==================== block 1
### config.mk
export PLATFORM = sky130hd
export DESIGN_NAME = fb_port_arbiter
export DESIGN_NICKNAME = d
export VERILOG_FILES = /design/src/rtl/fb_port_arbiter.sv
export SDC_FILE = /design/constraint.sdc
export NUM_CORES = 1
export LEC_CHECK = 0
export ABC_CLOCK_PERIOD_IN_PS = 2900
export CAP_MARGIN = 25
export CORE_MARGIN = 1.5
export CORE_UTILIZATION = 27
export CTS_BUF_LIST = sky130_fd_sc_hd__clkbuf_8
export CTS_CLUSTER_DIAMETER = 200
export CTS_CLUSTER_SIZE = 12
export DETAILED_ROUTE_END_ITERATION = 10
export PLACE_DENSITY_LB_ADDON = 0.3
export SLEW_MARGIN = 10
export SYNTH_ARGS = -nofsm -noshare
export SYNTH_HDL_FRONTEND = slang
export SYNTH_SLANG_ARGS = --single-unit
### constraint.sdc
create_clock -name clk -period 2.9 [get_ports clk]
set_clock_uncertainty 0.05 [all_clocks]
set_input_delay 0.58 -clock clk [delete_from_list [all_inputs] [get_ports clk]]
set_output_delay 0.58 -clock clk [all_outputs]
set_load 0.005 [all_outputs]
### src/rtl/fb_port_arbiter.sv
// rtl/fb_port_arbiter.sv - frame-buffer owner: camera write FIFO, capture FSM, read/write arbitration
module fb_port_arbiter #(
   parameter int FB_WIDTH    = 160,
   parameter int FB_HEIGHT   = 120,
   parameter int ADDR_W      = 15,
   parameter int DATA_W      = 16,
   parameter int WFIFO_DEPTH = 4,
   parameter int RD_LATENCY  = 1
) (
   input  logic              clk,
   input  logic              rst_n,
   input  logic              cam_vsync,
   input  logic              cam_valid,
   input  logic [DATA_W-1:0] cam_data,
   input  logic              disp_rd_req,
   input  logic [ADDR_W-1:0] disp_rd_addr,
   output logic              disp_rd_gnt,
   output logic              disp_rd_valid,
   output logic [DATA_W-1:0] disp_rd_data,
   output logic [ADDR_W-1:0] mem_addr,
   output logic              mem_wr_en,
   output logic [DATA_W-1:0] mem_wdata,
   output logic              mem_rd_en,
   input  logic [DATA_W-1:0] mem_rdata,
   output logic              wr_overflow,
   output logic              frame_done
);

   localparam int                N         = FB_WIDTH * FB_HEIGHT;
   localparam logic [ADDR_W-1:0] LAST_ADDR = ADDR_W'(N - 1);
   localparam int                PTR_W     = $clog2(WFIFO_DEPTH);
   localparam logic [PTR_W:0]    CNT_ONE   = (PTR_W + 1)'(1);
   localparam logic [PTR_W:0]    CNT_FULL  = (PTR_W + 1)'(WFIFO_DEPTH);

   typedef enum logic [1:0] {IDLE, CAPTURE, FULL} cap_state_t;

   cap_state_t        state, state_nxt;
   logic [ADDR_W-1:0] wr_ptr, wr_ptr_nxt;
   logic              vsync_q;
   logic              vsync_rise;
   logic              push_req;
   logic              push_ok;
   logic              overflow_set;

   logic [ADDR_W-1:0] fifo_addr [WFIFO_DEPTH];
   logic [DATA_W-1:0] fifo_data [WFIFO_DEPTH];
   logic [PTR_W-1:0]  wr_idx, rd_idx;
   logic [PTR_W:0]    count;
   logic              fifo_full, fifo_nonempty;
   logic [ADDR_W-1:0] head_addr;
   logic [DATA_W-1:0] head_data;

   logic              do_wr, do_rd;
   logic [RD_LATENCY-1:0] rd_pipe;
   logic [RD_LATENCY:0]   rd_pipe_in;

   assign vsync_rise    = cam_vsync & ~vsync_q;
   assign fifo_full     = (count == CNT_FULL);
   assign fifo_nonempty = (count != '0);
   assign head_addr     = fifo_addr[rd_idx];
   assign head_data     = fifo_data[rd_idx];

   // Capture FSM: a vsync edge always wins and restarts addressing at 0
   always_comb begin
      state_nxt  = state;
      wr_ptr_nxt = wr_ptr;
      push_req   = 1'b0;
      if (vsync_rise) begin
         state_nxt  = CAPTURE;
         wr_ptr_nxt = '0;
      end else if (state == CAPTURE && cam_valid) begin
         push_req = 1'b1;
         if (wr_ptr == LAST_ADDR)
            state_nxt = FULL;
         else
            wr_ptr_nxt = wr_ptr + ADDR_W'(1);
      end
   end

   always_ff @(posedge clk or negedge rst_n) begin
      if (!rst_n) begin
         state   <= IDLE;
         wr_ptr  <= '0;
         vsync_q <= 1'b0;
      end else begin
         state   <= state_nxt;
         wr_ptr  <= wr_ptr_nxt;
         vsync_q <= cam_vsync;
      end
   end

   // A full FIFO forces a write so the camera never stalls; otherwise reads win
   always_comb begin
      do_wr = 1'b0;
      do_rd = 1'b0;
      if (rst_n) begin
         if (fifo_full)
            do_wr = 1'b1;
         else if (disp_rd_req)
            do_rd = 1'b1;
         else if (fifo_nonempty)
            do_wr = 1'b1;
      end
   end

   assign mem_wr_en   = do_wr;
   assign mem_rd_en   = do_rd;
   assign disp_rd_gnt = do_rd;
   assign mem_addr    = do_rd ? disp_rd_addr : (do_wr ? head_addr : '0);
   assign mem_wdata   = do_wr ? head_data : '0;

   assign push_ok      = push_req && (!fifo_full || do_wr);
   assign overflow_set = push_req && fifo_full && !do_wr;

   always_ff @(posedge clk or negedge rst_n) begin
      if (!rst_n) begin
         for (int i = 0; i < WFIFO_DEPTH; i++) begin
            fifo_addr[i] <= '0;
            fifo_data[i] <= '0;
         end
         wr_idx <= '0;
         rd_idx <= '0;
         count  <= '0;
      end else begin
         if (push_ok) begin
            fifo_addr[wr_idx] <= wr_ptr;
            fifo_data[wr_idx] <= cam_data;
            wr_idx            <= wr_idx + PTR_W'(1);
         end
         if (do_wr)
            rd_idx <= rd_idx + PTR_W'(1);
         if (push_ok && !do_wr)
            count <= count + CNT_ONE;
         else if (!push_ok && do_wr)
            count <= count - CNT_ONE;
      end
   end

   always_ff @(posedge clk or negedge rst_n) begin
      if (!rst_n) begin
         wr_overflow <= 1'b0;
         frame_done  <= 1'b0;
      end else begin
         if (vsync_rise)
            wr_overflow <= 1'b0;
         else if (overflow_set)
            wr_overflow <= 1'b1;
         frame_done <= do_wr && (head_addr == LAST_ADDR);
      end
   end

   // Grant delay line matches the BSRAM latency; data is then registered once more
   assign rd_pipe_in = {rd_pipe, do_rd};

   always_ff @(posedge clk or negedge rst_n) begin
      if (!rst_n) begin
         rd_pipe       <= '0;
         disp_rd_valid <= 1'b0;
         disp_rd_data  <= '0;
      end else begin
         rd_pipe       <= rd_pipe_in[RD_LATENCY-1:0];
         disp_rd_valid <= rd_pipe[RD_LATENCY-1];
         if (rd_pipe[RD_LATENCY-1])
            disp_rd_data <= mem_rdata;
      end
   end

endmodule

**Block 1: I/O pins on the die edge**

(3 px per um) Pins as bars across the die edge, other pins in gray.
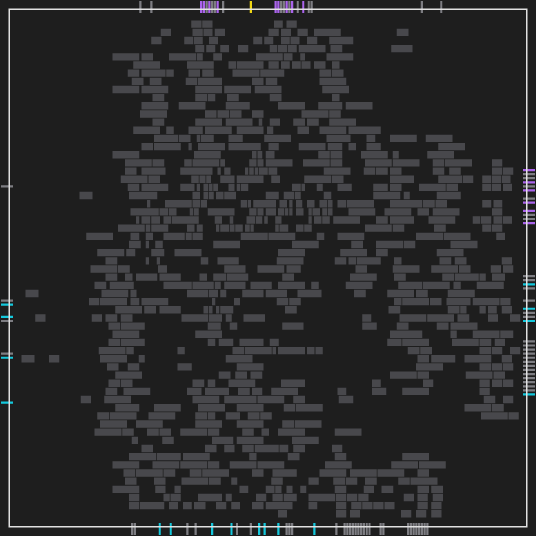
- purple: `disp_rd_addr` (pins 15; direction input; edge 9 top, 6 right)
- cyan: `cam_data` (pins 16; direction input; edge 8 bottom, 4 right, 4 left)
- yellow: `cam_valid` (pins 1; direction input; edge top)
- all pins by edge: 38 bottom, 35 right, 24 top, 8 left
IO Port Bufs: 104
chip height: 172.0 um
die width: 172.0 um

**Block 1: the metal 2 layer**

(3 px per um) Cells faint in the background.
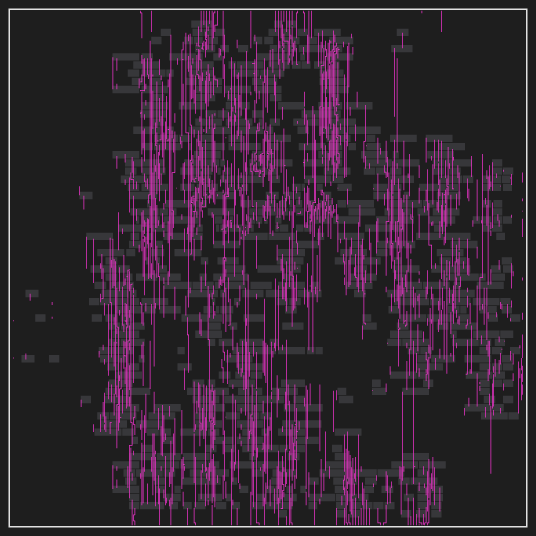
- wire length on this layer: 9500 um
- nets with wire on the layer: 678
- longest straight run: 67.7 um
- main direction: vertical

**Block 1: congestion heat map**

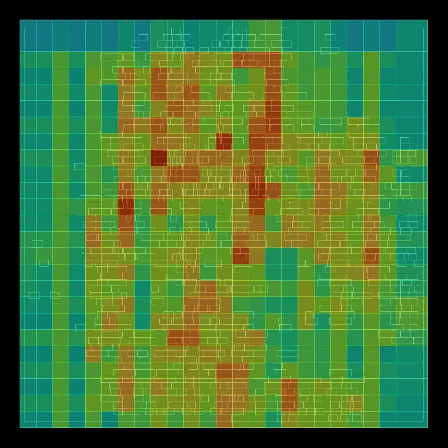
GR Layer Usage met1: 15.56%
met3 Resource Use GR: 2.472%
routed len/inst: 17.34 um

==> impl_metrics.json <==
{
  "outcome": "completed",
  "top_layer": "met4",
  "comb_share_pct": 32.73,
  "mappedNetlistArea_um2": 7712,
  "cp-endpoint": "mem_wdata[11]",
  "dominant_cells": "flip-flops and latches",
  "num-nonclk-buffers": 155,
  "fill_cells": 2703,
  "route.detailed.drc": 0,
  "wl_um": 18350,
  "place_area_um2": 9453,
  "p_per_area_nw_per_um2": 850.5,
  "crit_chain": "buf_12, mux4_2, and2_4, clkdlybuf4s50_1",
  "num_antenna_cells": 0,
  "cp_data_arrival_time_ns": 2.17,
  "slowest_delay_ns": 0.51,
  "largest_reg_flops": 64
}

==================== block 2
**Block 2: I/O pins on the die edge**

(2 px per um) Pins as bars across the die edge, other pins in gray.
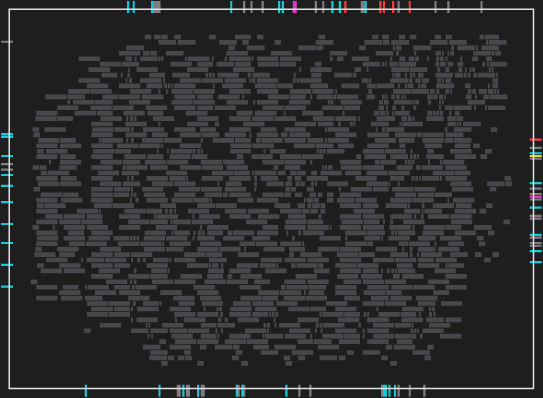
**Block 2: signal metal coverage by tile**

(1.5 px per um) The die is cut into 26 by 19 equal tiles; dark blue is low, red is high, scaled to the fullest tile. Values are wire area over tile area, all layers added.
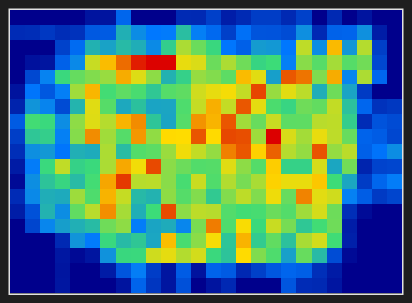
===== config.mk =====
export PLATFORM = sky130hd
export DESIGN_NAME = led_cube_layer_scanner_flat
export DESIGN_NICKNAME = d
export VERILOG_FILES = /design/src/rtl/led_cube_pkg.sv /design/src/rtl/led_cube_layer_scanner_if.sv /design/src/rtl/led_cube_frame_bank.sv /design/src/rtl/led_cube_layer_scanner.sv /design/src/flat_wrapper.sv
export SDC_FILE = /design/constraint.sdc
export NUM_CORES = 1
export LEC_CHECK = 0
export ABC_CLOCK_PERIOD_IN_PS = 6250
export CAP_MARGIN = 20
export CORE_ASPECT_RATIO = 0.7
export CORE_MARGIN = 10
export CORE_UTILIZATION = 47
export CTS_BUF_LIST = sky130_fd_sc_hd__clkbuf_16
export DETAILED_ROUTE_END_ITERATION = 6
export PLACE_DENSITY = 0.63
export SYNTH_ARGS = -nofsm -noshare
export SYNTH_HDL_FRONTEND = slang
export SYNTH_SLANG_ARGS = --single-unit

===== constraint.sdc =====
create_clock -name clk -period 6.25 [get_ports clk]
set_input_delay 0.625 -clock clk [delete_from_list [all_inputs] [get_ports clk]]
set_output_delay 0.625 -clock clk [all_outputs]
set_load 0.05 [all_outputs]

===== src/rtl/led_cube_pkg.sv =====
// Shared types and constants for the 6x36 LED cube layer scanner.
package led_cube_pkg;

    localparam int unsigned NUM_LAYERS  = 6;
    localparam int unsigned NUM_COLS    = 36;
    localparam int unsigned LAYER_IDX_W = 3;
    localparam int unsigned CNT_W       = 20;
    localparam int unsigned PWM_W       = 8;

    typedef logic [NUM_LAYERS-1:0]  layer_t;
    typedef logic [NUM_COLS-1:0]    col_t;
    typedef logic [LAYER_IDX_W-1:0] layer_idx_t;

    typedef enum logic [1:0] {
        IDLE  = 2'd0,
        BLANK = 2'd1,
        DRIVE = 2'd2
    } scan_state_t;

    localparam layer_idx_t LAST_LAYER = layer_idx_t'(NUM_LAYERS - 1);

    // One-hot layer select for a layer index.
    function automatic layer_t layer_onehot(input layer_idx_t idx);
        return layer_t'(1) << idx;
    endfunction

    // Indices 6 and 7 do not address a layer.
    function automatic logic layer_valid(input layer_idx_t idx);
        return idx <= LAST_LAYER;
    endfunction

endpackage


===== src/rtl/led_cube_layer_scanner_if.sv =====
// Frame write and buffer-swap handshake between a pattern source and the scanner.
interface led_cube_layer_scanner_if;
    import led_cube_pkg::*;

    logic       wr_valid;
    layer_idx_t wr_layer;
    col_t       wr_data;
    logic       swap_req;
    logic       swap_ack;

    modport master (output wr_valid, wr_layer, wr_data, swap_req, input swap_ack);
    modport slave  (input wr_valid, wr_layer, wr_data, swap_req, output swap_ack);

endinterface


===== src/rtl/led_cube_frame_bank.sv =====
// Double-buffered frame store: writes go to the back bank, reads come from the front bank.
module led_cube_frame_bank
    import led_cube_pkg::*;
(
    input  logic       clk,
    input  logic       wr_en_i,
    input  logic       wr_bank_i,
    input  layer_idx_t wr_layer_i,
    input  col_t       wr_data_i,
    input  logic       rd_bank_i,
    input  layer_idx_t rd_layer_i,
    output col_t       rd_data_c
);

    col_t mem_q [2][NUM_LAYERS];

    // Storage is intentionally not reset; out-of-range layer writes are dropped.
    always_ff @(posedge clk) begin
        if (wr_en_i && layer_valid(wr_layer_i)) begin
            mem_q[wr_bank_i][wr_layer_i] <= wr_data_i;
        end
    end

    assign rd_data_c = mem_q[rd_bank_i][rd_layer_i];

endmodule


===== src/rtl/led_cube_layer_scanner.sv =====
// LED cube layer scanner: cycles six layers through BLANK/DRIVE with a
// double-buffered frame and swap at the end of layer 5.
// Optional build macro LED_CUBE_BRIGHTNESS_EN adds the bright input and
// 8-bit PWM gating of col_out.
module led_cube_layer_scanner
    import led_cube_pkg::*;
#(
    parameter int unsigned DWELL_CYCLES = 50000,
    parameter int unsigned BLANK_CYCLES = 500
) (
    input  logic                           clk,
    input  logic                           reset_n,
    input  logic                           enable,
    led_cube_layer_scanner_if.slave        bus,
`ifdef LED_CUBE_BRIGHTNESS_EN
    input  logic [PWM_W-1:0]               bright,
`endif
    output logic                           frame_start,
    output col_t                           col_out,
    output layer_t                         layer_out
);

    localparam logic [CNT_W-1:0] DWELL_LAST = CNT_W'(DWELL_CYCLES - 1);
    localparam logic [CNT_W-1:0] BLANK_LAST = CNT_W'(BLANK_CYCLES - 1);

    scan_state_t      state_q,       state_d;
    logic [CNT_W-1:0] cnt_q,         cnt_d;
    layer_idx_t       layer_idx_q,   layer_idx_d;
    logic             bank_sel_q,    bank_sel_d;
    logic             swap_pend_q,   swap_pend_d;
    logic             swap_ack_q,    swap_ack_d;
    logic             frame_start_q, frame_start_d;
    col_t             col_q,         col_d;
    layer_t           layer_q,       layer_d;
    logic             lit;
    col_t             front_c;
`ifdef LED_CUBE_BRIGHTNESS_EN
    logic [PWM_W-1:0] pwm_q,         pwm_d;
`endif

    led_cube_frame_bank u_bank (
        .clk        (clk),
        .wr_en_i    (bus.wr_valid),
        .wr_bank_i  (~bank_sel_q),
        .wr_layer_i (bus.wr_layer),
        .wr_data_i  (bus.wr_data),
        .rd_bank_i  (bank_sel_q),
        .rd_layer_i (layer_idx_q),
        .rd_data_c  (front_c)
    );

    // Next-state and next-output logic for the scan FSM.
    always_comb begin
        state_d       = state_q;
        cnt_d         = cnt_q + CNT_W'(1);
        layer_idx_d   = layer_idx_q;
        bank_sel_d    = bank_sel_q;
        swap_pend_d   = swap_pend_q | bus.swap_req;
        swap_ack_d    = 1'b0;
        frame_start_d = 1'b0;
        col_d         = '0;
        layer_d       = '0;
        lit           = 1'b0;

        if (!enable) begin
            state_d     = IDLE;
            cnt_d       = '0;
            layer_idx_d = '0;
        end else begin
            unique case (state_q)
                IDLE: begin
                    state_d = BLANK;
                    cnt_d   = '0;
                end
                BLANK: begin
                    if (cnt_q == BLANK_LAST) begin
                        state_d       = DRIVE;
                        cnt_d         = '0;
                        lit           = 1'b1;
                        frame_start_d = (layer_idx_q == '0);
                    end
                end
                DRIVE: begin
                    if (cnt_q == DWELL_LAST) begin
                        state_d = BLANK;
                        cnt_d   = '0;
                        if (layer_idx_q == LAST_LAYER) begin
                            layer_idx_d = '0;
                            // A request arriving this very cycle is folded into swap_pend_d.
                            if (swap_pend_d) begin
                                bank_sel_d  = ~bank_sel_q;
                                swap_pend_d = 1'b0;
                                swap_ack_d  = 1'b1;
                            end
                        end else begin
                            layer_idx_d = layer_idx_q + layer_idx_t'(1);
                        end
                    end else begin
                        lit = 1'b1;
                    end
                end
                default: begin
                    state_d     = IDLE;
                    cnt_d       = '0;
                    layer_idx_d = '0;
                end
            endcase
        end

        if (lit) begin
            layer_d = layer_onehot(layer_idx_q);
            col_d   = front_c;
        end

`ifdef LED_CUBE_BRIGHTNESS_EN
        // PWM phase restarts on DRIVE entry so every layer gets the same duty window.
        pwm_d = (enable && (state_q == BLANK) && (cnt_q == BLANK_LAST)) ? '0 : pwm_q + PWM_W'(1);
        if (pwm_d >= bright) begin
            col_d = '0;
        end
`endif
    end

    // State, counters, bank select and registered outputs.
    always_ff @(posedge clk or negedge reset_n) begin
        if (!reset_n) begin
            state_q       <= IDLE;
            cnt_q         <= '0;
            layer_idx_q   <= '0;
            bank_sel_q    <= 1'b0;
            swap_pend_q   <= 1'b0;
            swap_ack_q    <= 1'b0;
            frame_start_q <= 1'b0;
            col_q         <= '0;
            layer_q       <= '0;
`ifdef LED_CUBE_BRIGHTNESS_EN
            pwm_q         <= '0;
`endif
        end else begin
            state_q       <= state_d;
            cnt_q         <= cnt_d;
            layer_idx_q   <= layer_idx_d;
            bank_sel_q    <= bank_sel_d;
            swap_pend_q   <= swap_pend_d;
            swap_ack_q    <= swap_ack_d;
            frame_start_q <= frame_start_d;
            col_q         <= col_d;
            layer_q       <= layer_d;
`ifdef LED_CUBE_BRIGHTNESS_EN
            pwm_q         <= pwm_d;
`endif
        end
    end

    assign bus.swap_ack = swap_ack_q;
    assign frame_start  = frame_start_q;
    assign col_out      = col_q;
    assign layer_out    = layer_q;

endmodule


===== src/flat_wrapper.sv =====
// flat-port wrapper written by rule: the top's interface ports become plain ports
module led_cube_layer_scanner_flat import led_cube_pkg::*;
#(
    parameter int unsigned DWELL_CYCLES = 50000,
    parameter int unsigned BLANK_CYCLES = 500
)
  (clk, reset_n, enable, frame_start, col_out, layer_out, bus_wr_valid, bus_wr_layer, bus_wr_data, bus_swap_req, bus_swap_ack);
  led_cube_layer_scanner_if bus_i ();
  input  logic clk;
  input  logic reset_n;
  input  logic enable;
  output logic frame_start;
  output col_t col_out;
  output layer_t layer_out;
  input wire logic [$bits(bus_i.wr_valid)-1:0] bus_wr_valid;
  input wire logic [$bits(bus_i.wr_layer)-1:0] bus_wr_layer;
  input wire logic [$bits(bus_i.wr_data)-1:0] bus_wr_data;
  input wire logic [$bits(bus_i.swap_req)-1:0] bus_swap_req;
  output wire logic [$bits(bus_i.swap_ack)-1:0] bus_swap_ack;
  assign bus_i.wr_valid = bus_wr_valid;
  assign bus_i.wr_layer = bus_wr_layer;
  assign bus_i.wr_data = bus_wr_data;
  assign bus_i.swap_req = bus_swap_req;
  assign bus_swap_ack = bus_i.swap_ack;
  led_cube_layer_scanner #(.DWELL_CYCLES(DWELL_CYCLES), .BLANK_CYCLES(BLANK_CYCLES)) u_core (.clk(clk), .reset_n(reset_n), .enable(enable), .bus(bus_i), .frame_start(frame_start), .col_out(col_out), .layer_out(layer_out));
endmodule

==> impl_metrics.json <==
{
  "inverters": 9,
  "yosys_warnings": 0,
  "outcome": "completed",
  "swShare_pct": 19.81,
  "groute.layer.met3.usage_pct": 2.883,
  "num_antenna_cells": 2,
  "sh_seq_area_pct": 66.76,
  "ir_drop_mv": 0.2196,
  "logic_gates": 434,
  "most_common_cell": "edfxtp_1",
  "warning_count": 29,
  "layout_top_cell": "edfxtp_1",
  "insertion_delay_ns": 0.56,
  "tns_ns": 0,
  "die_area_um2": 49370,
  "cts_tree": "yes",
  "critical_path.slowest_cell": "dfrtp_4",
  "slowest_delay_ns": 0.96,
  "seqCellArea_um2": 14760,
  "cp-endpoint": "u_core.col_out[0]",
  "leakagePower_nw": 7.220,
  "ctsLongestPathBuffers": 3,
  "dieWidth_um": 261.3,
  "comb_power_share_pct": 1.8,
  "powerClk_mw": 2.58
}
About 'I/O pins on the die edge' of block 2:
- magenta: `bus_wr_layer` (pins 3; direction input; edge 2 top, 1 right)
- cyan: `bus_wr_data` (pins 36; direction input; edge 11 bottom, 10 left, 9 top, 6 right)
- yellow: `bus_swap_ack` (pins 1; direction output; edge right)
- red: `layer_out` (pins 6; direction output; edge 5 top, 1 right)

About 'signal metal coverage by tile' of block 2:
- tiles over half the peak: 42%
- mean over tiles: 0.13
- nearly empty tiles: 13%
final WL: 40150 um
Vias: 9384


==================== block 3
### config.mk
export PLATFORM = sky130hd
export DESIGN_NAME = ip_decoder
export DESIGN_NICKNAME = d
export VERILOG_FILES = /design/src/rtl/ip_decoder.sv
export SDC_FILE = /design/constraint.sdc
export NUM_CORES = 1
export LEC_CHECK = 0
export ABC_AREA = 1
export CAP_MARGIN = 20
export CORE_MARGIN = 10
export CORE_UTILIZATION = 52
export CTS_BUF_LIST = sky130_fd_sc_hd__clkbuf_16
export CTS_CLUSTER_SIZE = 40
export DETAILED_ROUTE_END_ITERATION = 8
export GPL_ROUTABILITY_DRIVEN = 0
export PLACE_DENSITY_LB_ADDON = 0.05
export SLEW_MARGIN = 20
export SYNTH_ARGS = -nofsm -noshare
export SYNTH_HDL_FRONTEND = slang
export SYNTH_SLANG_ARGS = --single-unit
### constraint.sdc
create_clock -name clk -period 7.15 [get_ports clk]
set_input_delay 1.7875 -clock clk [delete_from_list [all_inputs] [get_ports clk]]
set_output_delay 1.7875 -clock clk [all_outputs]
set_load 0.02 [all_outputs]
### src/rtl/ip_decoder.sv
// ip_decoder - receive-side IPv4 header parser.
//
// Takes a packet as a stream of 32-bit big-endian words, one per clock,
// starting with the word qualified by start. Header fields are captured into
// registered outputs. The header checksum is verified, and payload words are
// forwarded with a write strobe when the checksum is good.
//
// Ports:
//   clk            rising-edge clock
//   reset          synchronous, active-low reset
//   data[31:0]     packet word, byte 0 in data[31:24]
//   start          marks word 0 of a new packet (sampled only while idle)
//   version, IHL, type_of_ser, total_length         word 0 fields
//   identification, flag, frag_offset                word 1 fields
//   time_to_live, protocol                           word 2 fields
//   src_ip, dest_ip                                  words 3 and 4
//   len_out        payload length in bytes (total_length - 4*IHL, floored at 0)
//   data_out       forwarded payload word
//   wr_en          data_out valid strobe
//   ok             header checksum valid
//   fin            one-cycle end-of-packet pulse
module ip_decoder (
  input  logic        clk,
  input  logic        reset,
  input  logic [31:0] data,
  input  logic        start,
  output logic [3:0]  version,
  output logic [3:0]  IHL,
  output logic [7:0]  type_of_ser,
  output logic [15:0] total_length,
  output logic [15:0] identification,
  output logic [2:0]  flag,
  output logic [12:0] frag_offset,
  output logic [7:0]  time_to_live,
  output logic [7:0]  protocol,
  output logic [31:0] src_ip,
  output logic [31:0] dest_ip,
  output logic [15:0] len_out,
  output logic [31:0] data_out,
  output logic        wr_en,
  output logic        ok,
  output logic        fin
);

  localparam logic [1:0] IDLE    = 2'd0;
  localparam logic [1:0] HEADER  = 2'd1;
  localparam logic [1:0] OPTIONS = 2'd2;
  localparam logic [1:0] PAYLOAD = 2'd3;

  logic [1:0]  state;
  logic [3:0]  word_idx;
  logic [14:0] words_left;
  logic [20:0] sum_acc;
  logic [15:0] head_chks16;
  logic        hdr_done;
  logic        len_bad;

  logic [20:0] sum_next;
  logic [16:0] fold1;
  logic [15:0] sum_fold;
  logic [15:0] ihl_bytes;
  logic        w0_short;
  logic [15:0] w0_len;
  logic        last_hdr;
  logic [14:0] pay_words;

  // Running 21-bit sum of all header halves; two end-around folds are
  // enough because after the first fold the carry can be at most 1.
  always_comb begin
    sum_next  = sum_acc + {5'd0, data[31:16]} + {5'd0, data[15:0]};
    fold1     = {1'b0, sum_next[15:0]} + {12'd0, sum_next[20:16]};
    sum_fold  = fold1[15:0] + {15'd0, fold1[16]};
    ihl_bytes = {10'd0, data[27:24], 2'b00};
    w0_short  = data[15:0] < ihl_bytes;
    w0_len    = w0_short ? 16'd0 : (data[15:0] - ihl_bytes);
    last_hdr  = (word_idx == (IHL - 4'd1));
    pay_words = {1'b0, len_out[15:2]} + {14'd0, |len_out[1:0]};
  end

  // ok is derived from the stored folded sum so it holds naturally until
  // the next start clears hdr_done.
  assign ok = hdr_done && (head_chks16 == 16'hFFFF) && !len_bad;

  always_ff @(posedge clk) begin
    if (!reset) begin
      state          <= IDLE;
      word_idx       <= '0;
      words_left     <= '0;
      sum_acc        <= '0;
      head_chks16    <= '0;
      hdr_done       <= 1'b0;
      len_bad        <= 1'b0;
      version        <= '0;
      IHL            <= '0;
      type_of_ser    <= '0;
      total_length   <= '0;
      identification <= '0;
      flag           <= '0;
      frag_offset    <= '0;
      time_to_live   <= '0;
      protocol       <= '0;
      src_ip         <= '0;
      dest_ip        <= '0;
      len_out        <= '0;
      data_out       <= '0;
      wr_en          <= 1'b0;
      fin            <= 1'b0;
    end else begin
      wr_en <= 1'b0;
      fin   <= 1'b0;
      case (state)
        IDLE: begin
          if (start) begin
            version      <= data[31:28];
            IHL          <= data[27:24];
            type_of_ser  <= data[23:16];
            total_length <= data[15:0];
            len_out      <= w0_len;
            len_bad      <= w0_short;
            hdr_done     <= 1'b0;
            sum_acc      <= {5'd0, data[31:16]} + {5'd0, data[15:0]};
            word_idx     <= 4'd1;
            // A header shorter than five words cannot be parsed; end the
            // packet immediately with ok left low.
            if (data[27:24] < 4'd5) begin
              fin <= 1'b1;
            end else begin
              state <= HEADER;
            end
          end
        end
        HEADER, OPTIONS: begin
          case (word_idx)
            4'd1: begin
              identification <= data[31:16];
              flag           <= data[15:13];
              frag_offset    <= data[12:0];
            end
            4'd2: begin
              time_to_live <= data[31:24];
              protocol     <= data[23:16];
            end
            4'd3: src_ip  <= data;
            4'd4: dest_ip <= data;
            default: ;
          endcase
          sum_acc  <= sum_next;
          word_idx <= word_idx + 4'd1;
          if (last_hdr) begin
            head_chks16 <= sum_fold;
            hdr_done    <= 1'b1;
            if (len_out == 16'd0) begin
              fin   <= 1'b1;
              state <= IDLE;
            end else begin
              words_left <= pay_words;
              state      <= PAYLOAD;
            end
          end else if (word_idx == 4'd4) begin
            state <= OPTIONS;
          end
        end
        PAYLOAD: begin
          data_out   <= data;
          wr_en      <= ok;
          words_left <= words_left - 15'd1;
          if (words_left == 15'd1) begin
            fin   <= 1'b1;
            state <= IDLE;
          end
        end
        default: state <= IDLE;
      endcase
    end
  end

endmodule

**Block 3: congestion heat map**

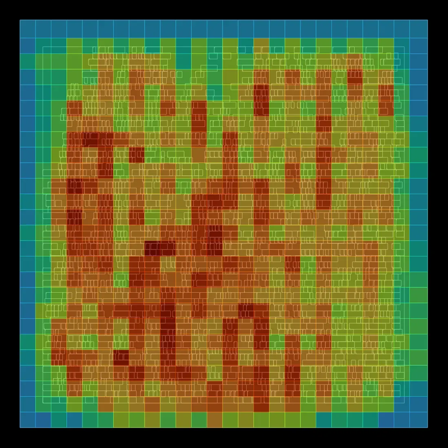
GR Util All Layers: 28.07%
GR Layer Usage met1: 36.10%

==> impl_metrics.json <==
{
  "swShare_pct": 45.93,
  "route.met2.wl_um": 22260,
  "ir_drop_mv": 0.3693,
  "num-nonclk-buffers": 313,
  "cap_violations": 0,
  "outcome": "completed",
  "p_per_area_nw_per_um2": 402.6,
  "grt-ovfl-total": 0,
  "r2r_slack_ns": 1.98,
  "coreArea_um2": 25250,
  "fill_cells": 2225,
  "grt_pass1_wl_um": 73870,
  "ys_types": 51,
  "cts_resized": 0,
  "cp.depth": 36
}

==================== block 4
**Block 4: I/O pins on the die edge**

(10 px per um) Pins as bars across the die edge, other pins in gray.
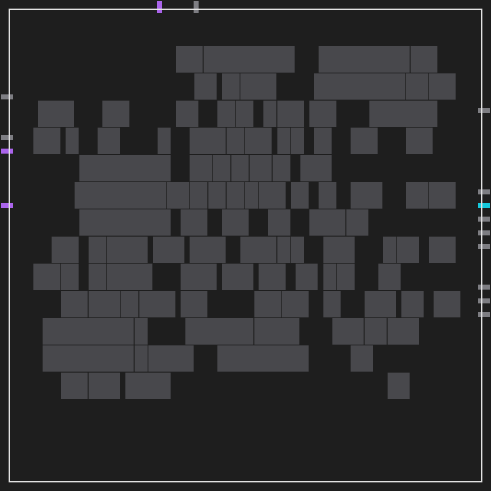
<file path="src/rtl/intersection_phase_scheduler.sv">
// Phase authority for a two-road intersection with a shared pedestrian crossing.
// Moore-decoded lights; greens hold at minimum until a competing request appears.
//
// state     | meaning
// ALLRED_NS | clearance before north-south green (or walk)
// NS_GREEN  | north-south green, extends while no competing request
// NS_YELLOW | north-south yellow
// ALLRED_EW | clearance before east-west green (or walk)
// EW_GREEN  | east-west green, extends while no competing request
// EW_YELLOW | east-west yellow
// PED_WALK  | all vehicle lights red, walk lamp lit
module intersection_phase_scheduler #(
  parameter int GREEN_CYC  = 10,
  parameter int YELLOW_CYC = 3,
  parameter int ALLRED_CYC = 2,
  parameter int WALK_CYC   = 6,
  parameter int TW         = 4
) (
  input  logic       clk,
  input  logic       reset,
  input  logic       ns_req,
  input  logic       ew_req,
  input  logic       ped_req,
  output logic       ns_red,
  output logic       ns_yellow,
  output logic       ns_green,
  output logic       ew_red,
  output logic       ew_yellow,
  output logic       ew_green,
  output logic       walk,
  output logic [2:0] phase
);

  typedef enum logic [2:0] {
    ALLRED_NS = 3'd0,
    NS_GREEN  = 3'd1,
    NS_YELLOW = 3'd2,
    ALLRED_EW = 3'd3,
    EW_GREEN  = 3'd4,
    EW_YELLOW = 3'd5,
    PED_WALK  = 3'd6,
    ST_BAD    = 3'd7
  } state_e;

  localparam logic [TW-1:0] GREEN_LAST  = TW'(GREEN_CYC - 1);
  localparam logic [TW-1:0] YELLOW_LAST = TW'(YELLOW_CYC - 1);
  localparam logic [TW-1:0] ALLRED_LAST = TW'(ALLRED_CYC - 1);
  localparam logic [TW-1:0] WALK_LAST   = TW'(WALK_CYC - 1);

  localparam logic DIR_NS = 1'b0;
  localparam logic DIR_EW = 1'b1;

  state_e        state_q, state_d;
  logic [TW-1:0] timer_q, timer_d;
  logic          ped_pending_q, ped_pending_d;
  logic          next_dir_q, next_dir_d;

  logic ped_set;
  logic ped_eff;
  logic hold_timer;

  // A press in the current cycle already counts for this cycle's decision.
  assign ped_set = ped_req && (state_q != PED_WALK);
  assign ped_eff = ped_pending_q || ped_set;

  always_ff @(posedge clk or posedge reset) begin
    if (reset) begin
      state_q       <= ALLRED_NS;
      timer_q       <= '0;
      ped_pending_q <= 1'b0;
      next_dir_q    <= DIR_NS;
    end else begin
      state_q       <= state_d;
      timer_q       <= timer_d;
      ped_pending_q <= ped_pending_d;
      next_dir_q    <= next_dir_d;
    end
  end

  always_comb begin
    state_d    = state_q;
    next_dir_d = next_dir_q;
    hold_timer = 1'b0;

    case (state_q)
      ALLRED_NS: begin
        if (timer_q == ALLRED_LAST) begin
          if (ped_eff) begin
            state_d    = PED_WALK;
            next_dir_d = DIR_NS;
          end else begin
            state_d = NS_GREEN;
          end
        end
      end
      NS_GREEN: begin
        if (timer_q == GREEN_LAST) begin
          if (ew_req || ped_eff) state_d = NS_YELLOW;
          else                   hold_timer = 1'b1;
        end
      end
      NS_YELLOW: begin
        if (timer_q == YELLOW_LAST) begin
          state_d    = ALLRED_EW;
          next_dir_d = DIR_EW;
        end
      end
      ALLRED_EW: begin
        if (timer_q == ALLRED_LAST) begin
          if (ped_eff) begin
            state_d    = PED_WALK;
            next_dir_d = DIR_EW;
          end else begin
            state_d = EW_GREEN;
          end
        end
      end
      EW_GREEN: begin
        if (timer_q == GREEN_LAST) begin
          if (ns_req || ped_eff) state_d = EW_YELLOW;
          else                   hold_timer = 1'b1;
        end
      end
      EW_YELLOW: begin
        if (timer_q == YELLOW_LAST) begin
          state_d    = ALLRED_NS;
          next_dir_d = DIR_NS;
        end
      end
      PED_WALK: begin
        if (timer_q == WALK_LAST) begin
          state_d = (next_dir_q == DIR_EW) ? EW_GREEN : NS_GREEN;
        end
      end
      default: state_d = ALLRED_NS;
    endcase
  end

  always_comb begin
    timer_d = timer_q + TW'(1);
    if (state_d != state_q) timer_d = '0;
    else if (hold_timer)    timer_d = timer_q;
  end

  always_comb begin
    ped_pending_d = ped_pending_q;
    if (state_d == PED_WALK && state_q != PED_WALK) ped_pending_d = 1'b0;
    else if (ped_set)                               ped_pending_d = 1'b1;
  end

  always_comb begin
    ns_green  = (state_q == NS_GREEN);
    ns_yellow = (state_q == NS_YELLOW);
    ns_red    = !(ns_green || ns_yellow);
    ew_green  = (state_q == EW_GREEN);
    ew_yellow = (state_q == EW_YELLOW);
    ew_red    = !(ew_green || ew_yellow);
    walk      = (state_q == PED_WALK);
    phase     = state_q;
  end

endmodule

</file>
<file path="config.mk">
export PLATFORM = sky130hd
export DESIGN_NAME = intersection_phase_scheduler
export DESIGN_NICKNAME = d
export VERILOG_FILES = /design/src/rtl/intersection_phase_scheduler.sv
export SDC_FILE = /design/constraint.sdc
export NUM_CORES = 1
export LEC_CHECK = 0
export CORE_MARGIN = 2
export CORE_UTILIZATION = 45
export DETAILED_ROUTE_END_ITERATION = 16
export DONT_BUFFER_PORTS = 1
export PLACE_DENSITY = 0.68
export SYNTH_ARGS = -nofsm -noshare
export SYNTH_HDL_FRONTEND = slang
export SYNTH_SLANG_ARGS = --single-unit
</file>
<file path="constraint.sdc">
create_clock -name clk -period 3.6 [get_ports clk]
set_input_delay 0.36 -clock clk [delete_from_list [all_inputs] [get_ports clk]]
set_output_delay 0.36 -clock clk [all_outputs]
set_load 0.1 [all_outputs]
</file>
==> impl_metrics.json <==
{
  "clock_sinks": 9,
  "cap_violations": 0,
  "use_met2_pct": 29.86,
  "top_cells_by_area": "dfrtp_1 (27%), a21oi_1 (5.4%), ha_1 (4.5%)",
  "finalCritPeriodShare_pct": 62.43,
  "path_buffers": 1,
  "drtPass1Iterations": 4,
  "flop-count": 9,
  "rr_startpoint": "phase[0]",
  "antenna_found_initial": 0,
  "rows": 15,
  "route.detailed.drc": 0,
  "outcome": "completed",
  "numCtsBuffers": 3,
  "coreArea_um2": 1745,
  "fill_cells": 167
}
About 'I/O pins on the die edge' of block 4:
- cyan: `ns_green` (pins 1; direction output; edge right)
- purple: `phase` (pins 3; direction output; edge 2 left, 1 top)
- all pins by edge: 9 right, 4 left, 2 top
chip height: 47.10 um
IO Port Bufs: 0
die width: 47.10 um


==================== block 5
**Block 5: I/O pins on the die edge**

(4 px per um) Pins as bars across the die edge, other pins in gray.
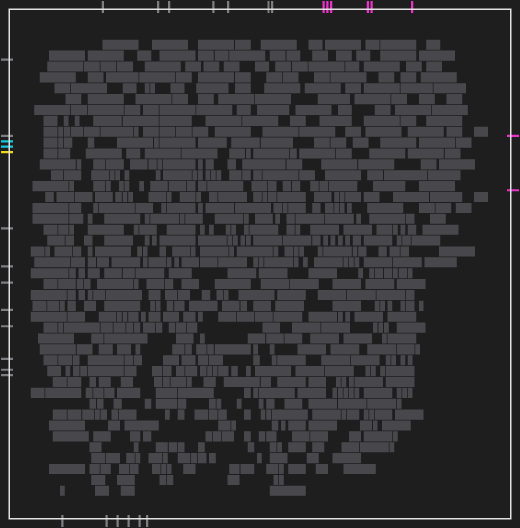
**Block 5: M3 wires**

(4 px per um) Cells faint in the background.
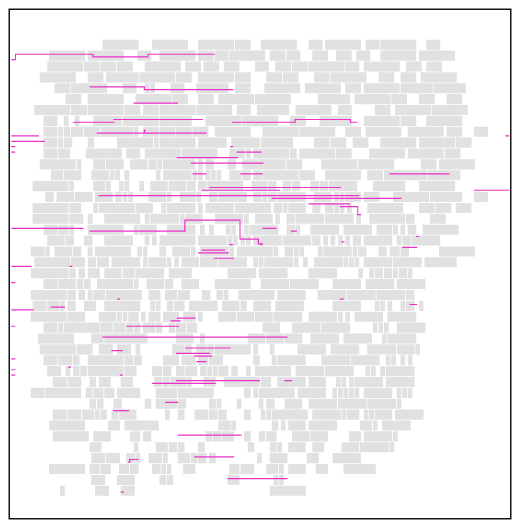
**Block 5: signal metal coverage by tile**

(3 px per um) The die is cut into 25 by 25 equal tiles; dark blue is low, red is high, scaled to the fullest tile. Values are wire area over tile area, all layers added.
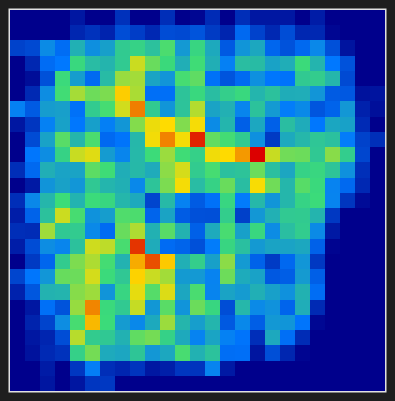
==> src/rtl/fir_serial_ctrl_if.sv <==
// Sample, result and coefficient-write bundle for fir_serial_ctrl.
// The slave modport is the filter's view; the master modport is the driver's view.
interface fir_serial_ctrl_if #(
  parameter int unsigned NTAPS = 4,
  parameter int unsigned NB_X  = 8,
  parameter int unsigned NB_C  = 8,
  parameter int unsigned NB_Y  = 8
);
  localparam int unsigned NB_A = $clog2(NTAPS);

  logic            i_valid;
  logic [NB_X-1:0] i_x;
  logic            o_ready;
  logic            o_valid;
  logic [NB_Y-1:0] o_y;
  logic            i_ready;
  logic            i_cfg_we;
  logic [NB_A-1:0] i_cfg_addr;
  logic [NB_C-1:0] i_cfg_data;
  logic            o_cfg_err;

  modport slave (
    input  i_valid, i_x, i_ready, i_cfg_we, i_cfg_addr, i_cfg_data,
    output o_ready, o_valid, o_y, o_cfg_err
  );

  modport master (
    output i_valid, i_x, i_ready, i_cfg_we, i_cfg_addr, i_cfg_data,
    input  o_ready, o_valid, o_y, o_cfg_err
  );
endinterface

==> src/rtl/fir_serial_ctrl.sv <==
// Serial FIR filter: one shared multiplier walks the taps, one tap per cycle.
// The result is rounded half-up, saturated and held until the consumer takes it.
module fir_serial_ctrl #(
  parameter int unsigned NTAPS = 4,
  parameter int unsigned NB_X  = 8,
  parameter int unsigned NBF_X = 6,
  parameter int unsigned NB_C  = 8,
  parameter int unsigned NBF_C = 7,
  parameter int unsigned NB_Y  = 8,
  parameter int unsigned NBF_Y = 6
) (
  input  logic               i_clock,
  input  logic               i_rst_n,
  fir_serial_ctrl_if.slave   bus
);

  localparam int unsigned NB_A   = $clog2(NTAPS);
  localparam int unsigned NB_P   = NB_X + NB_C;
  localparam int unsigned NB_ACC = NB_P + NB_A;
  localparam int unsigned NB_G   = NB_ACC + 1;
  localparam int unsigned SHIFT  = NBF_X + NBF_C - NBF_Y;

  localparam logic signed [NB_G-1:0] RND_HALF = NB_G'(1) << (SHIFT - 1);
  localparam logic signed [NB_G-1:0] Y_MAX    = {{(NB_G-NB_Y+1){1'b0}}, {(NB_Y-1){1'b1}}};
  localparam logic signed [NB_G-1:0] Y_MIN    = {{(NB_G-NB_Y+1){1'b1}}, {(NB_Y-1){1'b0}}};

  typedef enum logic [1:0] {
    S_IDLE,
    S_MAC,
    S_OUT
  } state_e;

  state_e                    state_q,   state_d;
  logic [NB_A-1:0]           tap_q,     tap_d;
  logic signed [NB_ACC-1:0]  acc_q,     acc_d;
  logic signed [NB_X-1:0]    x_q [NTAPS];
  logic signed [NB_X-1:0]    x_d [NTAPS];
  logic signed [NB_C-1:0]    c_q [NTAPS];
  logic signed [NB_C-1:0]    c_d [NTAPS];
  logic                      o_ready_q, o_ready_d;
  logic                      o_valid_q, o_valid_d;
  logic [NB_Y-1:0]           o_y_q,     o_y_d;
  logic                      cfg_err_q, cfg_err_d;

  logic signed [NB_P-1:0]    prod;
  logic signed [NB_ACC-1:0]  acc_sum;
  logic signed [NB_G-1:0]    acc_g;
  logic signed [NB_G-1:0]    rnd;
  logic [NB_Y-1:0]           y_sat;

  // Shared MAC and output quantizer; the guard bit absorbs the rounding carry.
  always_comb begin
    prod    = NB_P'(x_q[tap_q]) * NB_P'(c_q[tap_q]);
    acc_sum = acc_q + NB_ACC'(prod);
    acc_g   = NB_G'(acc_sum);
    rnd     = (acc_g + RND_HALF) >>> SHIFT;
    if (rnd > Y_MAX) begin
      y_sat = NB_Y'(Y_MAX);
    end else if (rnd < Y_MIN) begin
      y_sat = NB_Y'(Y_MIN);
    end else begin
      y_sat = rnd[NB_Y-1:0];
    end
  end

  always_comb begin
    state_d   = state_q;
    tap_d     = tap_q;
    acc_d     = acc_q;
    x_d       = x_q;
    c_d       = c_q;
    o_valid_d = o_valid_q;
    o_y_d     = o_y_q;
    cfg_err_d = 1'b0;

    case (state_q)
      S_IDLE: begin
        // A write coinciding with an accept lands before the first MAC cycle reads it.
        if (bus.i_cfg_we) begin
          c_d[bus.i_cfg_addr] = bus.i_cfg_data;
        end
        if (bus.i_valid) begin
          x_d[0] = bus.i_x;
          for (int k = 1; k < int'(NTAPS); k++) begin
            x_d[k] = x_q[k-1];
          end
          tap_d   = '0;
          acc_d   = '0;
          state_d = S_MAC;
        end
      end
      S_MAC: begin
        cfg_err_d = bus.i_cfg_we;
        acc_d     = acc_sum;
        tap_d     = tap_q + NB_A'(1);
        if (tap_q == NB_A'(NTAPS - 1)) begin
          o_y_d     = y_sat;
          o_valid_d = 1'b1;
          state_d   = S_OUT;
        end
      end
      S_OUT: begin
        cfg_err_d = bus.i_cfg_we;
        if (bus.i_ready) begin
          o_valid_d = 1'b0;
          state_d   = S_IDLE;
        end
      end
      default: begin
        state_d = S_IDLE;
      end
    endcase

    o_ready_d = (state_d == S_IDLE);
  end

  always_ff @(posedge i_clock or negedge i_rst_n) begin
    if (!i_rst_n) begin
      state_q   <= S_IDLE;
      tap_q     <= '0;
      acc_q     <= '0;
      o_ready_q <= 1'b1;
      o_valid_q <= 1'b0;
      o_y_q     <= '0;
      cfg_err_q <= 1'b0;
      for (int k = 0; k < int'(NTAPS); k++) begin
        x_q[k] <= '0;
        c_q[k] <= '0;
      end
    end else begin
      state_q   <= state_d;
      tap_q     <= tap_d;
      acc_q     <= acc_d;
      o_ready_q <= o_ready_d;
      o_valid_q <= o_valid_d;
      o_y_q     <= o_y_d;
      cfg_err_q <= cfg_err_d;
      for (int k = 0; k < int'(NTAPS); k++) begin
        x_q[k] <= x_d[k];
        c_q[k] <= c_d[k];
      end
    end
  end

  assign bus.o_ready   = o_ready_q;
  assign bus.o_valid   = o_valid_q;
  assign bus.o_y       = o_y_q;
  assign bus.o_cfg_err = cfg_err_q;

endmodule

==> src/flat_wrapper.sv <==
// flat-port wrapper written by rule: the top's interface ports become plain ports
module fir_serial_ctrl_flat 
#(
  parameter int unsigned NTAPS = 4,
  parameter int unsigned NB_X  = 8,
  parameter int unsigned NBF_X = 6,
  parameter int unsigned NB_C  = 8,
  parameter int unsigned NBF_C = 7,
  parameter int unsigned NB_Y  = 8,
  parameter int unsigned NBF_Y = 6
)
  (i_clock, i_rst_n, bus_i_valid, bus_i_x, bus_i_ready, bus_i_cfg_we, bus_i_cfg_addr, bus_i_cfg_data, bus_o_ready, bus_o_valid, bus_o_y, bus_o_cfg_err);
  fir_serial_ctrl_if #(.NTAPS(NTAPS), .NB_X(NB_X), .NB_C(NB_C), .NB_Y(NB_Y)) bus_i ();
  input  logic i_clock;
  input  logic i_rst_n;
  input wire logic [$bits(bus_i.i_valid)-1:0] bus_i_valid;
  input wire logic [$bits(bus_i.i_x)-1:0] bus_i_x;
  input wire logic [$bits(bus_i.i_ready)-1:0] bus_i_ready;
  input wire logic [$bits(bus_i.i_cfg_we)-1:0] bus_i_cfg_we;
  input wire logic [$bits(bus_i.i_cfg_addr)-1:0] bus_i_cfg_addr;
  input wire logic [$bits(bus_i.i_cfg_data)-1:0] bus_i_cfg_data;
  output wire logic [$bits(bus_i.o_ready)-1:0] bus_o_ready;
  output wire logic [$bits(bus_i.o_valid)-1:0] bus_o_valid;
  output wire logic [$bits(bus_i.o_y)-1:0] bus_o_y;
  output wire logic [$bits(bus_i.o_cfg_err)-1:0] bus_o_cfg_err;
  assign bus_i.i_valid = bus_i_valid;
  assign bus_i.i_x = bus_i_x;
  assign bus_i.i_ready = bus_i_ready;
  assign bus_i.i_cfg_we = bus_i_cfg_we;
  assign bus_i.i_cfg_addr = bus_i_cfg_addr;
  assign bus_i.i_cfg_data = bus_i_cfg_data;
  assign bus_o_ready = bus_i.o_ready;
  assign bus_o_valid = bus_i.o_valid;
  assign bus_o_y = bus_i.o_y;
  assign bus_o_cfg_err = bus_i.o_cfg_err;
  fir_serial_ctrl #(.NTAPS(NTAPS), .NB_X(NB_X), .NBF_X(NBF_X), .NB_C(NB_C), .NBF_C(NBF_C), .NB_Y(NB_Y), .NBF_Y(NBF_Y)) u_core (.i_clock(i_clock), .i_rst_n(i_rst_n), .bus(bus_i));
endmodule
==> config.mk <==
export PLATFORM = sky130hd
export DESIGN_NAME = fir_serial_ctrl_flat
export DESIGN_NICKNAME = d
export VERILOG_FILES = /design/src/rtl/fir_serial_ctrl_if.sv /design/src/rtl/fir_serial_ctrl.sv /design/src/flat_wrapper.sv
export SDC_FILE = /design/constraint.sdc
export NUM_CORES = 1
export LEC_CHECK = 0
export CORE_AREA = 5 5 120 122
export CTS_CLUSTER_SIZE = 12
export DETAILED_ROUTE_END_ITERATION = 7
export DIE_AREA = 0 0 125 127
export PLACE_DENSITY = 0.79
export RECOVER_POWER = 100
export SYNTH_ARGS = -nofsm -noshare
export SYNTH_HDL_FRONTEND = slang
export SYNTH_SLANG_ARGS = --single-unit
==> constraint.sdc <==
create_clock -name i_clock -period 10.4 [get_ports i_clock]
set_clock_uncertainty 0.05 [all_clocks]
set_input_delay 2.08 -clock i_clock [delete_from_list [all_inputs] [get_ports i_clock]]
set_output_delay 2.08 -clock i_clock [all_outputs]
set_load 0.02 [all_outputs]
==> impl_metrics.json <==
{
  "async_flop_share_pct": 100.0,
  "path_max_fanout": 17,
  "final_util_pct": 66.70,
  "grtUsageMet1_pct": 30.44,
  "holdPathStages": 1,
  "die_area_um2": 15880,
  "vias_per_cell": 5.812,
  "slowest_delay_ns": 1.07,
  "cts.hold.buffers_added": 0,
  "outcome": "finished with violations",
  "violations": "capacitance limit, slew limit",
  "reg2reg_depth": 19,
  "inverters": 92,
  "cap_violations": 3,
  "comb_share_pct": 57.81,
  "ys_sh_aoi_pct": 9.036,
  "clock_sinks": 97,
  "finalMaxSlewViolations": 133,
  "finalCritPeriodShare_pct": 81.89
}
## Picture notes: 'I/O pins on the die edge' of block 5
- yellow: `bus_i_cfg_we` (pins 1; direction input; edge left)
- magenta: `bus_i_x` (pins 8; direction input; edge 6 top, 2 right)
- cyan: `bus_i_cfg_addr` (pins 2; direction input; edge left)
- all pins by edge: 13 left, 13 top, 6 bottom, 2 right
IO Port Bufs: 33
chip height: 127 um

## Picture notes: 'M3 wires' of block 5
- wire length on this layer: 745 um
- main direction: horizontal
- nets with wire on the layer: 53
- longest straight run: 64.9 um

## Picture notes: 'signal metal coverage by tile' of block 5
- nearly empty tiles: 20%
- tiles over half the peak: 16%
- fullest tile: 0.58
- densest ninth of the die: middle


==================== block 6
**Block 6: I/O pins on the die edge**

(6 px per um) Pins as bars across the die edge, other pins in gray.
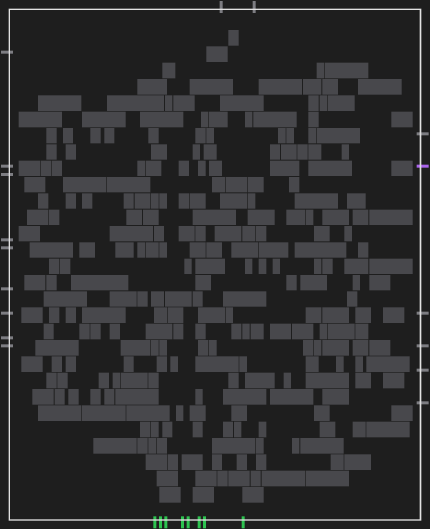
==> src/rtl/qpsk_tx_ctrl.sv <==
// qpsk_tx_ctrl: frame sequencer driving the QPSK modulator bit input with preamble, LSB-first payload, optional CRC-8 and a gap
// Ports:
//   i_clk, i_reset          clock, synchronous active-high reset
//   i_start, i_len          frame request and payload byte count, sampled in IDLE
//   i_byte, i_byte_valid    upstream payload byte stream
//   o_byte_ready            byte accepted this cycle when i_byte_valid is high
//   o_bit, o_bit_valid      serial bit and one-cycle strobe to the modulator
//   o_busy, o_done          frame in progress, one-cycle end-of-frame pulse
// Optional feature: define QPSK_TX_CRC_EN to append a CRC-8 (poly 0x07, MSB first) after the payload.
module qpsk_tx_ctrl #(
  parameter logic [15:0] PREAMBLE     = 16'hCCCC,
  parameter int          PREAMBLE_LEN = 16,
  parameter int          BIT_DIV      = 1,
  parameter int          GAP_CYCLES   = 4
) (
  input  logic       i_clk,
  input  logic       i_reset,
  input  logic       i_start,
  input  logic [7:0] i_len,
  input  logic [7:0] i_byte,
  input  logic       i_byte_valid,
  output logic       o_byte_ready,
  output logic       o_bit,
  output logic       o_bit_valid,
  output logic       o_busy,
  output logic       o_done
);
  localparam int DW = BIT_DIV > 1 ? $clog2(BIT_DIV) : 1;
  localparam int GW = GAP_CYCLES > 1 ? $clog2(GAP_CYCLES) : 1;
`ifdef QPSK_TX_CRC_EN
  typedef enum logic [2:0] {IDLE, PRE, PAY, CRC, GAP} state_t;
  localparam state_t TAIL = CRC;
`else
  typedef enum logic [1:0] {IDLE, PRE, PAY, GAP} state_t;
  localparam state_t TAIL = GAP;
`endif
  state_t state_q, state_d;
  logic [7:0] len_q, len_d;
  logic [7:0] acc_q, acc_d;
  logic [7:0] buf_q, buf_d;
  logic [3:0] idx_q, idx_d;
  logic [DW-1:0] div_q, div_d;
  logic [GW-1:0] gap_q, gap_d;
  logic full_q, full_d;
  logic bit_q, bit_d;
  logic bit_valid_q, bit_valid_d;
  logic busy_q, busy_d;
  logic done_q, done_d;
  logic avail, emit, cur_bit;
`ifdef QPSK_TX_CRC_EN
  logic [7:0] crc_q, crc_d;
  assign avail = state_q == PRE || state_q == CRC || (state_q == PAY && full_q);
  assign cur_bit = state_q == PRE ? PREAMBLE[idx_q] : state_q == PAY ? buf_q[idx_q[2:0]] : crc_q[7];
`else
  assign avail = state_q == PRE || (state_q == PAY && full_q);
  assign cur_bit = state_q == PRE ? PREAMBLE[idx_q] : buf_q[idx_q[2:0]];
`endif
  // prefetch starts in PRE so the first payload byte is normally ready when the preamble ends
  assign o_byte_ready = (state_q == PRE || state_q == PAY) && !full_q && acc_q < len_q;
  // an empty buffer at a slot leaves the divider parked at 0 until a byte lands
  assign emit = avail && div_q == '0;
  always_comb begin
    state_d = state_q;
    len_d = len_q;
    acc_d = acc_q;
    idx_d = idx_q;
    div_d = div_q;
    gap_d = state_q == GAP ? gap_q + 1'b1 : '0;
    buf_d = buf_q;
    full_d = full_q;
    bit_d = emit ? cur_bit : 1'b0;
    bit_valid_d = emit;
    done_d = 1'b0;
`ifdef QPSK_TX_CRC_EN
    crc_d = crc_q;
`endif
    if (div_q != '0 || emit) div_d = div_q == DW'(BIT_DIV - 1) ? '0 : div_q + 1'b1;
    if (emit) idx_d = idx_q + 4'd1;
    if (o_byte_ready && i_byte_valid) begin
      buf_d = i_byte;
      full_d = 1'b1;
      acc_d = acc_q + 8'd1;
    end
    case (state_q)
      IDLE: if (i_start) begin
        state_d = PRE;
        len_d = i_len;
        acc_d = '0;
        idx_d = '0;
        div_d = '0;
        full_d = 1'b0;
`ifdef QPSK_TX_CRC_EN
        crc_d = '0;
`endif
      end
      PRE: if (emit && idx_q == 4'(PREAMBLE_LEN - 1)) begin
        idx_d = '0;
        state_d = len_q != 8'd0 ? PAY : TAIL;
      end
      PAY: if (emit) begin
`ifdef QPSK_TX_CRC_EN
        crc_d = {crc_q[6:0], 1'b0} ^ ((crc_q[7] ^ cur_bit) ? 8'h07 : 8'h00);
`endif
        // all len bytes accepted while one is still buffered means this is the last byte
        if (idx_q == 4'd7) begin
          idx_d = '0;
          full_d = 1'b0;
          if (acc_q == len_q) state_d = TAIL;
        end
      end
`ifdef QPSK_TX_CRC_EN
      CRC: if (emit) begin
        crc_d = {crc_q[6:0], 1'b0};
        if (idx_q == 4'd7) begin
          idx_d = '0;
          state_d = GAP;
        end
      end
`endif
      GAP: if (gap_q == GW'(GAP_CYCLES - 1)) begin
        state_d = IDLE;
        done_d = 1'b1;
      end
      default: state_d = IDLE;
    endcase
    busy_d = state_q != IDLE && !done_d;
  end
  always_ff @(posedge i_clk) begin
    if (i_reset) begin
      state_q <= IDLE;
      len_q <= '0;
      acc_q <= '0;
      buf_q <= '0;
      idx_q <= '0;
      div_q <= '0;
      gap_q <= '0;
      full_q <= 1'b0;
      bit_q <= 1'b0;
      bit_valid_q <= 1'b0;
      busy_q <= 1'b0;
      done_q <= 1'b0;
`ifdef QPSK_TX_CRC_EN
      crc_q <= '0;
`endif
    end else begin
      state_q <= state_d;
      len_q <= len_d;
      acc_q <= acc_d;
      buf_q <= buf_d;
      idx_q <= idx_d;
      div_q <= div_d;
      gap_q <= gap_d;
      full_q <= full_d;
      bit_q <= bit_d;
      bit_valid_q <= bit_valid_d;
      busy_q <= busy_d;
      done_q <= done_d;
`ifdef QPSK_TX_CRC_EN
      crc_q <= crc_d;
`endif
    end
  end
  assign o_bit = bit_q;
  assign o_bit_valid = bit_valid_q;
  assign o_busy = busy_q;
  assign o_done = done_q;
endmodule

==> config.mk <==
export PLATFORM = sky130hd
export DESIGN_NAME = qpsk_tx_ctrl
export DESIGN_NICKNAME = d
export VERILOG_FILES = /design/src/rtl/qpsk_tx_ctrl.sv
export SDC_FILE = /design/constraint.sdc
export NUM_CORES = 1
export LEC_CHECK = 0
export ABC_CLOCK_PERIOD_IN_PS = 2500
export CAP_MARGIN = 20
export CORE_ASPECT_RATIO = 1.25
export CORE_UTILIZATION = 35
export CTS_CLUSTER_DIAMETER = 60
export DETAILED_ROUTE_END_ITERATION = 10
export HOLD_SLACK_MARGIN = 0.03
export PLACE_DENSITY = 0.54
export SLEW_MARGIN = 20
export SYNTH_ARGS = -nofsm -noshare
export SYNTH_HDL_FRONTEND = slang
export SYNTH_SLANG_ARGS = --single-unit
==> constraint.sdc <==
create_clock -name i_clk -period 2.5 [get_ports i_clk]
set_input_delay 0.375 -clock i_clk [delete_from_list [all_inputs] [get_ports i_clk]]
set_output_delay 0.375 -clock i_clk [all_outputs]
set_load 0.02 [all_outputs]
==> impl_metrics.json <==
{
  "cap_violations": 0,
  "logic_family": "simple AND/OR/NAND/NOR gates",
  "ys_sh_adder_pct": 9.759,
  "bufAreaShareNonClock_pct": 13.08,
  "ys_sh_xor_pct": 1.366,
  "finalMaxSlewViolations": 0,
  "finalCritPeriodShare_pct": 88.19,
  "ys.flops": 38,
  "swShare_pct": 38.55,
  "layout_top_cell": "dfxtp_1",
  "place_inst": 310,
  "reg2reg_depth": 7,
  "outcome": "completed",
  "critical_path.slowest_cell": "dfxtp_1",
  "seqCellArea_um2": 760.7,
  "yosys_warnings": 0,
  "ys_sh_simple_pct": 22.25,
  "final_area_um2": 2372,
  "cts_tree": "yes",
  "ys_area_um2": 1923,
  "top_cells_by_count": "dfxtp_1 (38), a21oi_1 (28), nand3_1 (23)",
  "numCtsBuffers": 5,
  "synth.largest_area_cell": "dfxtp_1",
  "avgRoutedWirePerCell_um": 14.24
}
## Picture notes: 'I/O pins on the die edge' of block 6
- green: `i_len` (pins 8; direction input; edge bottom)
- purple: `o_bit` (pins 1; direction output; edge right)
chip height: 84.88 um
die width: 68.30 um
IO Port Bufs: 24


==================== block 7
**Block 7: M3 wires**

(6 px per um) Cells faint in the background.
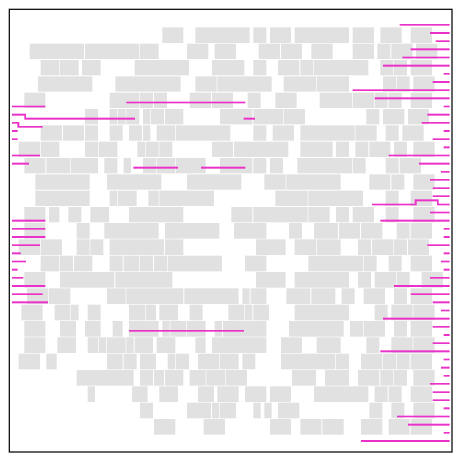
**config.mk**
```make
export PLATFORM = sky130hd
export DESIGN_NAME = demux_rr_sched_flat
export DESIGN_NICKNAME = d
export VERILOG_FILES = /design/src/rtl/demux_rr_sched_pkg.sv /design/src/rtl/demux_rr_sched_if.sv /design/src/rtl/demux_rr_sched_pick.sv /design/src/rtl/demux_rr_sched.sv /design/src/flat_wrapper.sv
export SDC_FILE = /design/constraint.sdc
export NUM_CORES = 1
export LEC_CHECK = 0
export CAP_MARGIN = 30
export CORE_UTILIZATION = 42
export DETAILED_ROUTE_END_ITERATION = 10
export GPL_ROUTABILITY_DRIVEN = 0
export PLACE_DENSITY = 0.76
export SKIP_CTS_REPAIR_TIMING = 1
export SKIP_LAST_GASP = 1
export SYNTH_ARGS = -nofsm -noshare
export SYNTH_HDL_FRONTEND = slang
export SYNTH_SLANG_ARGS = --single-unit
```
**constraint.sdc**
```tcl
create_clock -name clk -period 2.7 [get_ports clk]
set_input_delay 0.54 -clock clk [delete_from_list [all_inputs] [get_ports clk]]
set_output_delay 0.54 -clock clk [all_outputs]
set_load 0.005 [all_outputs]
```
**src/rtl/demux_rr_sched_pkg.sv**
```systemverilog
// demux_pkg: shared types and constants for the round-robin 1-to-3 demux
// scheduler and related arbiters.
//   sel_t      : 2-bit channel select code (00=y1, 01=y2, 10=y3, 11=none)
//   state_t    : IDLE (no word held) / HOLD (one word held for sel_q)
//   sel_inc    : next channel index modulo 3
//   sel_bit    : picks the bit of a 3-bit per-channel mask addressed by a select
package demux_pkg;

  localparam int unsigned DEF_W = 16;

  typedef logic [1:0] sel_t;

  localparam sel_t SEL_Y1   = 2'b00;
  localparam sel_t SEL_Y2   = 2'b01;
  localparam sel_t SEL_Y3   = 2'b10;
  localparam sel_t SEL_NONE = 2'b11;

  typedef enum logic {
    IDLE,
    HOLD
  } state_t;

  // Channel rotation modulo 3; SEL_NONE wraps to y1.
  function automatic sel_t sel_inc(input sel_t p);
    case (p)
      SEL_Y1:  return SEL_Y2;
      SEL_Y2:  return SEL_Y3;
      default: return SEL_Y1;
    endcase
  endfunction

  // Per-channel mask lookup; SEL_NONE addresses no channel.
  function automatic logic sel_bit(input logic [2:0] m, input sel_t c);
    case (c)
      SEL_Y1:  return m[0];
      SEL_Y2:  return m[1];
      SEL_Y3:  return m[2];
      default: return 1'b0;
    endcase
  endfunction

endpackage

```
**src/rtl/demux_rr_sched_if.sv**
```systemverilog
// demux_rr_sched_if: producer/consumer bundle of the round-robin demux.
//   en       : channel enable mask (bit0=y1, bit1=y2, bit2=y3)
//   x/x_valid/x_ready : single input word stream
//   y1..y3   : channel data, y_valid/y_ready per-channel handshake
//   s        : current select code, dcnt : delivered-word counter
// modport slave is the demux side, master is the producer/consumer side.
interface demux_rr_sched_if
  import demux_pkg::*;
#(
  parameter int unsigned W     = DEF_W,
  parameter int unsigned CNT_W = 16
);

  logic [2:0]       en;
  logic [W-1:0]     x;
  logic             x_valid;
  logic             x_ready;
  logic [W-1:0]     y1;
  logic [W-1:0]     y2;
  logic [W-1:0]     y3;
  logic [2:0]       y_valid;
  logic [2:0]       y_ready;
  sel_t             s;
  logic [CNT_W-1:0] dcnt;

  modport slave (
    input  en, x, x_valid, y_ready,
    output x_ready, y1, y2, y3, y_valid, s, dcnt
  );

  modport master (
    output en, x, x_valid, y_ready,
    input  x_ready, y1, y2, y3, y_valid, s, dcnt
  );

endinterface

```
**src/rtl/demux_rr_sched_pick.sv**
```systemverilog
// rr_pick3: combinational 3-way round-robin picker.
//   en     (in)  : request/enable mask, bit N = channel N
//   ptr    (in)  : last served channel
//   nxt    (out) : first enabled channel in order ptr+1, ptr+2, ptr+3 (mod 3),
//                  SEL_NONE when nothing is enabled
//   any_en (out) : at least one channel enabled
module rr_pick3
  import demux_pkg::*;
(
  input  logic [2:0] en,
  input  sel_t       ptr,
  output sel_t       nxt,
  output logic       any_en
);

  sel_t w_c1;
  sel_t w_c2;
  sel_t w_c3;

  always_comb begin
    w_c1 = sel_inc(ptr);
    w_c2 = sel_inc(w_c1);
    w_c3 = sel_inc(w_c2);
    nxt  = SEL_NONE;
    if (sel_bit(en, w_c1)) begin
      nxt = w_c1;
    end else if (sel_bit(en, w_c2)) begin
      nxt = w_c2;
    end else if (sel_bit(en, w_c3)) begin
      nxt = w_c3;
    end
  end

  assign any_en = |en;

endmodule

```
**src/rtl/demux_rr_sched.sv**
```systemverilog
// demux_rr_sched: distributes one valid/ready word stream round-robin over
// three W-bit consumer channels through a one-entry holding register.
//   clk   : rising-edge clock
//   rst_n : asynchronous active-low reset
//   bus   : demux_rr_sched_if.slave (en, x/x_valid/x_ready, y1..y3,
//           y_valid/y_ready, s, dcnt)
// Unselected channels read zero; s = 2'b11 while nothing is held.
module demux_rr_sched
  import demux_pkg::*;
#(
  parameter int unsigned W     = DEF_W,
  parameter int unsigned CNT_W = 16
)(
  input  logic              clk,
  input  logic              rst_n,
  demux_rr_sched_if.slave   bus
);

  state_t           r_state;
  logic [W-1:0]     r_data;
  sel_t             r_sel;
  sel_t             r_ptr;
  logic [CNT_W-1:0] r_dcnt;

  state_t           w_state_d;
  logic [W-1:0]     w_data_d;
  sel_t             w_sel_d;
  sel_t             w_ptr_d;
  logic [CNT_W-1:0] w_dcnt_d;

  logic             w_hold;
  logic             w_sel_rdy;
  logic             w_complete;
  logic             w_accept;
  logic             w_x_ready;
  logic             w_any_en;
  sel_t             w_pick_ptr;
  sel_t             w_nxt;

  assign w_hold     = (r_state == HOLD);
  assign w_sel_rdy  = sel_bit(bus.y_ready, r_sel);
  assign w_complete = w_hold && w_sel_rdy;
  // A word completing this cycle already counts as last served, so a word
  // accepted in the same cycle rotates onward from it.
  assign w_pick_ptr = w_complete ? r_sel : r_ptr;
  // rst_n gating keeps x_ready low while reset is asserted.
  assign w_x_ready  = rst_n && w_any_en && (!w_hold || w_sel_rdy);
  assign w_accept   = bus.x_valid && w_x_ready;

  rr_pick3 u_pick (
    .en     (bus.en),
    .ptr    (w_pick_ptr),
    .nxt    (w_nxt),
    .any_en (w_any_en)
  );

  always_ff @(posedge clk or negedge rst_n) begin
    if (!rst_n) begin
      r_state <= IDLE;
      r_data  <= '0;
      r_sel   <= SEL_NONE;
      r_ptr   <= SEL_Y3;
      r_dcnt  <= '0;
    end else begin
      r_state <= w_state_d;
      r_data  <= w_data_d;
      r_sel   <= w_sel_d;
      r_ptr   <= w_ptr_d;
      r_dcnt  <= w_dcnt_d;
    end
  end

  always_comb begin
    w_state_d = r_state;
    w_data_d  = r_data;
    w_sel_d   = r_sel;
    w_ptr_d   = r_ptr;
    w_dcnt_d  = r_dcnt;
    case (r_state)
      IDLE: begin
        if (w_accept) begin
          w_data_d  = bus.x;
          w_sel_d   = w_nxt;
          w_state_d = HOLD;
        end
      end
      HOLD: begin
        if (w_complete) begin
          w_ptr_d  = r_sel;
          w_dcnt_d = r_dcnt + CNT_W'(1);
          if (w_accept) begin
            w_data_d = bus.x;
            w_sel_d  = w_nxt;
          end else begin
            w_state_d = IDLE;
            w_sel_d   = SEL_NONE;
          end
        end
      end
      default: begin
        w_state_d = IDLE;
        w_sel_d   = SEL_NONE;
      end
    endcase
  end

  always_comb begin
    bus.y_valid = '0;
    bus.y1      = '0;
    bus.y2      = '0;
    bus.y3      = '0;
    bus.s       = SEL_NONE;
    if (w_hold) begin
      bus.s = r_sel;
      case (r_sel)
        SEL_Y1: begin
          bus.y_valid = 3'b001;
          bus.y1      = r_data;
        end
        SEL_Y2: begin
          bus.y_valid = 3'b010;
          bus.y2      = r_data;
        end
        SEL_Y3: begin
          bus.y_valid = 3'b100;
          bus.y3      = r_data;
        end
        default: begin
          bus.y_valid = '0;
        end
      endcase
    end
  end

  assign bus.x_ready = w_x_ready;
  assign bus.dcnt    = r_dcnt;

endmodule
```
**src/flat_wrapper.sv**
```systemverilog
// flat-port wrapper written by rule: the top's interface ports become plain ports
module demux_rr_sched_flat import demux_pkg::*;
#(
  parameter int unsigned W     = DEF_W,
  parameter int unsigned CNT_W = 16
)
  (clk, rst_n, bus_en, bus_x, bus_x_valid, bus_y_ready, bus_x_ready, bus_y1, bus_y2, bus_y3, bus_y_valid, bus_s, bus_dcnt);
  demux_rr_sched_if #(.W(W), .CNT_W(CNT_W)) bus_i ();
  input  logic clk;
  input  logic rst_n;
  input wire logic [$bits(bus_i.en)-1:0] bus_en;
  input wire logic [$bits(bus_i.x)-1:0] bus_x;
  input wire logic [$bits(bus_i.x_valid)-1:0] bus_x_valid;
  input wire logic [$bits(bus_i.y_ready)-1:0] bus_y_ready;
  output wire logic [$bits(bus_i.x_ready)-1:0] bus_x_ready;
  output wire logic [$bits(bus_i.y1)-1:0] bus_y1;
  output wire logic [$bits(bus_i.y2)-1:0] bus_y2;
  output wire logic [$bits(bus_i.y3)-1:0] bus_y3;
  output wire logic [$bits(bus_i.y_valid)-1:0] bus_y_valid;
  output wire logic [$bits(bus_i.s)-1:0] bus_s;
  output wire logic [$bits(bus_i.dcnt)-1:0] bus_dcnt;
  assign bus_i.en = bus_en;
  assign bus_i.x = bus_x;
  assign bus_i.x_valid = bus_x_valid;
  assign bus_i.y_ready = bus_y_ready;
  assign bus_x_ready = bus_i.x_ready;
  assign bus_y1 = bus_i.y1;
  assign bus_y2 = bus_i.y2;
  assign bus_y3 = bus_i.y3;
  assign bus_y_valid = bus_i.y_valid;
  assign bus_s = bus_i.s;
  assign bus_dcnt = bus_i.dcnt;
  demux_rr_sched #(.W(W), .CNT_W(CNT_W)) u_core (.clk(clk), .rst_n(rst_n), .bus(bus_i));
endmodule
```
==> impl_metrics.json <==
{
  "crit_top_cell": "clkdlybuf4s50_1",
  "root_buffer": "clkbuf_8",
  "worst_hold_slack_ns": 0.3252,
  "port-buffer-count": 94,
  "outcome": "completed",
  "r2r_slack_ns": 0.63,
  "dieWidth_um": 73.54,
  "slew_headroom_pct": 68.10,
  "p_int_mw": 1.850,
  "edf_count": 0,
  "mappedNetlistArea_um2": 2150,
  "layout_top_cell": "clkdlybuf4s50_1",
  "hp-class": "input port to asynchronous set/reset pin",
  "ys_seq_share_pct": 43.25,
  "tns_ns": 0,
  "cts_tree": "yes",
  "avgRoutedWirePerCell_um": 14.91,
  "grt_max_degree": 39
}
## Picture notes: 'M3 wires' of block 7
- wire length on this layer: 368 um
- share of all routed wire: 6.7%
- nets with wire on the layer: 71
- main direction: horizontal
final WL: 5501 um
Vias: 1913
met3 Resource Use GR: 5.350%


==================== block 8
--- config.mk ---
export PLATFORM = sky130hd
export DESIGN_NAME = fold_output_collector
export DESIGN_NICKNAME = d
export VERILOG_FILES = /design/src/rtl/fold_output_collector.sv
export SDC_FILE = /design/constraint.sdc
export NUM_CORES = 1
export LEC_CHECK = 0
export ABC_AREA = 1
export CORE_MARGIN = 4
export CORE_UTILIZATION = 40
export DETAILED_ROUTE_END_ITERATION = 16
export PLACE_DENSITY = 0.7
export SLEW_MARGIN = 10
export SYNTH_ARGS = -nofsm -noshare
export SYNTH_HDL_FRONTEND = slang
export SYNTH_SLANG_ARGS = --single-unit
--- constraint.sdc ---
create_clock -name clk -period 1.89 [get_ports clk]
set_input_delay 0.567 -clock clk [delete_from_list [all_inputs] [get_ports clk]]
set_output_delay 0.567 -clock clk [all_outputs]
set_load 0.01 [all_outputs]
--- src/rtl/fold_output_collector.sv ---
// Output collector for a folded datapath: tracks the fold-phase sequence, locks onto it,
// and captures the completed sample on the capture phase while locked.
module fold_output_collector #(
    parameter int          DW            = 16,
    parameter int unsigned CAPTURE_PHASE = 2,
    parameter int unsigned LOCK_CNT      = 3
) (
    input  logic          clk,
    input  logic          rst,
    input  logic [1:0]    count,
    input  logic [DW-1:0] din,
    output logic [DW-1:0] y_out,
    output logic          y_valid,
    output logic          locked,
    output logic          phase_err,
    output logic [7:0]    err_cnt
);

    localparam int unsigned RunW      = (LOCK_CNT < 2) ? 1 : $clog2(LOCK_CNT + 1);
    localparam logic [RunW-1:0] LockRun  = RunW'(LOCK_CNT);
    localparam logic [RunW-1:0] RunOne   = RunW'(1);
    localparam logic [1:0]      CapPhase = 2'(CAPTURE_PHASE);

    typedef enum logic [1:0] {
        StHunt,
        StAcq,
        StLocked
    } state_e;

    state_e          state_q, state_d;
    logic [1:0]      exp_q, exp_d;
    logic [RunW-1:0] run_q, run_d;
    logic [RunW-1:0] run_inc;
    logic [DW-1:0]   y_out_q;
    logic            y_valid_q;
    logic            locked_q;
    logic            phase_err_q;
    logic [7:0]      err_cnt_q;

    logic            in_seq;
    logic            capture;
    logic            err_evt;
    state_e          restart_state;
    logic [1:0]      restart_exp;
    logic [RunW-1:0] restart_run;

    function automatic logic [1:0] next_phase(input logic [1:0] p);
        return (p == 2'd2) ? 2'd0 : p + 2'd1;
    endfunction

    // exp only ever holds 0..2, so count==3 can never be in sequence.
    assign in_seq  = (count == exp_q);
    assign run_inc = run_q + RunOne;

    // A broken sequence restarts acquisition in place if it lands on phase 0.
    always_comb begin
        restart_state = StHunt;
        restart_exp   = 2'd0;
        restart_run   = '0;
        if (count == 2'd0) begin
            restart_state = StAcq;
            restart_exp   = 2'd1;
            restart_run   = RunOne;
        end
    end

    always_comb begin
        state_d = state_q;
        exp_d   = exp_q;
        run_d   = run_q;
        capture = 1'b0;
        err_evt = 1'b0;
        unique case (state_q)
            StHunt: begin
                if (count == 2'd0) begin
                    state_d = StAcq;
                    exp_d   = 2'd1;
                    run_d   = RunOne;
                end
            end
            StAcq: begin
                if (in_seq) begin
                    exp_d = next_phase(exp_q);
                    run_d = run_inc;
                    if (run_inc == LockRun) begin
                        state_d = StLocked;
                    end
                end else begin
                    state_d = restart_state;
                    exp_d   = restart_exp;
                    run_d   = restart_run;
                end
            end
            StLocked: begin
                if (in_seq) begin
                    exp_d   = next_phase(exp_q);
                    capture = (count == CapPhase);
                end else begin
                    err_evt = 1'b1;
                    state_d = restart_state;
                    exp_d   = restart_exp;
                    run_d   = restart_run;
                end
            end
            default: begin
                state_d = StHunt;
                exp_d   = 2'd0;
                run_d   = '0;
            end
        endcase
    end

    always_ff @(posedge clk) begin
        if (rst) begin
            state_q     <= StHunt;
            exp_q       <= 2'd0;
            run_q       <= '0;
            y_out_q     <= '0;
            y_valid_q   <= 1'b0;
            locked_q    <= 1'b0;
            phase_err_q <= 1'b0;
            err_cnt_q   <= 8'd0;
        end else begin
            state_q     <= state_d;
            exp_q       <= exp_d;
            run_q       <= run_d;
            locked_q    <= (state_d == StLocked);
            phase_err_q <= err_evt;
            y_valid_q   <= capture;
            if (capture) begin
                y_out_q <= din;
            end
            if (err_evt && (err_cnt_q != 8'hFF)) begin
                err_cnt_q <= err_cnt_q + 8'd1;
            end
        end
    end

    assign y_out     = y_out_q;
    assign y_valid   = y_valid_q;
    assign locked    = locked_q;
    assign phase_err = phase_err_q;
    assign err_cnt   = err_cnt_q;

endmodule

**Block 8: M3 wires**

(6 px per um) Cells faint in the background.
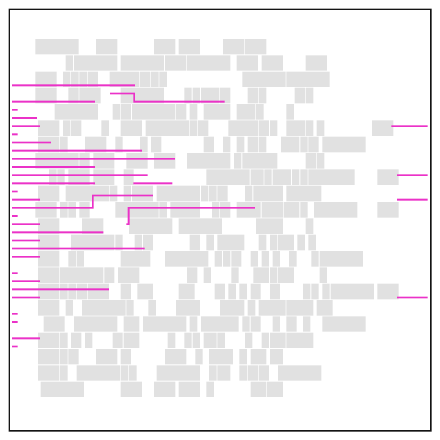
- longest straight run: 26.9 um
- share of all routed wire: 10%
- wire length on this layer: 331 um
- nets with wire on the layer: 34
- main direction: horizontal

==> impl_metrics.json <==
{
  "fill_cells": 371,
  "drtPass1Iterations": 4,
  "ys_sh_xor_pct": 2.846,
  "root_buffer": "clkbuf_8",
  "power_sequential_uw": 712,
  "syn_inst": 199,
  "leakagePower_nw": 0.9549,
  "ys_sh_adder_pct": 4.878,
  "outcome": "completed",
  "vias": 1383,
  "critPathLaunchType": "register",
  "grt_pass1_vias": 1255,
  "clkPwrFrac_pct": 37.9,
  "worst_slack_ns": 0.05093,
  "clkbuf_count": 5,
  "p_comb_uw": 142,
  "synthToLayoutAreaGrowth_pct": 41.46,
  "cap_violations": 0,
  "drtIter0Drc": 37,
  "finalCritPeriodShare_pct": 97.31,
  "rows": 22,
  "drive_above_1_share_pct": 11.67,
  "path_class": "register to primary output",
  "timing.rr.end": "y_out[10]",
  "syn_avg_cell_area_um2": 7.734,
  "p_seq_share_pct": 51.8,
  "route.detailed.drc": 0,
  "layout_top_cell": "clkdlybuf4s50_1"
}
**Block 8: I/O pins on the die edge**

(6 px per um) Pins as bars across the die edge, other pins in gray.
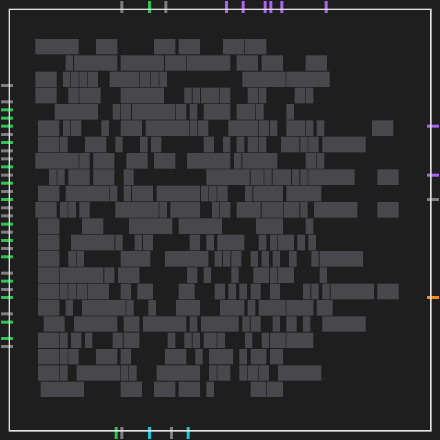
- cyan: `count` (pins 2; direction input; edge bottom)
- purple: `err_cnt` (pins 8; direction output; edge 6 top, 2 right)
- green: `din` (pins 16; direction input; edge 14 left, 1 bottom, 1 top)
- orange: `locked` (pins 1; direction output; edge right)
- all pins by edge: 29 left, 9 top, 5 bottom, 4 right


==================== block 9
**Block 9: M3 wires**

(8 px per um) Cells faint in the background.
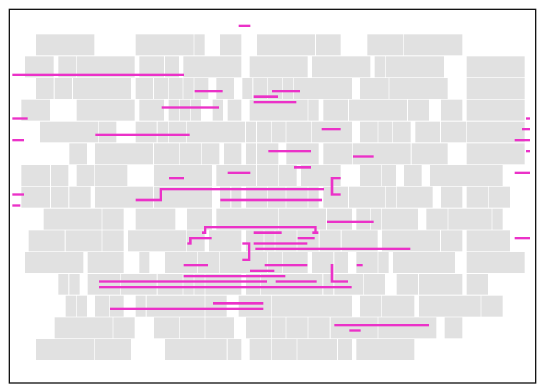
**Block 9: the metal 2 layer**

(8 px per um) Cells faint in the background.
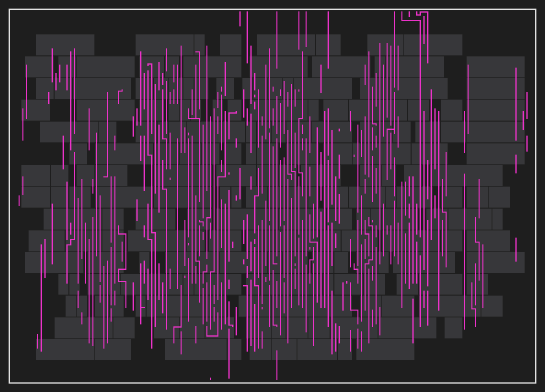
**Block 9: I/O pins on the die edge**

(8 px per um) Pins as bars across the die edge, other pins in gray.
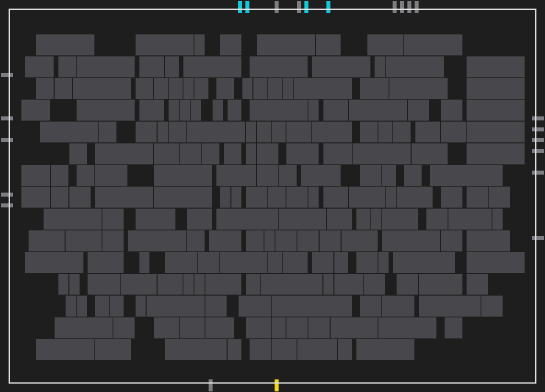
`src/rtl/hc00_test_pkg.sv`:
```
// Shared types and helpers for the 2-input NAND gate tester.
package hc00_test_pkg;

  typedef enum logic [1:0] {
    ST_IDLE,
    ST_SETTLE,
    ST_SAMPLE,
    ST_FIN
  } state_t;

  // Test vectors are applied in the order 00, 01, 10, 11.
  localparam int NUM_VEC = 4;

  // Output expected from an ideal NAND gate.
  function automatic logic nand_exp(input logic a, input logic b);
    return ~(a & b);
  endfunction

endpackage

```
`src/rtl/hc00_test_ctrl_if.sv`:
```
// Control and gate-stimulus bundle between a test host and hc00_test_ctrl.
interface hc00_test_ctrl_if #(
  parameter int NUM_GATES = 4
);
  logic                 start;
  logic                 abort;
  logic [NUM_GATES-1:0] y_i;
  logic [NUM_GATES-1:0] a_o;
  logic [NUM_GATES-1:0] b_o;
  logic                 busy;
  logic                 done;
  logic                 pass;
  logic [NUM_GATES-1:0] fail_mask;

  modport master (
    output start, abort, y_i,
    input  a_o, b_o, busy, done, pass, fail_mask
  );

  modport slave (
    input  start, abort, y_i,
    output a_o, b_o, busy, done, pass, fail_mask
  );
endinterface

```
`src/rtl/hc00_sync2.sv`:
```
// Two-flop synchronizer for the gate outputs, which arrive asynchronously to clk.
module hc00_sync2 #(
  parameter int WIDTH = 1
) (
  input  logic             clk,
  input  logic             rst,
  input  logic [WIDTH-1:0] i_d,
  output logic [WIDTH-1:0] o_q
);
  logic [WIDTH-1:0] r_meta;
  logic [WIDTH-1:0] r_sync;

  // Two-stage capture; both flops clear on reset.
  always_ff @(posedge clk) begin
    if (rst) begin
      r_meta <= '0;
      r_sync <= '0;
    end else begin
      r_meta <= i_d;
      r_sync <= r_meta;
    end
  end

  assign o_q = r_sync;
endmodule

```
`src/rtl/hc00_test_ctrl.sv`:
```
// Walks four A/B vectors across up to four NAND gates, lets each vector settle
// for SETTLE_CYC cycles, then compares the synchronized gate outputs.
module hc00_test_ctrl
  import hc00_test_pkg::*;
#(
  parameter int NUM_GATES  = 4,
  parameter int SETTLE_CYC = 4
) (
  input  logic             clk,
  input  logic             rst,
  hc00_test_ctrl_if.slave  bus
);
  localparam logic [7:0] CNT_RELOAD = 8'(SETTLE_CYC - 1);
  localparam logic [1:0] V_LAST     = 2'(NUM_VEC - 1);

  state_t               r_state;
  state_t               w_state_nxt;
  logic [7:0]           r_cnt;
  logic [1:0]           r_v;
  logic [NUM_GATES-1:0] r_fail_mask;
  logic                 r_pass;
  logic [NUM_GATES-1:0] w_sync_y;
  logic [NUM_GATES-1:0] w_exp;
  logic [NUM_GATES-1:0] w_fail_nxt;
  logic                 w_run;
  logic                 w_accept;

  hc00_sync2 #(.WIDTH(NUM_GATES)) u_sync (
    .clk (clk),
    .rst (rst),
    .i_d (bus.y_i),
    .o_q (w_sync_y)
  );

  assign w_run      = (r_state == ST_SETTLE) || (r_state == ST_SAMPLE);
  assign w_accept   = bus.start && !bus.abort;
  // Every gate sees the same A/B pair, so one expected bit is replicated.
  assign w_exp      = {NUM_GATES{nand_exp(r_v[1], r_v[0])}};
  assign w_fail_nxt = r_fail_mask | (w_sync_y ^ w_exp);

  // State register.
  always_ff @(posedge clk) begin
    if (rst) r_state <= ST_IDLE;
    else     r_state <= w_state_nxt;
  end

  // Next-state logic; abort wins over start and over sampling.
  always_comb begin
    w_state_nxt = r_state;
    case (r_state)
      ST_IDLE:   if (w_accept) w_state_nxt = ST_SETTLE;
      ST_SETTLE: begin
        if (bus.abort)        w_state_nxt = ST_IDLE;
        else if (r_cnt == '0) w_state_nxt = ST_SAMPLE;
      end
      ST_SAMPLE: begin
        if (bus.abort)         w_state_nxt = ST_IDLE;
        else if (r_v == V_LAST) w_state_nxt = ST_FIN;
        else                   w_state_nxt = ST_SETTLE;
      end
      ST_FIN:    w_state_nxt = ST_IDLE;
      default:   w_state_nxt = ST_IDLE;
    endcase
  end

  // Vector index, settle counter and result registers. An aborted SAMPLE
  // cycle does not fold its comparison into the mask. Pass is resolved on the
  // last SAMPLE edge so it is already valid alongside the done pulse.
  always_ff @(posedge clk) begin
    if (rst) begin
      r_cnt       <= '0;
      r_v         <= '0;
      r_fail_mask <= '0;
      r_pass      <= 1'b0;
    end else begin
      case (r_state)
        ST_IDLE: begin
          if (w_accept) begin
            r_v         <= '0;
            r_cnt       <= CNT_RELOAD;
            r_fail_mask <= '0;
            r_pass      <= 1'b0;
          end
        end
        ST_SETTLE: begin
          if (bus.abort)        r_pass <= 1'b0;
          else if (r_cnt != '0) r_cnt  <= r_cnt - 8'd1;
        end
        ST_SAMPLE: begin
          if (bus.abort) begin
            r_pass <= 1'b0;
          end else begin
            r_fail_mask <= w_fail_nxt;
            if (r_v == V_LAST) begin
              r_pass <= (w_fail_nxt == '0);
            end else begin
              r_v   <= r_v + 2'd1;
              r_cnt <= CNT_RELOAD;
            end
          end
        end
        ST_FIN:  r_v <= '0;
        default: ;
      endcase
    end
  end

  assign bus.busy      = w_run;
  assign bus.done      = (r_state == ST_FIN);
  assign bus.a_o       = w_run ? {NUM_GATES{r_v[1]}} : '0;
  assign bus.b_o       = w_run ? {NUM_GATES{r_v[0]}} : '0;
  assign bus.pass      = r_pass;
  assign bus.fail_mask = r_fail_mask;
endmodule
```
`src/flat_wrapper.sv`:
```
// flat-port wrapper written by rule: the top's interface ports become plain ports
module hc00_test_ctrl_flat import hc00_test_pkg::*;
#(
  parameter int NUM_GATES  = 4,
  parameter int SETTLE_CYC = 4
)
  (clk, rst, bus_start, bus_abort, bus_y_i, bus_a_o, bus_b_o, bus_busy, bus_done, bus_pass, bus_fail_mask);
  hc00_test_ctrl_if #(.NUM_GATES(NUM_GATES)) bus_i ();
  input  logic clk;
  input  logic rst;
  input wire logic [$bits(bus_i.start)-1:0] bus_start;
  input wire logic [$bits(bus_i.abort)-1:0] bus_abort;
  input wire logic [$bits(bus_i.y_i)-1:0] bus_y_i;
  output wire logic [$bits(bus_i.a_o)-1:0] bus_a_o;
  output wire logic [$bits(bus_i.b_o)-1:0] bus_b_o;
  output wire logic [$bits(bus_i.busy)-1:0] bus_busy;
  output wire logic [$bits(bus_i.done)-1:0] bus_done;
  output wire logic [$bits(bus_i.pass)-1:0] bus_pass;
  output wire logic [$bits(bus_i.fail_mask)-1:0] bus_fail_mask;
  assign bus_i.start = bus_start;
  assign bus_i.abort = bus_abort;
  assign bus_i.y_i = bus_y_i;
  assign bus_a_o = bus_i.a_o;
  assign bus_b_o = bus_i.b_o;
  assign bus_busy = bus_i.busy;
  assign bus_done = bus_i.done;
  assign bus_pass = bus_i.pass;
  assign bus_fail_mask = bus_i.fail_mask;
  hc00_test_ctrl #(.NUM_GATES(NUM_GATES), .SETTLE_CYC(SETTLE_CYC)) u_core (.clk(clk), .rst(rst), .bus(bus_i));
endmodule
```
`config.mk`:
```
export PLATFORM = sky130hd
export DESIGN_NAME = hc00_test_ctrl_flat
export DESIGN_NICKNAME = d
export VERILOG_FILES = /design/src/rtl/hc00_test_pkg.sv /design/src/rtl/hc00_test_ctrl_if.sv /design/src/rtl/hc00_sync2.sv /design/src/rtl/hc00_test_ctrl.sv /design/src/flat_wrapper.sv
export SDC_FILE = /design/constraint.sdc
export NUM_CORES = 1
export LEC_CHECK = 0
export ABC_AREA = 0
export CAP_MARGIN = 10
export CORE_ASPECT_RATIO = 0.7
export CORE_UTILIZATION = 47
export CTS_CLUSTER_DIAMETER = 30
export DETAILED_ROUTE_END_ITERATION = 8
export PLACE_DENSITY = 0.75
export SLEW_MARGIN = 15
export SYNTH_ARGS = -nofsm -noshare
export SYNTH_HDL_FRONTEND = slang
export SYNTH_SLANG_ARGS = --single-unit
```
`constraint.sdc`:
```
create_clock -name clk -period 1.9 [get_ports clk]
set_clock_uncertainty 0.15 [all_clocks]
set_input_delay 0.57 -clock clk [delete_from_list [all_inputs] [get_ports clk]]
set_output_delay 0.57 -clock clk [all_outputs]
set_load 0.1 [all_outputs]
```
==> impl_metrics.json <==
{
  "outcome": "finished with violations",
  "violations": "setup timing",
  "critPathLaunchType": "register",
  "flop-count": 25,
  "route.detailed.drc": 0,
  "ctsLongestPathBuffers": 2,
  "p_per_area_nw_per_um2": 712.0,
  "place_inst": 230,
  "top_layer": "met4",
  "postCtsSetupRepairBufs": 3,
  "initial_utilization_pct": 51.78,
  "swShare_pct": 35.87,
  "setup_viol": 16,
  "final_area_um2": 2162,
  "antenna_found_initial": 0,
  "cp_data_arrival_time_ns": 2.11,
  "worst_slack_ns": -0.1747,
  "sh_seq_area_pct": 23.32,
  "numCtsBuffers": 3,
  "insertion_delay_ns": 0.28,
  "top_cells_by_area": "dfxtp_1 (38%), ha_1 (8.5%), nor2b_1 (4.7%)",
  "finalCritPeriodShare_pct": 109.2,
  "route.met2.wl_um": 2035,
  "ir_drop_mv": 0.6912,
  "required_ns": 1.94,
  "p_comb_uw": 625,
  "drive_above_1_share_pct": 45.10
}
## Picture notes: 'M3 wires' of block 9
- wire length on this layer: 302 um
- main direction: horizontal
- longest straight run: 31.3 um
- nets with wire on the layer: 39
final WL: 4032 um
Vias: 1396
met3 Resource Use GR: 9.158%

## Picture notes: 'the metal 2 layer' of block 9
- longest straight run: 27.5 um
- share of all routed wire: 50%
- main direction: vertical

## Picture notes: 'I/O pins on the die edge' of block 9
- cyan: `bus_fail_mask` (pins 4; direction output; edge top)
- yellow: `bus_abort` (pins 1; direction input; edge bottom)
- all pins by edge: 10 top, 6 right, 5 left, 2 bottom
die width: 65.61 um
chip height: 46.53 um
IO Port Bufs: 22


==================== block 10
**Block 10: the metal 2 layer**

(6 px per um) Cells faint in the background.
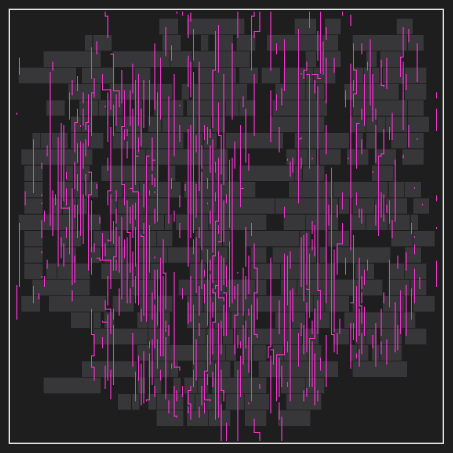
**Block 10: I/O pins on the die edge**

(6 px per um) Pins as bars across the die edge, other pins in gray.
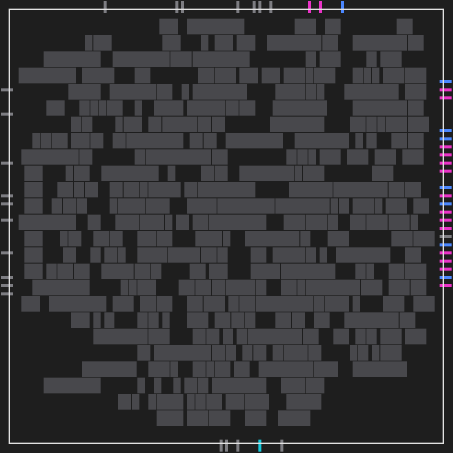
**Block 10: congestion heat map**

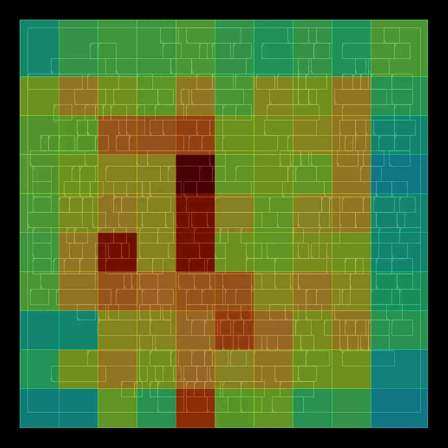
**src/rtl/memory_dumper_if.sv**
```systemverilog
// Bus between memory_dumper, the sample memory read port and the UART tx.
interface memory_dumper_if #(
  parameter int unsigned ADDR_WIDTH = 16
);
  logic [ADDR_WIDTH-1:0] oAddress;
  logic [15:0]           iData;
  logic [7:0]            oTxData;
  logic                  oTxValid;
  logic                  iTxReady;

  modport master (
    output oAddress,
    output oTxData,
    output oTxValid,
    input  iData,
    input  iTxReady
  );

  modport slave (
    input  oAddress,
    input  oTxData,
    input  oTxValid,
    output iData,
    output iTxReady
  );
endinterface

```
**src/rtl/memory_dumper.sv**
```systemverilog
// Walks sample memory 0..LAST_ADDR and streams each word MSB byte first.
// Optional leading 8'hA5 byte: define MEMORY_DUMPER_HEADER_EN.
module memory_dumper #(
  parameter int unsigned          ADDR_WIDTH   = 16,
  parameter logic [ADDR_WIDTH-1:0] LAST_ADDR   = 16'hFFFF,
  parameter int unsigned          READ_LATENCY = 1
) (
  input  logic             iClock,
  input  logic             iReset,
  input  logic             iStartSignal,
  memory_dumper_if.master  bus,
  output logic             oBusy,
  output logic             oFinished
);

  localparam logic [2:0] S_IDLE    = 3'd0;
  localparam logic [2:0] S_FETCH   = 3'd1;
  localparam logic [2:0] S_SEND_HI = 3'd2;
  localparam logic [2:0] S_SEND_LO = 3'd3;
  localparam logic [2:0] S_DONE    = 3'd4;
`ifdef MEMORY_DUMPER_HEADER_EN
  localparam logic [2:0] S_HEADER  = 3'd5;
  localparam logic [7:0] HDR_BYTE  = 8'hA5;
`endif

  localparam logic [2:0] CNT_LAST = 3'(READ_LATENCY - 1);

  logic [2:0]            state_q, state_d;
  logic [ADDR_WIDTH-1:0] addr_q,  addr_d;
  logic [2:0]            cnt_q,   cnt_d;
  logic [15:0]           word_q,  word_d;
  logic [7:0]            txd_q,   txd_d;
  logic                  txv_q,   txv_d;
  logic                  xfer;

  assign xfer = txv_q & bus.iTxReady;

  always_comb begin
    state_d = state_q;
    addr_d  = addr_q;
    cnt_d   = cnt_q;
    word_d  = word_q;
    txd_d   = txd_q;
    txv_d   = txv_q;
    unique case (1'b1)
      (state_q == S_IDLE): begin
        addr_d = '0;
        cnt_d  = '0;
        if (iStartSignal) begin
`ifdef MEMORY_DUMPER_HEADER_EN
          state_d = S_HEADER;
          txd_d   = HDR_BYTE;
          txv_d   = 1'b1;
`else
          state_d = S_FETCH;
`endif
        end
      end
`ifdef MEMORY_DUMPER_HEADER_EN
      (state_q == S_HEADER): begin
        if (xfer) begin
          txv_d   = 1'b0;
          state_d = S_FETCH;
        end
      end
`endif
      (state_q == S_FETCH): begin
        if (cnt_q == CNT_LAST) begin
          cnt_d   = '0;
          word_d  = bus.iData;
          txd_d   = bus.iData[15:8];
          txv_d   = 1'b1;
          state_d = S_SEND_HI;
        end else begin
          cnt_d = cnt_q + 3'd1;
        end
      end
      (state_q == S_SEND_HI): begin
        if (xfer) begin
          // rotate so the byte still owed sits in the upper half
          txd_d   = word_q[7:0];
          word_d  = {word_q[7:0], word_q[15:8]};
          state_d = S_SEND_LO;
        end
      end
      (state_q == S_SEND_LO): begin
        if (xfer) begin
          txv_d = 1'b0;
          if (addr_q == LAST_ADDR) begin
            state_d = S_DONE;
          end else begin
            addr_d  = addr_q + 1'b1;
            state_d = S_FETCH;
          end
        end
      end
      (state_q == S_DONE): begin
        addr_d  = '0;
        state_d = S_IDLE;
      end
      default: begin
        state_d = S_IDLE;
        addr_d  = '0;
        cnt_d   = '0;
        txv_d   = 1'b0;
      end
    endcase
  end

  always_ff @(posedge iClock or posedge iReset) begin
    if (iReset) begin
      state_q <= S_IDLE;
      addr_q  <= '0;
      cnt_q   <= '0;
      word_q  <= '0;
      txd_q   <= '0;
      txv_q   <= 1'b0;
    end else begin
      state_q <= state_d;
      addr_q  <= addr_d;
      cnt_q   <= cnt_d;
      word_q  <= word_d;
      txd_q   <= txd_d;
      txv_q   <= txv_d;
    end
  end

  assign bus.oAddress = addr_q;
  assign bus.oTxData  = txd_q;
  assign bus.oTxValid = txv_q;
  assign oBusy        = (state_q != S_IDLE);
  assign oFinished    = (state_q == S_DONE);

endmodule

```
**src/flat_wrapper.sv**
```systemverilog
// flat-port wrapper written by rule: the top's interface ports become plain ports
module memory_dumper_flat 
#(
  parameter int unsigned          ADDR_WIDTH   = 16,
  parameter logic [ADDR_WIDTH-1:0] LAST_ADDR   = 16'hFFFF,
  parameter int unsigned          READ_LATENCY = 1
)
  (iClock, iReset, iStartSignal, oBusy, oFinished, bus_oAddress, bus_oTxData, bus_oTxValid, bus_iData, bus_iTxReady);
  memory_dumper_if #(.ADDR_WIDTH(ADDR_WIDTH)) bus_i ();
  input  logic iClock;
  input  logic iReset;
  input  logic iStartSignal;
  output logic oBusy;
  output logic oFinished;
  output wire logic [$bits(bus_i.oAddress)-1:0] bus_oAddress;
  output wire logic [$bits(bus_i.oTxData)-1:0] bus_oTxData;
  output wire logic [$bits(bus_i.oTxValid)-1:0] bus_oTxValid;
  input wire logic [$bits(bus_i.iData)-1:0] bus_iData;
  input wire logic [$bits(bus_i.iTxReady)-1:0] bus_iTxReady;
  assign bus_oAddress = bus_i.oAddress;
  assign bus_oTxData = bus_i.oTxData;
  assign bus_oTxValid = bus_i.oTxValid;
  assign bus_i.iData = bus_iData;
  assign bus_i.iTxReady = bus_iTxReady;
  memory_dumper #(.ADDR_WIDTH(ADDR_WIDTH), .LAST_ADDR(LAST_ADDR), .READ_LATENCY(READ_LATENCY)) u_core (.iClock(iClock), .iReset(iReset), .iStartSignal(iStartSignal), .bus(bus_i), .oBusy(oBusy), .oFinished(oFinished));
endmodule
```
**config.mk**
```make
export PLATFORM = sky130hd
export DESIGN_NAME = memory_dumper_flat
export DESIGN_NICKNAME = d
export VERILOG_FILES = /design/src/rtl/memory_dumper_if.sv /design/src/rtl/memory_dumper.sv /design/src/flat_wrapper.sv
export SDC_FILE = /design/constraint.sdc
export NUM_CORES = 1
export LEC_CHECK = 0
export CAP_MARGIN = 20
export CORE_UTILIZATION = 46
export CTS_CLUSTER_DIAMETER = 40
export CTS_CLUSTER_SIZE = 14
export DETAILED_ROUTE_END_ITERATION = 8
export GPL_TIMING_DRIVEN = 0
export MAX_ROUTING_LAYER = met4
export PLACE_DENSITY = 0.76
export SETUP_SLACK_MARGIN = 0.02
export SLEW_MARGIN = 20
export SYNTH_ARGS = -nofsm -noshare
export SYNTH_HDL_FRONTEND = slang
export SYNTH_SLANG_ARGS = --single-unit
export TNS_END_PERCENT = 5
```
**constraint.sdc**
```tcl
create_clock -name iClock -period 1.75 [get_ports iClock]
set_input_delay 0.35 -clock iClock [delete_from_list [all_inputs] [get_ports iClock]]
set_output_delay 0.35 -clock iClock [all_outputs]
set_load 0.05 [all_outputs]
```
==> impl_metrics.json <==
{
  "outcome": "finished with violations",
  "violations": "setup timing",
  "logic_gates": 168,
  "warning_count": 30,
  "skew_ns": 0.004933,
  "bufAreaShareNonClock_pct": 22.61,
  "clock_sinks": 39,
  "logic_area_um2": 1194,
  "drtPass1Iterations": 4,
  "worst_slack_ns": -0.06110,
  "setup_viol": 10,
  "rsz0062_at_grt": "yes",
  "insertion_delay_ns": 0.30,
  "flop_cell": "dfrtp_1",
  "postCtsSetupRepairBufs": 8,
  "syn_avg_cell_area_um2": 9.343,
  "tns_ns": -0.4089,
  "synthToLayoutAreaGrowth_pct": 39.29,
  "cts_resized": 62,
  "comb_power_share_pct": 55.1,
  "top_area_share_pct": 43.17,
  "grt.busiest_layer": "met2",
  "slowest_delay_ns": 0.61,
  "place_inst": 356,
  "sh_seq_area_pct": 31.70,
  "drtIter0Drc": 69,
  "rows": 25,
  "ys_types": 47,
  "clkPwrFrac_pct": 15.5,
  "crit_chain": "ha_4, nand3_4, or4_4, buf_8, a41oi_2, a31oi_1"
}
## Picture notes: 'the metal 2 layer' of block 10
- nets with wire on the layer: 262
- main direction: vertical
- longest straight run: 34.0 um
grt met2 use: 36.45%
final WL: 5467 um
Vias: 2069

## Picture notes: 'I/O pins on the die edge' of block 10
- blue: `bus_oTxData` (pins 8; direction output; edge 7 right, 1 top)
- magenta: `bus_iData` (pins 16; direction input; edge 14 right, 2 top)
- cyan: `iStartSignal` (pins 1; direction input; edge bottom)
die width: 72.11 um
IO Port Bufs: 46

## Picture notes: 'congestion heat map' of block 10
final design utilization: 66.68%
GR Layer Usage met1: 30.31%


==================== block 11
**Block 11: where the registers sit**

(6 px per um) Other sequential cells in the stronger gray, the rest of the logic in the fainter gray.
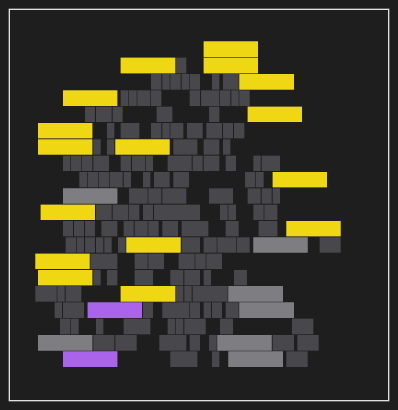
$ cat config.mk
export PLATFORM = sky130hd
export DESIGN_NAME = btn_event_decoder
export DESIGN_NICKNAME = d
export VERILOG_FILES = /design/src/rtl/btn_event_decoder.sv
export SDC_FILE = /design/constraint.sdc
export NUM_CORES = 1
export LEC_CHECK = 0
export CAP_MARGIN = 20
export CORE_AREA = 4 4 59 61
export CTS_CLUSTER_DIAMETER = 50
export DETAILED_ROUTE_END_ITERATION = 10
export DIE_AREA = 0 0 63 65
export MAX_ROUTING_LAYER = met4
export PLACE_DENSITY = 0.75
export SLEW_MARGIN = 10
export SYNTH_ARGS = -nofsm -noshare
export SYNTH_HDL_FRONTEND = slang
export SYNTH_SLANG_ARGS = --single-unit
$ cat constraint.sdc
create_clock -name i_clk -period 2.75 [get_ports i_clk]
set_input_delay 0.825 -clock i_clk [delete_from_list [all_inputs] [get_ports i_clk]]
set_output_delay 0.825 -clock i_clk [all_outputs]
set_load 0.02 [all_outputs]
$ cat src/rtl/btn_event_decoder.sv
// Button event decoder.
// Turns a debounced, clock-synchronous button level into one-cycle UI
// event strobes: press, release, short click, long press and auto-repeat.
// It also provides two level outputs: "held" and "long held".
// Every output is driven straight from a flop.
module btn_event_decoder #(
    parameter int unsigned LONG_CNT   = 32'd50000,
    parameter int unsigned REPEAT_CNT = 32'd10000,
    parameter bit          REPEAT_EN  = 1'b1,
    parameter int unsigned CNT_W      = 16
) (
    input  logic i_clk,
    input  logic i_rst,
    input  logic i_btn,
    output logic o_press,
    output logic o_release,
    output logic o_short,
    output logic o_long,
    output logic o_repeat,
    output logic o_held,
    output logic o_long_held
);

    // The counter only ever counts up to threshold-1, so comparing against
    // the truncated last value is exact and no wrap can occur.
    localparam logic [CNT_W-1:0] LONG_LAST   = CNT_W'(LONG_CNT - 1);
    localparam logic [CNT_W-1:0] REPEAT_LAST = CNT_W'(REPEAT_CNT - 1);

    typedef enum logic [1:0] {
        IDLE    = 2'd0,
        PRESSED = 2'd1,
        LONG    = 2'd2
    } state_t;

    state_t           state_q, state_d;
    logic [CNT_W-1:0] cnt_q, cnt_d;
    logic             press_q, press_d;
    logic             release_q, release_d;
    logic             short_q, short_d;
    logic             long_q, long_d;
    logic             rpt_q, rpt_d;
    logic             held_q, held_d;
    logic             long_held_q, long_held_d;

    // Next-state, counter and output-strobe decode. Pulses default to 0.
    always_comb begin
        state_d   = state_q;
        cnt_d     = cnt_q;
        press_d   = 1'b0;
        release_d = 1'b0;
        short_d   = 1'b0;
        long_d    = 1'b0;
        rpt_d     = 1'b0;

        case (state_q)
            IDLE: begin
                if (i_btn) begin
                    press_d = 1'b1;
                    cnt_d   = '0;
                    state_d = PRESSED;
                end
            end
            PRESSED: begin
                // A release on the threshold edge wins over the long event.
                if (!i_btn) begin
                    release_d = 1'b1;
                    short_d   = 1'b1;
                    state_d   = IDLE;
                end else if (cnt_q == LONG_LAST) begin
                    long_d  = 1'b1;
                    cnt_d   = '0;
                    state_d = LONG;
                end else begin
                    cnt_d = cnt_q + 1'b1;
                end
            end
            LONG: begin
                // A release on the repeat edge wins over the repeat event.
                if (!i_btn) begin
                    release_d = 1'b1;
                    state_d   = IDLE;
                end else if (REPEAT_EN) begin
                    if (cnt_q == REPEAT_LAST) begin
                        rpt_d = 1'b1;
                        cnt_d = '0;
                    end else begin
                        cnt_d = cnt_q + 1'b1;
                    end
                end
            end
            default: begin
                state_d = IDLE;
                cnt_d   = '0;
            end
        endcase

        held_d      = (state_d != IDLE);
        long_held_d = (state_d == LONG);
    end

    // State, counter and output registers. Reset aborts any event in flight.
    always_ff @(posedge i_clk or posedge i_rst) begin
        if (i_rst) begin
            state_q     <= IDLE;
            cnt_q       <= '0;
            press_q     <= 1'b0;
            release_q   <= 1'b0;
            short_q     <= 1'b0;
            long_q      <= 1'b0;
            rpt_q       <= 1'b0;
            held_q      <= 1'b0;
            long_held_q <= 1'b0;
        end else begin
            state_q     <= state_d;
            cnt_q       <= cnt_d;
            press_q     <= press_d;
            release_q   <= release_d;
            short_q     <= short_d;
            long_q      <= long_d;
            rpt_q       <= rpt_d;
            held_q      <= held_d;
            long_held_q <= long_held_d;
        end
    end

    assign o_press     = press_q;
    assign o_release   = release_q;
    assign o_short     = short_q;
    assign o_long      = long_q;
    assign o_repeat    = rpt_q;
    assign o_held      = held_q;
    assign o_long_held = long_held_q;

endmodule

==> impl_metrics.json <==
{
  "top_cells_by_count": "dfrtp_1 (25), nand2_1 (15), a21oi_1 (13), inv_1 (13), o21ai_0 (13)",
  "synthToLayoutAreaGrowth_pct": 11.18,
  "hp-start": "cnt_q[0]",
  "root_buffer": "clkbuf_4",
  "grt-ovfl-total": 0,
  "die_h_um": 65,
  "swShare_pct": 39.98,
  "drtIter0Drc": 47,
  "outcome": "completed",
  "flop_cell": "dfrtp_1",
  "worst_slack_ns": 0.4068,
  "powerClk_uw": 163,
  "path_class": "register to register",
  "dominant_cells": "logic gates",
  "die_area_um2": 4095,
  "met1_length_um": 1319,
  "edf_count": 0,
  "insertion_delay_ns": 0.31,
  "postCtsSetupRepairBufs": 0,
  "critPathLaunchType": "register",
  "cts.hold.buffers_added": 0
}
About 'where the registers sit' of block 11:
- yellow: `cnt_q` (sequential cells 16)
- purple: `state_q` (sequential cells 2)
- not colored: 7
FF/Latch Area: 625.6 um^2
Seq power: 435 uW


==================== block 12
**Block 12: I/O pins on the die edge**

(1.5 px per um) Pins as bars across the die edge, other pins in gray.
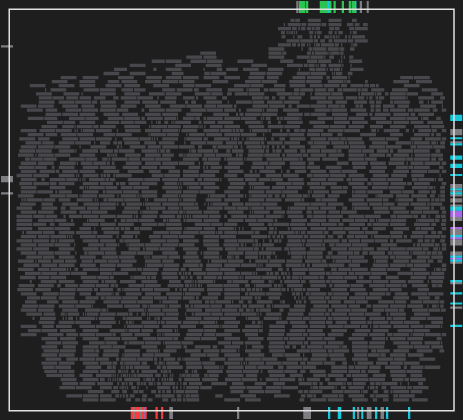
**Block 12: M3 wires**

(1.5 px per um) Cells faint in the background.
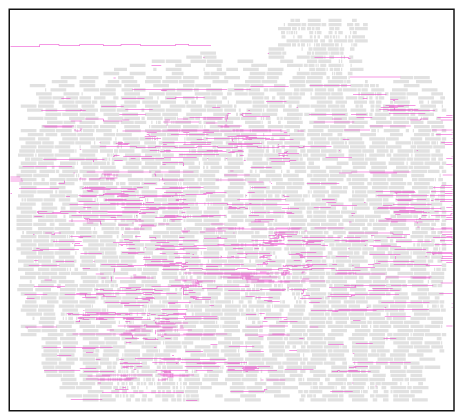
## src/rtl/rx_rss_indir.sv

```systemverilog
// rx_rss_indir: RSS indirection lookup of the per-frame flow hash with a show-ahead decision FIFO
module rx_rss_indir #(
  parameter int HASH_WIDTH  = 32,
  parameter int QUEUE_WIDTH = 6,
  parameter int TBL_AW      = 7,
  parameter int FIFO_AW     = 3
) (
  input  logic                   clk,
  input  logic                   rst_n,
  input  logic [HASH_WIDTH-1:0]  crx_hash,
  input  logic                   crx_hash_valid,
  input  logic                   cfg_rss_en,
  input  logic [QUEUE_WIDTH-1:0] cfg_default_queue,
  input  logic                   cfg_wr_en,
  input  logic [TBL_AW-1:0]      cfg_wr_addr,
  input  logic [QUEUE_WIDTH-1:0] cfg_wr_data,
  output logic                   queue_valid,
  input  logic                   queue_ready,
  output logic [QUEUE_WIDTH-1:0] queue_idx,
  output logic [HASH_WIDTH-1:0]  queue_hash,
  output logic                   init_done,
  output logic [15:0]            drop_cnt
);
  localparam int TBL_D = 1 << TBL_AW;
  localparam int DEPTH = 1 << FIFO_AW;
  localparam int DW    = QUEUE_WIDTH + HASH_WIDTH;
  typedef enum logic {INIT, RUN} state_e;
  state_e                  state_q, state_d;
  logic [TBL_AW-1:0]       init_ptr_q;
  logic                    init_we, tbl_we;
  logic [TBL_AW-1:0]       tbl_addr;
  logic [QUEUE_WIDTH-1:0]  tbl_data;
  logic [QUEUE_WIDTH-1:0]  tbl_q [TBL_D];
  logic                    s1_valid_q, s1_def_q;
  logic [QUEUE_WIDTH-1:0]  s1_rd_q, s1_dq_q;
  logic [HASH_WIDTH-1:0]   s1_hash_q;
  logic [DW-1:0]           fifo_q [DEPTH];
  logic [FIFO_AW-1:0]      wr_ptr_q, rd_ptr_q;
  logic [FIFO_AW:0]        cnt_q, cnt_d;
  logic [15:0]             drop_q;
  logic                    pop, push_ok;
  // state register
  always_ff @(posedge clk or negedge rst_n)
    if (!rst_n) state_q <= INIT;
    else state_q <= state_d;
  // leave INIT once the last table entry has been written; RUN is terminal
  always_comb state_d = (state_q == INIT && &init_ptr_q) ? RUN : state_q;
  // table write port: init sweep owns it in INIT, software in RUN
  always_comb begin
    init_done = state_q == RUN;
    init_we   = state_q == INIT;
    tbl_we    = init_we | cfg_wr_en;
    tbl_addr  = init_we ? init_ptr_q : cfg_wr_addr;
    tbl_data  = init_we ? QUEUE_WIDTH'(init_ptr_q) : cfg_wr_data;
  end
  // init sweep pointer
  always_ff @(posedge clk or negedge rst_n)
    if (!rst_n) init_ptr_q <= '0;
    else if (init_we) init_ptr_q <= init_ptr_q + 1'b1;
  // indirection table storage; rewritten by the init sweep after every reset
  always_ff @(posedge clk)
    if (tbl_we) tbl_q[tbl_addr] <= tbl_data;
  // stage 1: registered table read (old data on collision) plus default decision inputs
  always_ff @(posedge clk or negedge rst_n)
    if (!rst_n) begin
      s1_valid_q <= 1'b0;
      s1_def_q   <= 1'b0;
      s1_rd_q    <= '0;
      s1_dq_q    <= '0;
      s1_hash_q  <= '0;
    end else begin
      s1_valid_q <= crx_hash_valid;
      if (crx_hash_valid) begin
        s1_def_q  <= crx_hash == '0 || !cfg_rss_en || state_q == INIT;
        s1_rd_q   <= tbl_q[crx_hash[TBL_AW-1:0]];
        s1_dq_q   <= cfg_default_queue;
        s1_hash_q <= crx_hash;
      end
    end
  // a full FIFO still accepts a push when the head leaves in the same cycle
  always_comb begin
    pop     = queue_valid & queue_ready;
    push_ok = s1_valid_q & (!cnt_q[FIFO_AW] | pop);
    cnt_d   = cnt_q + (FIFO_AW+1)'(push_ok) - (FIFO_AW+1)'(pop);
  end
  // stage 2: push resolved decision
  always_ff @(posedge clk)
    if (push_ok) fifo_q[wr_ptr_q] <= {s1_def_q ? s1_dq_q : s1_rd_q, s1_hash_q};
  // FIFO pointers, occupancy and saturating drop counter
  always_ff @(posedge clk or negedge rst_n)
    if (!rst_n) begin
      wr_ptr_q <= '0;
      rd_ptr_q <= '0;
      cnt_q    <= '0;
      drop_q   <= '0;
    end else begin
      wr_ptr_q <= wr_ptr_q + FIFO_AW'(push_ok);
      rd_ptr_q <= rd_ptr_q + FIFO_AW'(pop);
      cnt_q    <= cnt_d;
      if (s1_valid_q && !push_ok && drop_q != 16'hFFFF) drop_q <= drop_q + 1'b1;
    end
  // show-ahead head; outputs read zero while empty
  always_comb begin
    queue_valid             = cnt_q != '0;
    {queue_idx, queue_hash} = queue_valid ? fifo_q[rd_ptr_q] : '0;
    drop_cnt                = drop_q;
  end
endmodule

```

## config.mk

```make
export PLATFORM = sky130hd
export DESIGN_NAME = rx_rss_indir
export DESIGN_NICKNAME = d
export VERILOG_FILES = /design/src/rtl/rx_rss_indir.sv
export SDC_FILE = /design/constraint.sdc
export NUM_CORES = 1
export LEC_CHECK = 0
export CORE_ASPECT_RATIO = 0.9
export CORE_MARGIN = 4
export CORE_UTILIZATION = 61
export CTS_CLUSTER_DIAMETER = 80
export DETAILED_ROUTE_END_ITERATION = 16
export PLACE_DENSITY = 0.79
export SYNTH_ARGS = -nofsm -noshare
export SYNTH_HDL_FRONTEND = slang
export SYNTH_SLANG_ARGS = --single-unit
```

## constraint.sdc

```tcl
create_clock -name clk -period 7.9 [get_ports clk]
set_input_delay 2.37 -clock clk [delete_from_list [all_inputs] [get_ports clk]]
set_output_delay 2.37 -clock clk [all_outputs]
set_load 0.005 [all_outputs]
```

==> impl_metrics.json <==
{
  "logic_area_um2": 10620,
  "worst_pin_slew_ns": 1.264,
  "leakagePower_nw": 16.76,
  "ys_types": 65,
  "die_h_um": 266.7,
  "ys.flops": 1152,
  "num_antenna_cells": 0,
  "ys_area_um2": 45370,
  "avgRoutedWirePerCell_um": 29.21,
  "p_int_mw": 11.27,
  "comb_power_share_pct": 13.6,
  "seqCellArea_um2": 34200,
  "port-buffer-count": 112,
  "outcome": "completed",
  "cp-endpoint": "queue_idx[1]"
}
About 'I/O pins on the die edge' of block 12:
- blue: `init_done` (pins 1; direction output; edge bottom)
- purple: `cfg_default_queue` (pins 6; direction input; edge right)
- green: `drop_cnt` (pins 16; direction output; edge top)
- red: `cfg_wr_addr` (pins 7; direction input; edge bottom)
- cyan: `queue_hash` (pins 32; direction output; edge 21 right, 8 bottom, 3 top)
- all pins by edge: 51 right, 35 bottom, 22 top, 5 left

About 'M3 wires' of block 12:
- nets with wire on the layer: 370
- wire length on this layer: 9000 um


==================== block 13
**Block 13: congestion heat map**

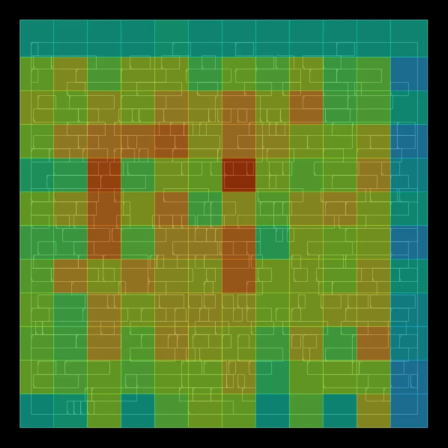
**Block 13: M3 wires**

(6 px per um) Cells faint in the background.
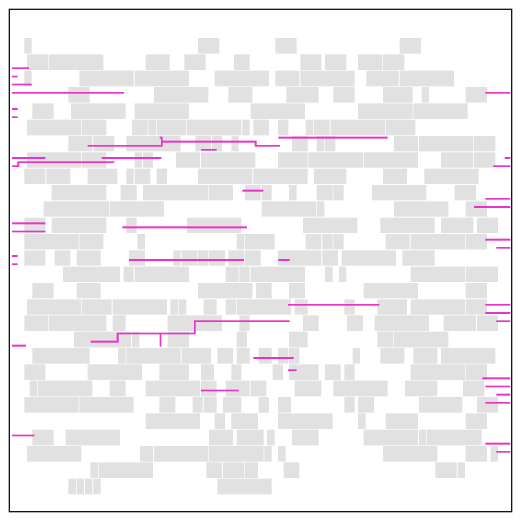
**Block 13: I/O pins on the die edge**

(6 px per um) Pins as bars across the die edge, other pins in gray.
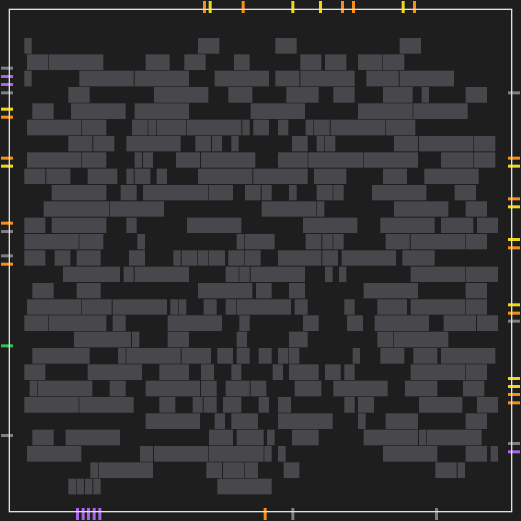
`config.mk`:
```
export PLATFORM = sky130hd
export DESIGN_NAME = dac_spi_rx
export DESIGN_NICKNAME = d
export VERILOG_FILES = /design/src/rtl/dac_spi_rx.sv
export SDC_FILE = /design/constraint.sdc
export NUM_CORES = 1
export LEC_CHECK = 0
export CAP_MARGIN = 10
export CELL_PAD_IN_SITES_DETAIL_PLACEMENT = 0
export CELL_PAD_IN_SITES_GLOBAL_PLACEMENT = 1
export CORE_MARGIN = 2
export CORE_UTILIZATION = 46
export DETAILED_ROUTE_END_ITERATION = 16
export PLACE_DENSITY_LB_ADDON = 0.1
export SLEW_MARGIN = 10
export SYNTH_ARGS = -nofsm -noshare
export SYNTH_HDL_FRONTEND = slang
export SYNTH_SLANG_ARGS = --single-unit
```
`constraint.sdc`:
```
create_clock -name clk -period 3.45 [get_ports clk]
set_input_delay 0.69 -clock clk [delete_from_list [all_inputs] [get_ports clk]]
set_output_delay 0.69 -clock clk [all_outputs]
set_load 0.1 [all_outputs]
```
`src/rtl/dac_spi_rx.sv`:
```
// dac_spi_rx: SPI mode-0 slave receiver for 16-bit DAC command frames.
// cs_n/sclk/mosi are synchronized into clk, edge-detected, and shifted MSB
// first. A frame of exactly 16 bits updates rx_data. When bit15==0 it also
// updates the decoded DAC fields. Any other bit count raises frame_err.
// Optional feature: define DAC_SPI_RX_ERRCNT_EN for a saturating 8-bit
// frame-error counter on err_count. Without it, err_count is tied to 0.
module dac_spi_rx #(
  parameter int SYNC_STAGES = 2
) (
  input  logic        clk,
  input  logic        rst,
  input  logic        cs_n,
  input  logic        sclk,
  input  logic        mosi,
  output logic [15:0] rx_data,
  output logic        rx_valid,
  output logic [11:0] dac_code,
  output logic        gain_n,
  output logic        shdn_n,
  output logic        dac_upd,
  output logic        frame_err,
  output logic        busy,
  output logic [7:0]  err_count
);

  typedef enum logic [1:0] {IDLE, SHIFT, DONE} state_t;

  logic [SYNC_STAGES-1:0] cs_sync_q, sclk_sync_q, mosi_sync_q;
  logic                   cs_s, sclk_s, mosi_s;
  logic                   cs_prev_q, sclk_prev_q, mosi_prev_q;
  logic                   cs_fall_q, cs_rise_q, sclk_rise_q;
  logic [SYNC_STAGES:0]   init_q;
  logic                   arm_q;

  state_t      state_q, state_d;
  logic [4:0]  cnt_q, cnt_d;
  logic [15:0] shreg_q, shreg_d;
  logic        frame_ok, frame_bad;

  logic [15:0] rx_data_q;
  logic        rx_valid_q, dac_upd_q, frame_err_q;
  logic [11:0] dac_code_q;
  logic        gain_n_q, shdn_n_q;

  assign cs_s   = cs_sync_q[SYNC_STAGES-1];
  assign sclk_s = sclk_sync_q[SYNC_STAGES-1];
  assign mosi_s = mosi_sync_q[SYNC_STAGES-1];

  // Pin synchronizers; cs_n idles high, sclk/mosi idle low.
  always_ff @(posedge clk or posedge rst) begin
    if (rst) begin
      cs_sync_q   <= '1;
      sclk_sync_q <= '0;
      mosi_sync_q <= '0;
    end else begin
      cs_sync_q   <= {cs_sync_q[SYNC_STAGES-2:0], cs_n};
      sclk_sync_q <= {sclk_sync_q[SYNC_STAGES-2:0], sclk};
      mosi_sync_q <= {mosi_sync_q[SYNC_STAGES-2:0], mosi};
    end
  end

  // Registered edge detection. mosi is delayed alongside so it lines up
  // with sclk_rise_q. The arm flag blocks the false cs_n fall that would
  // appear when the pin is already low as reset releases: init_q waits
  // until the synchronizer holds real samples, then cs_n must be seen high
  // once before a fall is accepted.
  always_ff @(posedge clk or posedge rst) begin
    if (rst) begin
      cs_prev_q   <= 1'b1;
      sclk_prev_q <= 1'b0;
      mosi_prev_q <= 1'b0;
      cs_fall_q   <= 1'b0;
      cs_rise_q   <= 1'b0;
      sclk_rise_q <= 1'b0;
      init_q      <= '0;
      arm_q       <= 1'b0;
    end else begin
      cs_prev_q   <= cs_s;
      sclk_prev_q <= sclk_s;
      mosi_prev_q <= mosi_s;
      cs_fall_q   <= arm_q & cs_prev_q & ~cs_s;
      cs_rise_q   <= ~cs_prev_q & cs_s;
      sclk_rise_q <= ~sclk_prev_q & sclk_s;
      init_q      <= {init_q[SYNC_STAGES-1:0], 1'b1};
      arm_q       <= arm_q | (init_q[SYNC_STAGES] & cs_s);
    end
  end

  // FSM state, bit counter and shift register.
  always_ff @(posedge clk or posedge rst) begin
    if (rst) begin
      state_q <= IDLE;
      cnt_q   <= '0;
      shreg_q <= '0;
    end else begin
      state_q <= state_d;
      cnt_q   <= cnt_d;
      shreg_q <= shreg_d;
    end
  end

  // Next state. The bit count saturates at 17 so any long frame stays != 16.
  always_comb begin
    state_d   = state_q;
    cnt_d     = cnt_q;
    shreg_d   = shreg_q;
    frame_ok  = 1'b0;
    frame_bad = 1'b0;
    case (state_q)
      IDLE: begin
        if (cs_fall_q) begin
          state_d = SHIFT;
          cnt_d   = '0;
          shreg_d = '0;
        end
      end
      SHIFT: begin
        if (sclk_rise_q) begin
          shreg_d = {shreg_q[14:0], mosi_prev_q};
          if (cnt_q != 5'd17) cnt_d = cnt_q + 5'd1;
        end
        if (cs_rise_q) state_d = DONE;
      end
      DONE: begin
        state_d   = IDLE;
        frame_ok  = (cnt_q == 5'd16);
        frame_bad = (cnt_q != 5'd16);
      end
      default: state_d = IDLE;
    endcase
  end

  // Frame results. The decoded DAC fields load only for bit15==0 frames.
  always_ff @(posedge clk or posedge rst) begin
    if (rst) begin
      rx_data_q   <= '0;
      rx_valid_q  <= 1'b0;
      dac_code_q  <= '0;
      gain_n_q    <= 1'b1;
      shdn_n_q    <= 1'b0;
      dac_upd_q   <= 1'b0;
      frame_err_q <= 1'b0;
    end else begin
      rx_valid_q  <= frame_ok;
      frame_err_q <= frame_bad;
      dac_upd_q   <= frame_ok & ~shreg_q[15];
      if (frame_ok) rx_data_q <= shreg_q;
      if (frame_ok && !shreg_q[15]) begin
        dac_code_q <= shreg_q[11:0];
        gain_n_q   <= shreg_q[13];
        shdn_n_q   <= shreg_q[12];
      end
    end
  end

`ifdef DAC_SPI_RX_ERRCNT_EN
  logic [7:0] err_cnt_q;

  // Saturating error counter. It steps on the same edge that raises frame_err.
  always_ff @(posedge clk or posedge rst) begin
    if (rst)                                err_cnt_q <= '0;
    else if (frame_bad && err_cnt_q != 8'hFF) err_cnt_q <= err_cnt_q + 8'd1;
  end

  assign err_count = err_cnt_q;
`else
  assign err_count = 8'd0;
`endif

  assign rx_data   = rx_data_q;
  assign rx_valid  = rx_valid_q;
  assign dac_code  = dac_code_q;
  assign gain_n    = gain_n_q;
  assign shdn_n    = shdn_n_q;
  assign dac_upd   = dac_upd_q;
  assign frame_err = frame_err_q;
  assign busy      = (state_q != IDLE);

endmodule

```
==> impl_metrics.json <==
{
  "leakagePower_nw": 1.683,
  "edf_count": 0,
  "ys_cells": 220,
  "setup_viol": 0,
  "preCtsSetupSlack_ns": 1.286,
  "grt.busiest_layer": "met2",
  "h-tree-depth": 3,
  "p_per_area_nw_per_um2": 521.8,
  "ir_drop_mv": 0.3684,
  "gp_congestion": 0.7065,
  "insertion_delay_ns": 0.34,
  "mappedNetlistArea_um2": 2907,
  "cap_violations": 0,
  "outcome": "completed",
  "cp_top_family": "buffers and inverters",
  "num_antenna_cells": 0,
  "layout_top_cell": "dfrtp_1",
  "timing.rr.end": "shreg_q[0]"
}
## Picture notes: 'congestion heat map' of block 13
met3 Resource Use GR: 7.023%
final design utilization: 58.70%

## Picture notes: 'M3 wires' of block 13
- share of all routed wire: 6.0%
- longest straight run: 20.5 um

## Picture notes: 'I/O pins on the die edge' of block 13
- purple: `err_count` (pins 8; direction output; edge 5 bottom, 2 left, 1 right)
- yellow: `dac_code` (pins 12; direction output; edge 6 right, 4 top, 2 left)
- green: `cs_n` (pins 1; direction input; edge left)
- orange: `rx_data` (pins 16; direction output; edge 6 right, 5 top, 4 left, 1 bottom)
- all pins by edge: 16 right, 14 left, 9 top, 8 bottom
die width: 83.49 um
IO Port Bufs: 38
chip height: 83.49 um



==> screenshots <==
Signal metal coverage by tile.
shot_01.png
(1 px per um) The die is cut into 30 by 27 equal tiles; dark blue is low, red is high, scaled to the fullest tile. Values are wire area over tile area, all layers added.
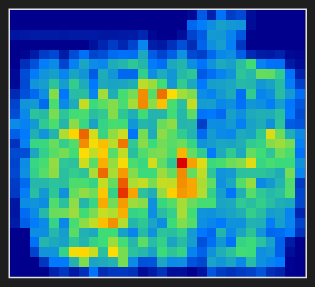
shot_02.png
(6 px per um) The die is cut into 14 by 14 equal tiles; dark blue is low, red is high, scaled to the fullest tile. Values are wire area over tile area, all layers added.
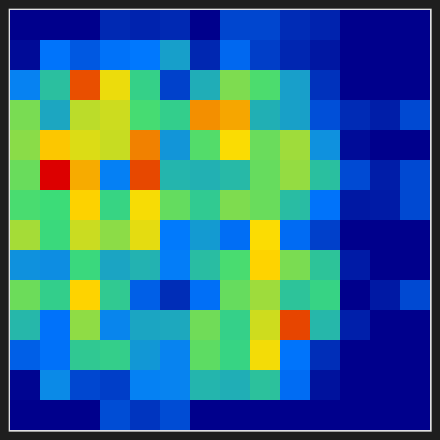
shot_03.png
(2 px per um) The die is cut into 36 by 36 equal tiles; dark blue is low, red is high, scaled to the fullest tile. Values are wire area over tile area, all layers added.
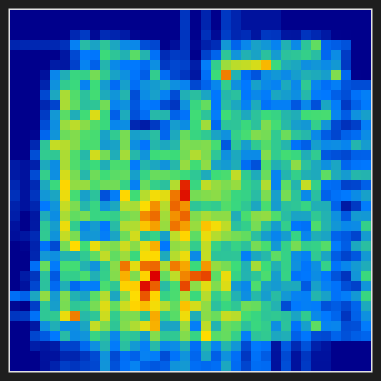
shot_04.png
(4 px per um) The die is cut into 14 by 14 equal tiles; dark blue is low, red is high, scaled to the fullest tile. Values are wire area over tile area, all layers added.
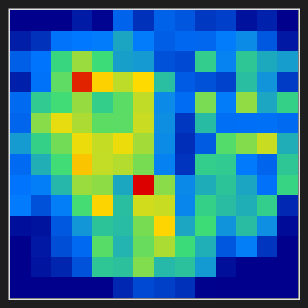
shot_05.png
(2 px per um) The die is cut into 34 by 34 equal tiles; dark blue is low, red is high, scaled to the fullest tile. Values are wire area over tile area, all layers added.
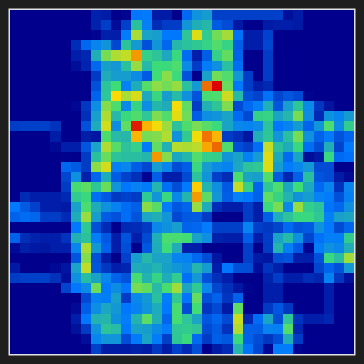
shot_06.png
(6 px per um) The die is cut into 13 by 9 equal tiles; dark blue is low, red is high, scaled to the fullest tile. Values are wire area over tile area, all layers added.
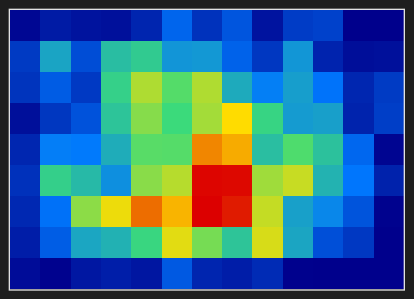
The one with the smallest die is shot_06.png.
The one with the largest die is shot_01.png.
- block 3 = shot_03.png
- block 9 = shot_06.png
- block 8 = shot_02.png
- block 1 = shot_05.png
- block 10 = shot_04.png
- block 12 = shot_01.png


==> layout pictures side by side <==
Signal metal coverage by tile.
image #1
(4 px per um) The die is cut into 14 by 17 equal tiles; dark blue is low, red is high, scaled to the fullest tile. Values are wire area over tile area, all layers added.
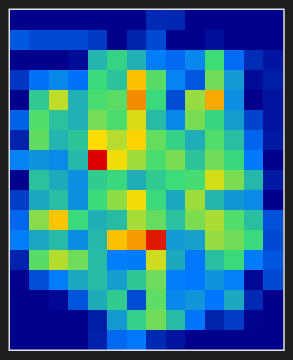
image #2
(8 px per um) The die is cut into 9 by 9 equal tiles; dark blue is low, red is high, scaled to the fullest tile. Values are wire area over tile area, all layers added.
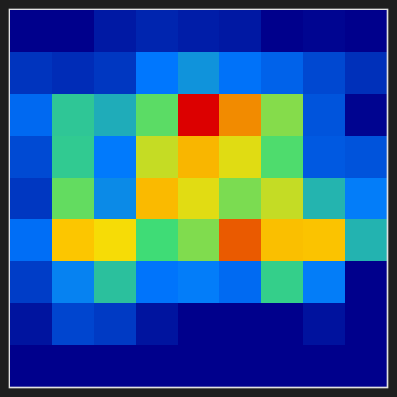
image #3
(4 px per um) The die is cut into 17 by 17 equal tiles; dark blue is low, red is high, scaled to the fullest tile. Values are wire area over tile area, all layers added.
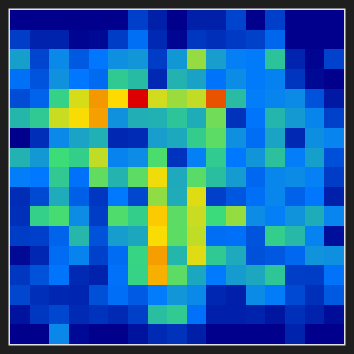
image #4
(6 px per um) The die is cut into 13 by 13 equal tiles; dark blue is low, red is high, scaled to the fullest tile. Values are wire area over tile area, all layers added.
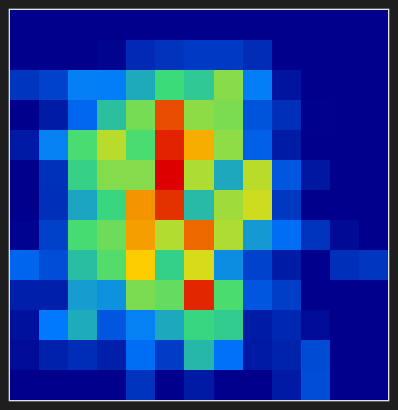
image #5
(4 px per um) The die is cut into 15 by 15 equal tiles; dark blue is low, red is high, scaled to the fullest tile. Values are wire area over tile area, all layers added.
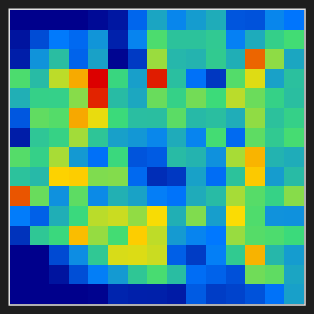
Image #5 comes from block 7.
Image #2 comes from block 4.
Image #1 comes from block 6.
Image #4 comes from block 11.
Image #3 comes from block 13.
Of these, largest die: image #3
Of these, smallest die: image #2

Key to image #2:
- densest ninth of the die: middle
- tiles over half the peak: 25%
- mean over tiles: 0.14
- nearly empty tiles: 25%

Power is estimated from default activity; no workload was simulated.
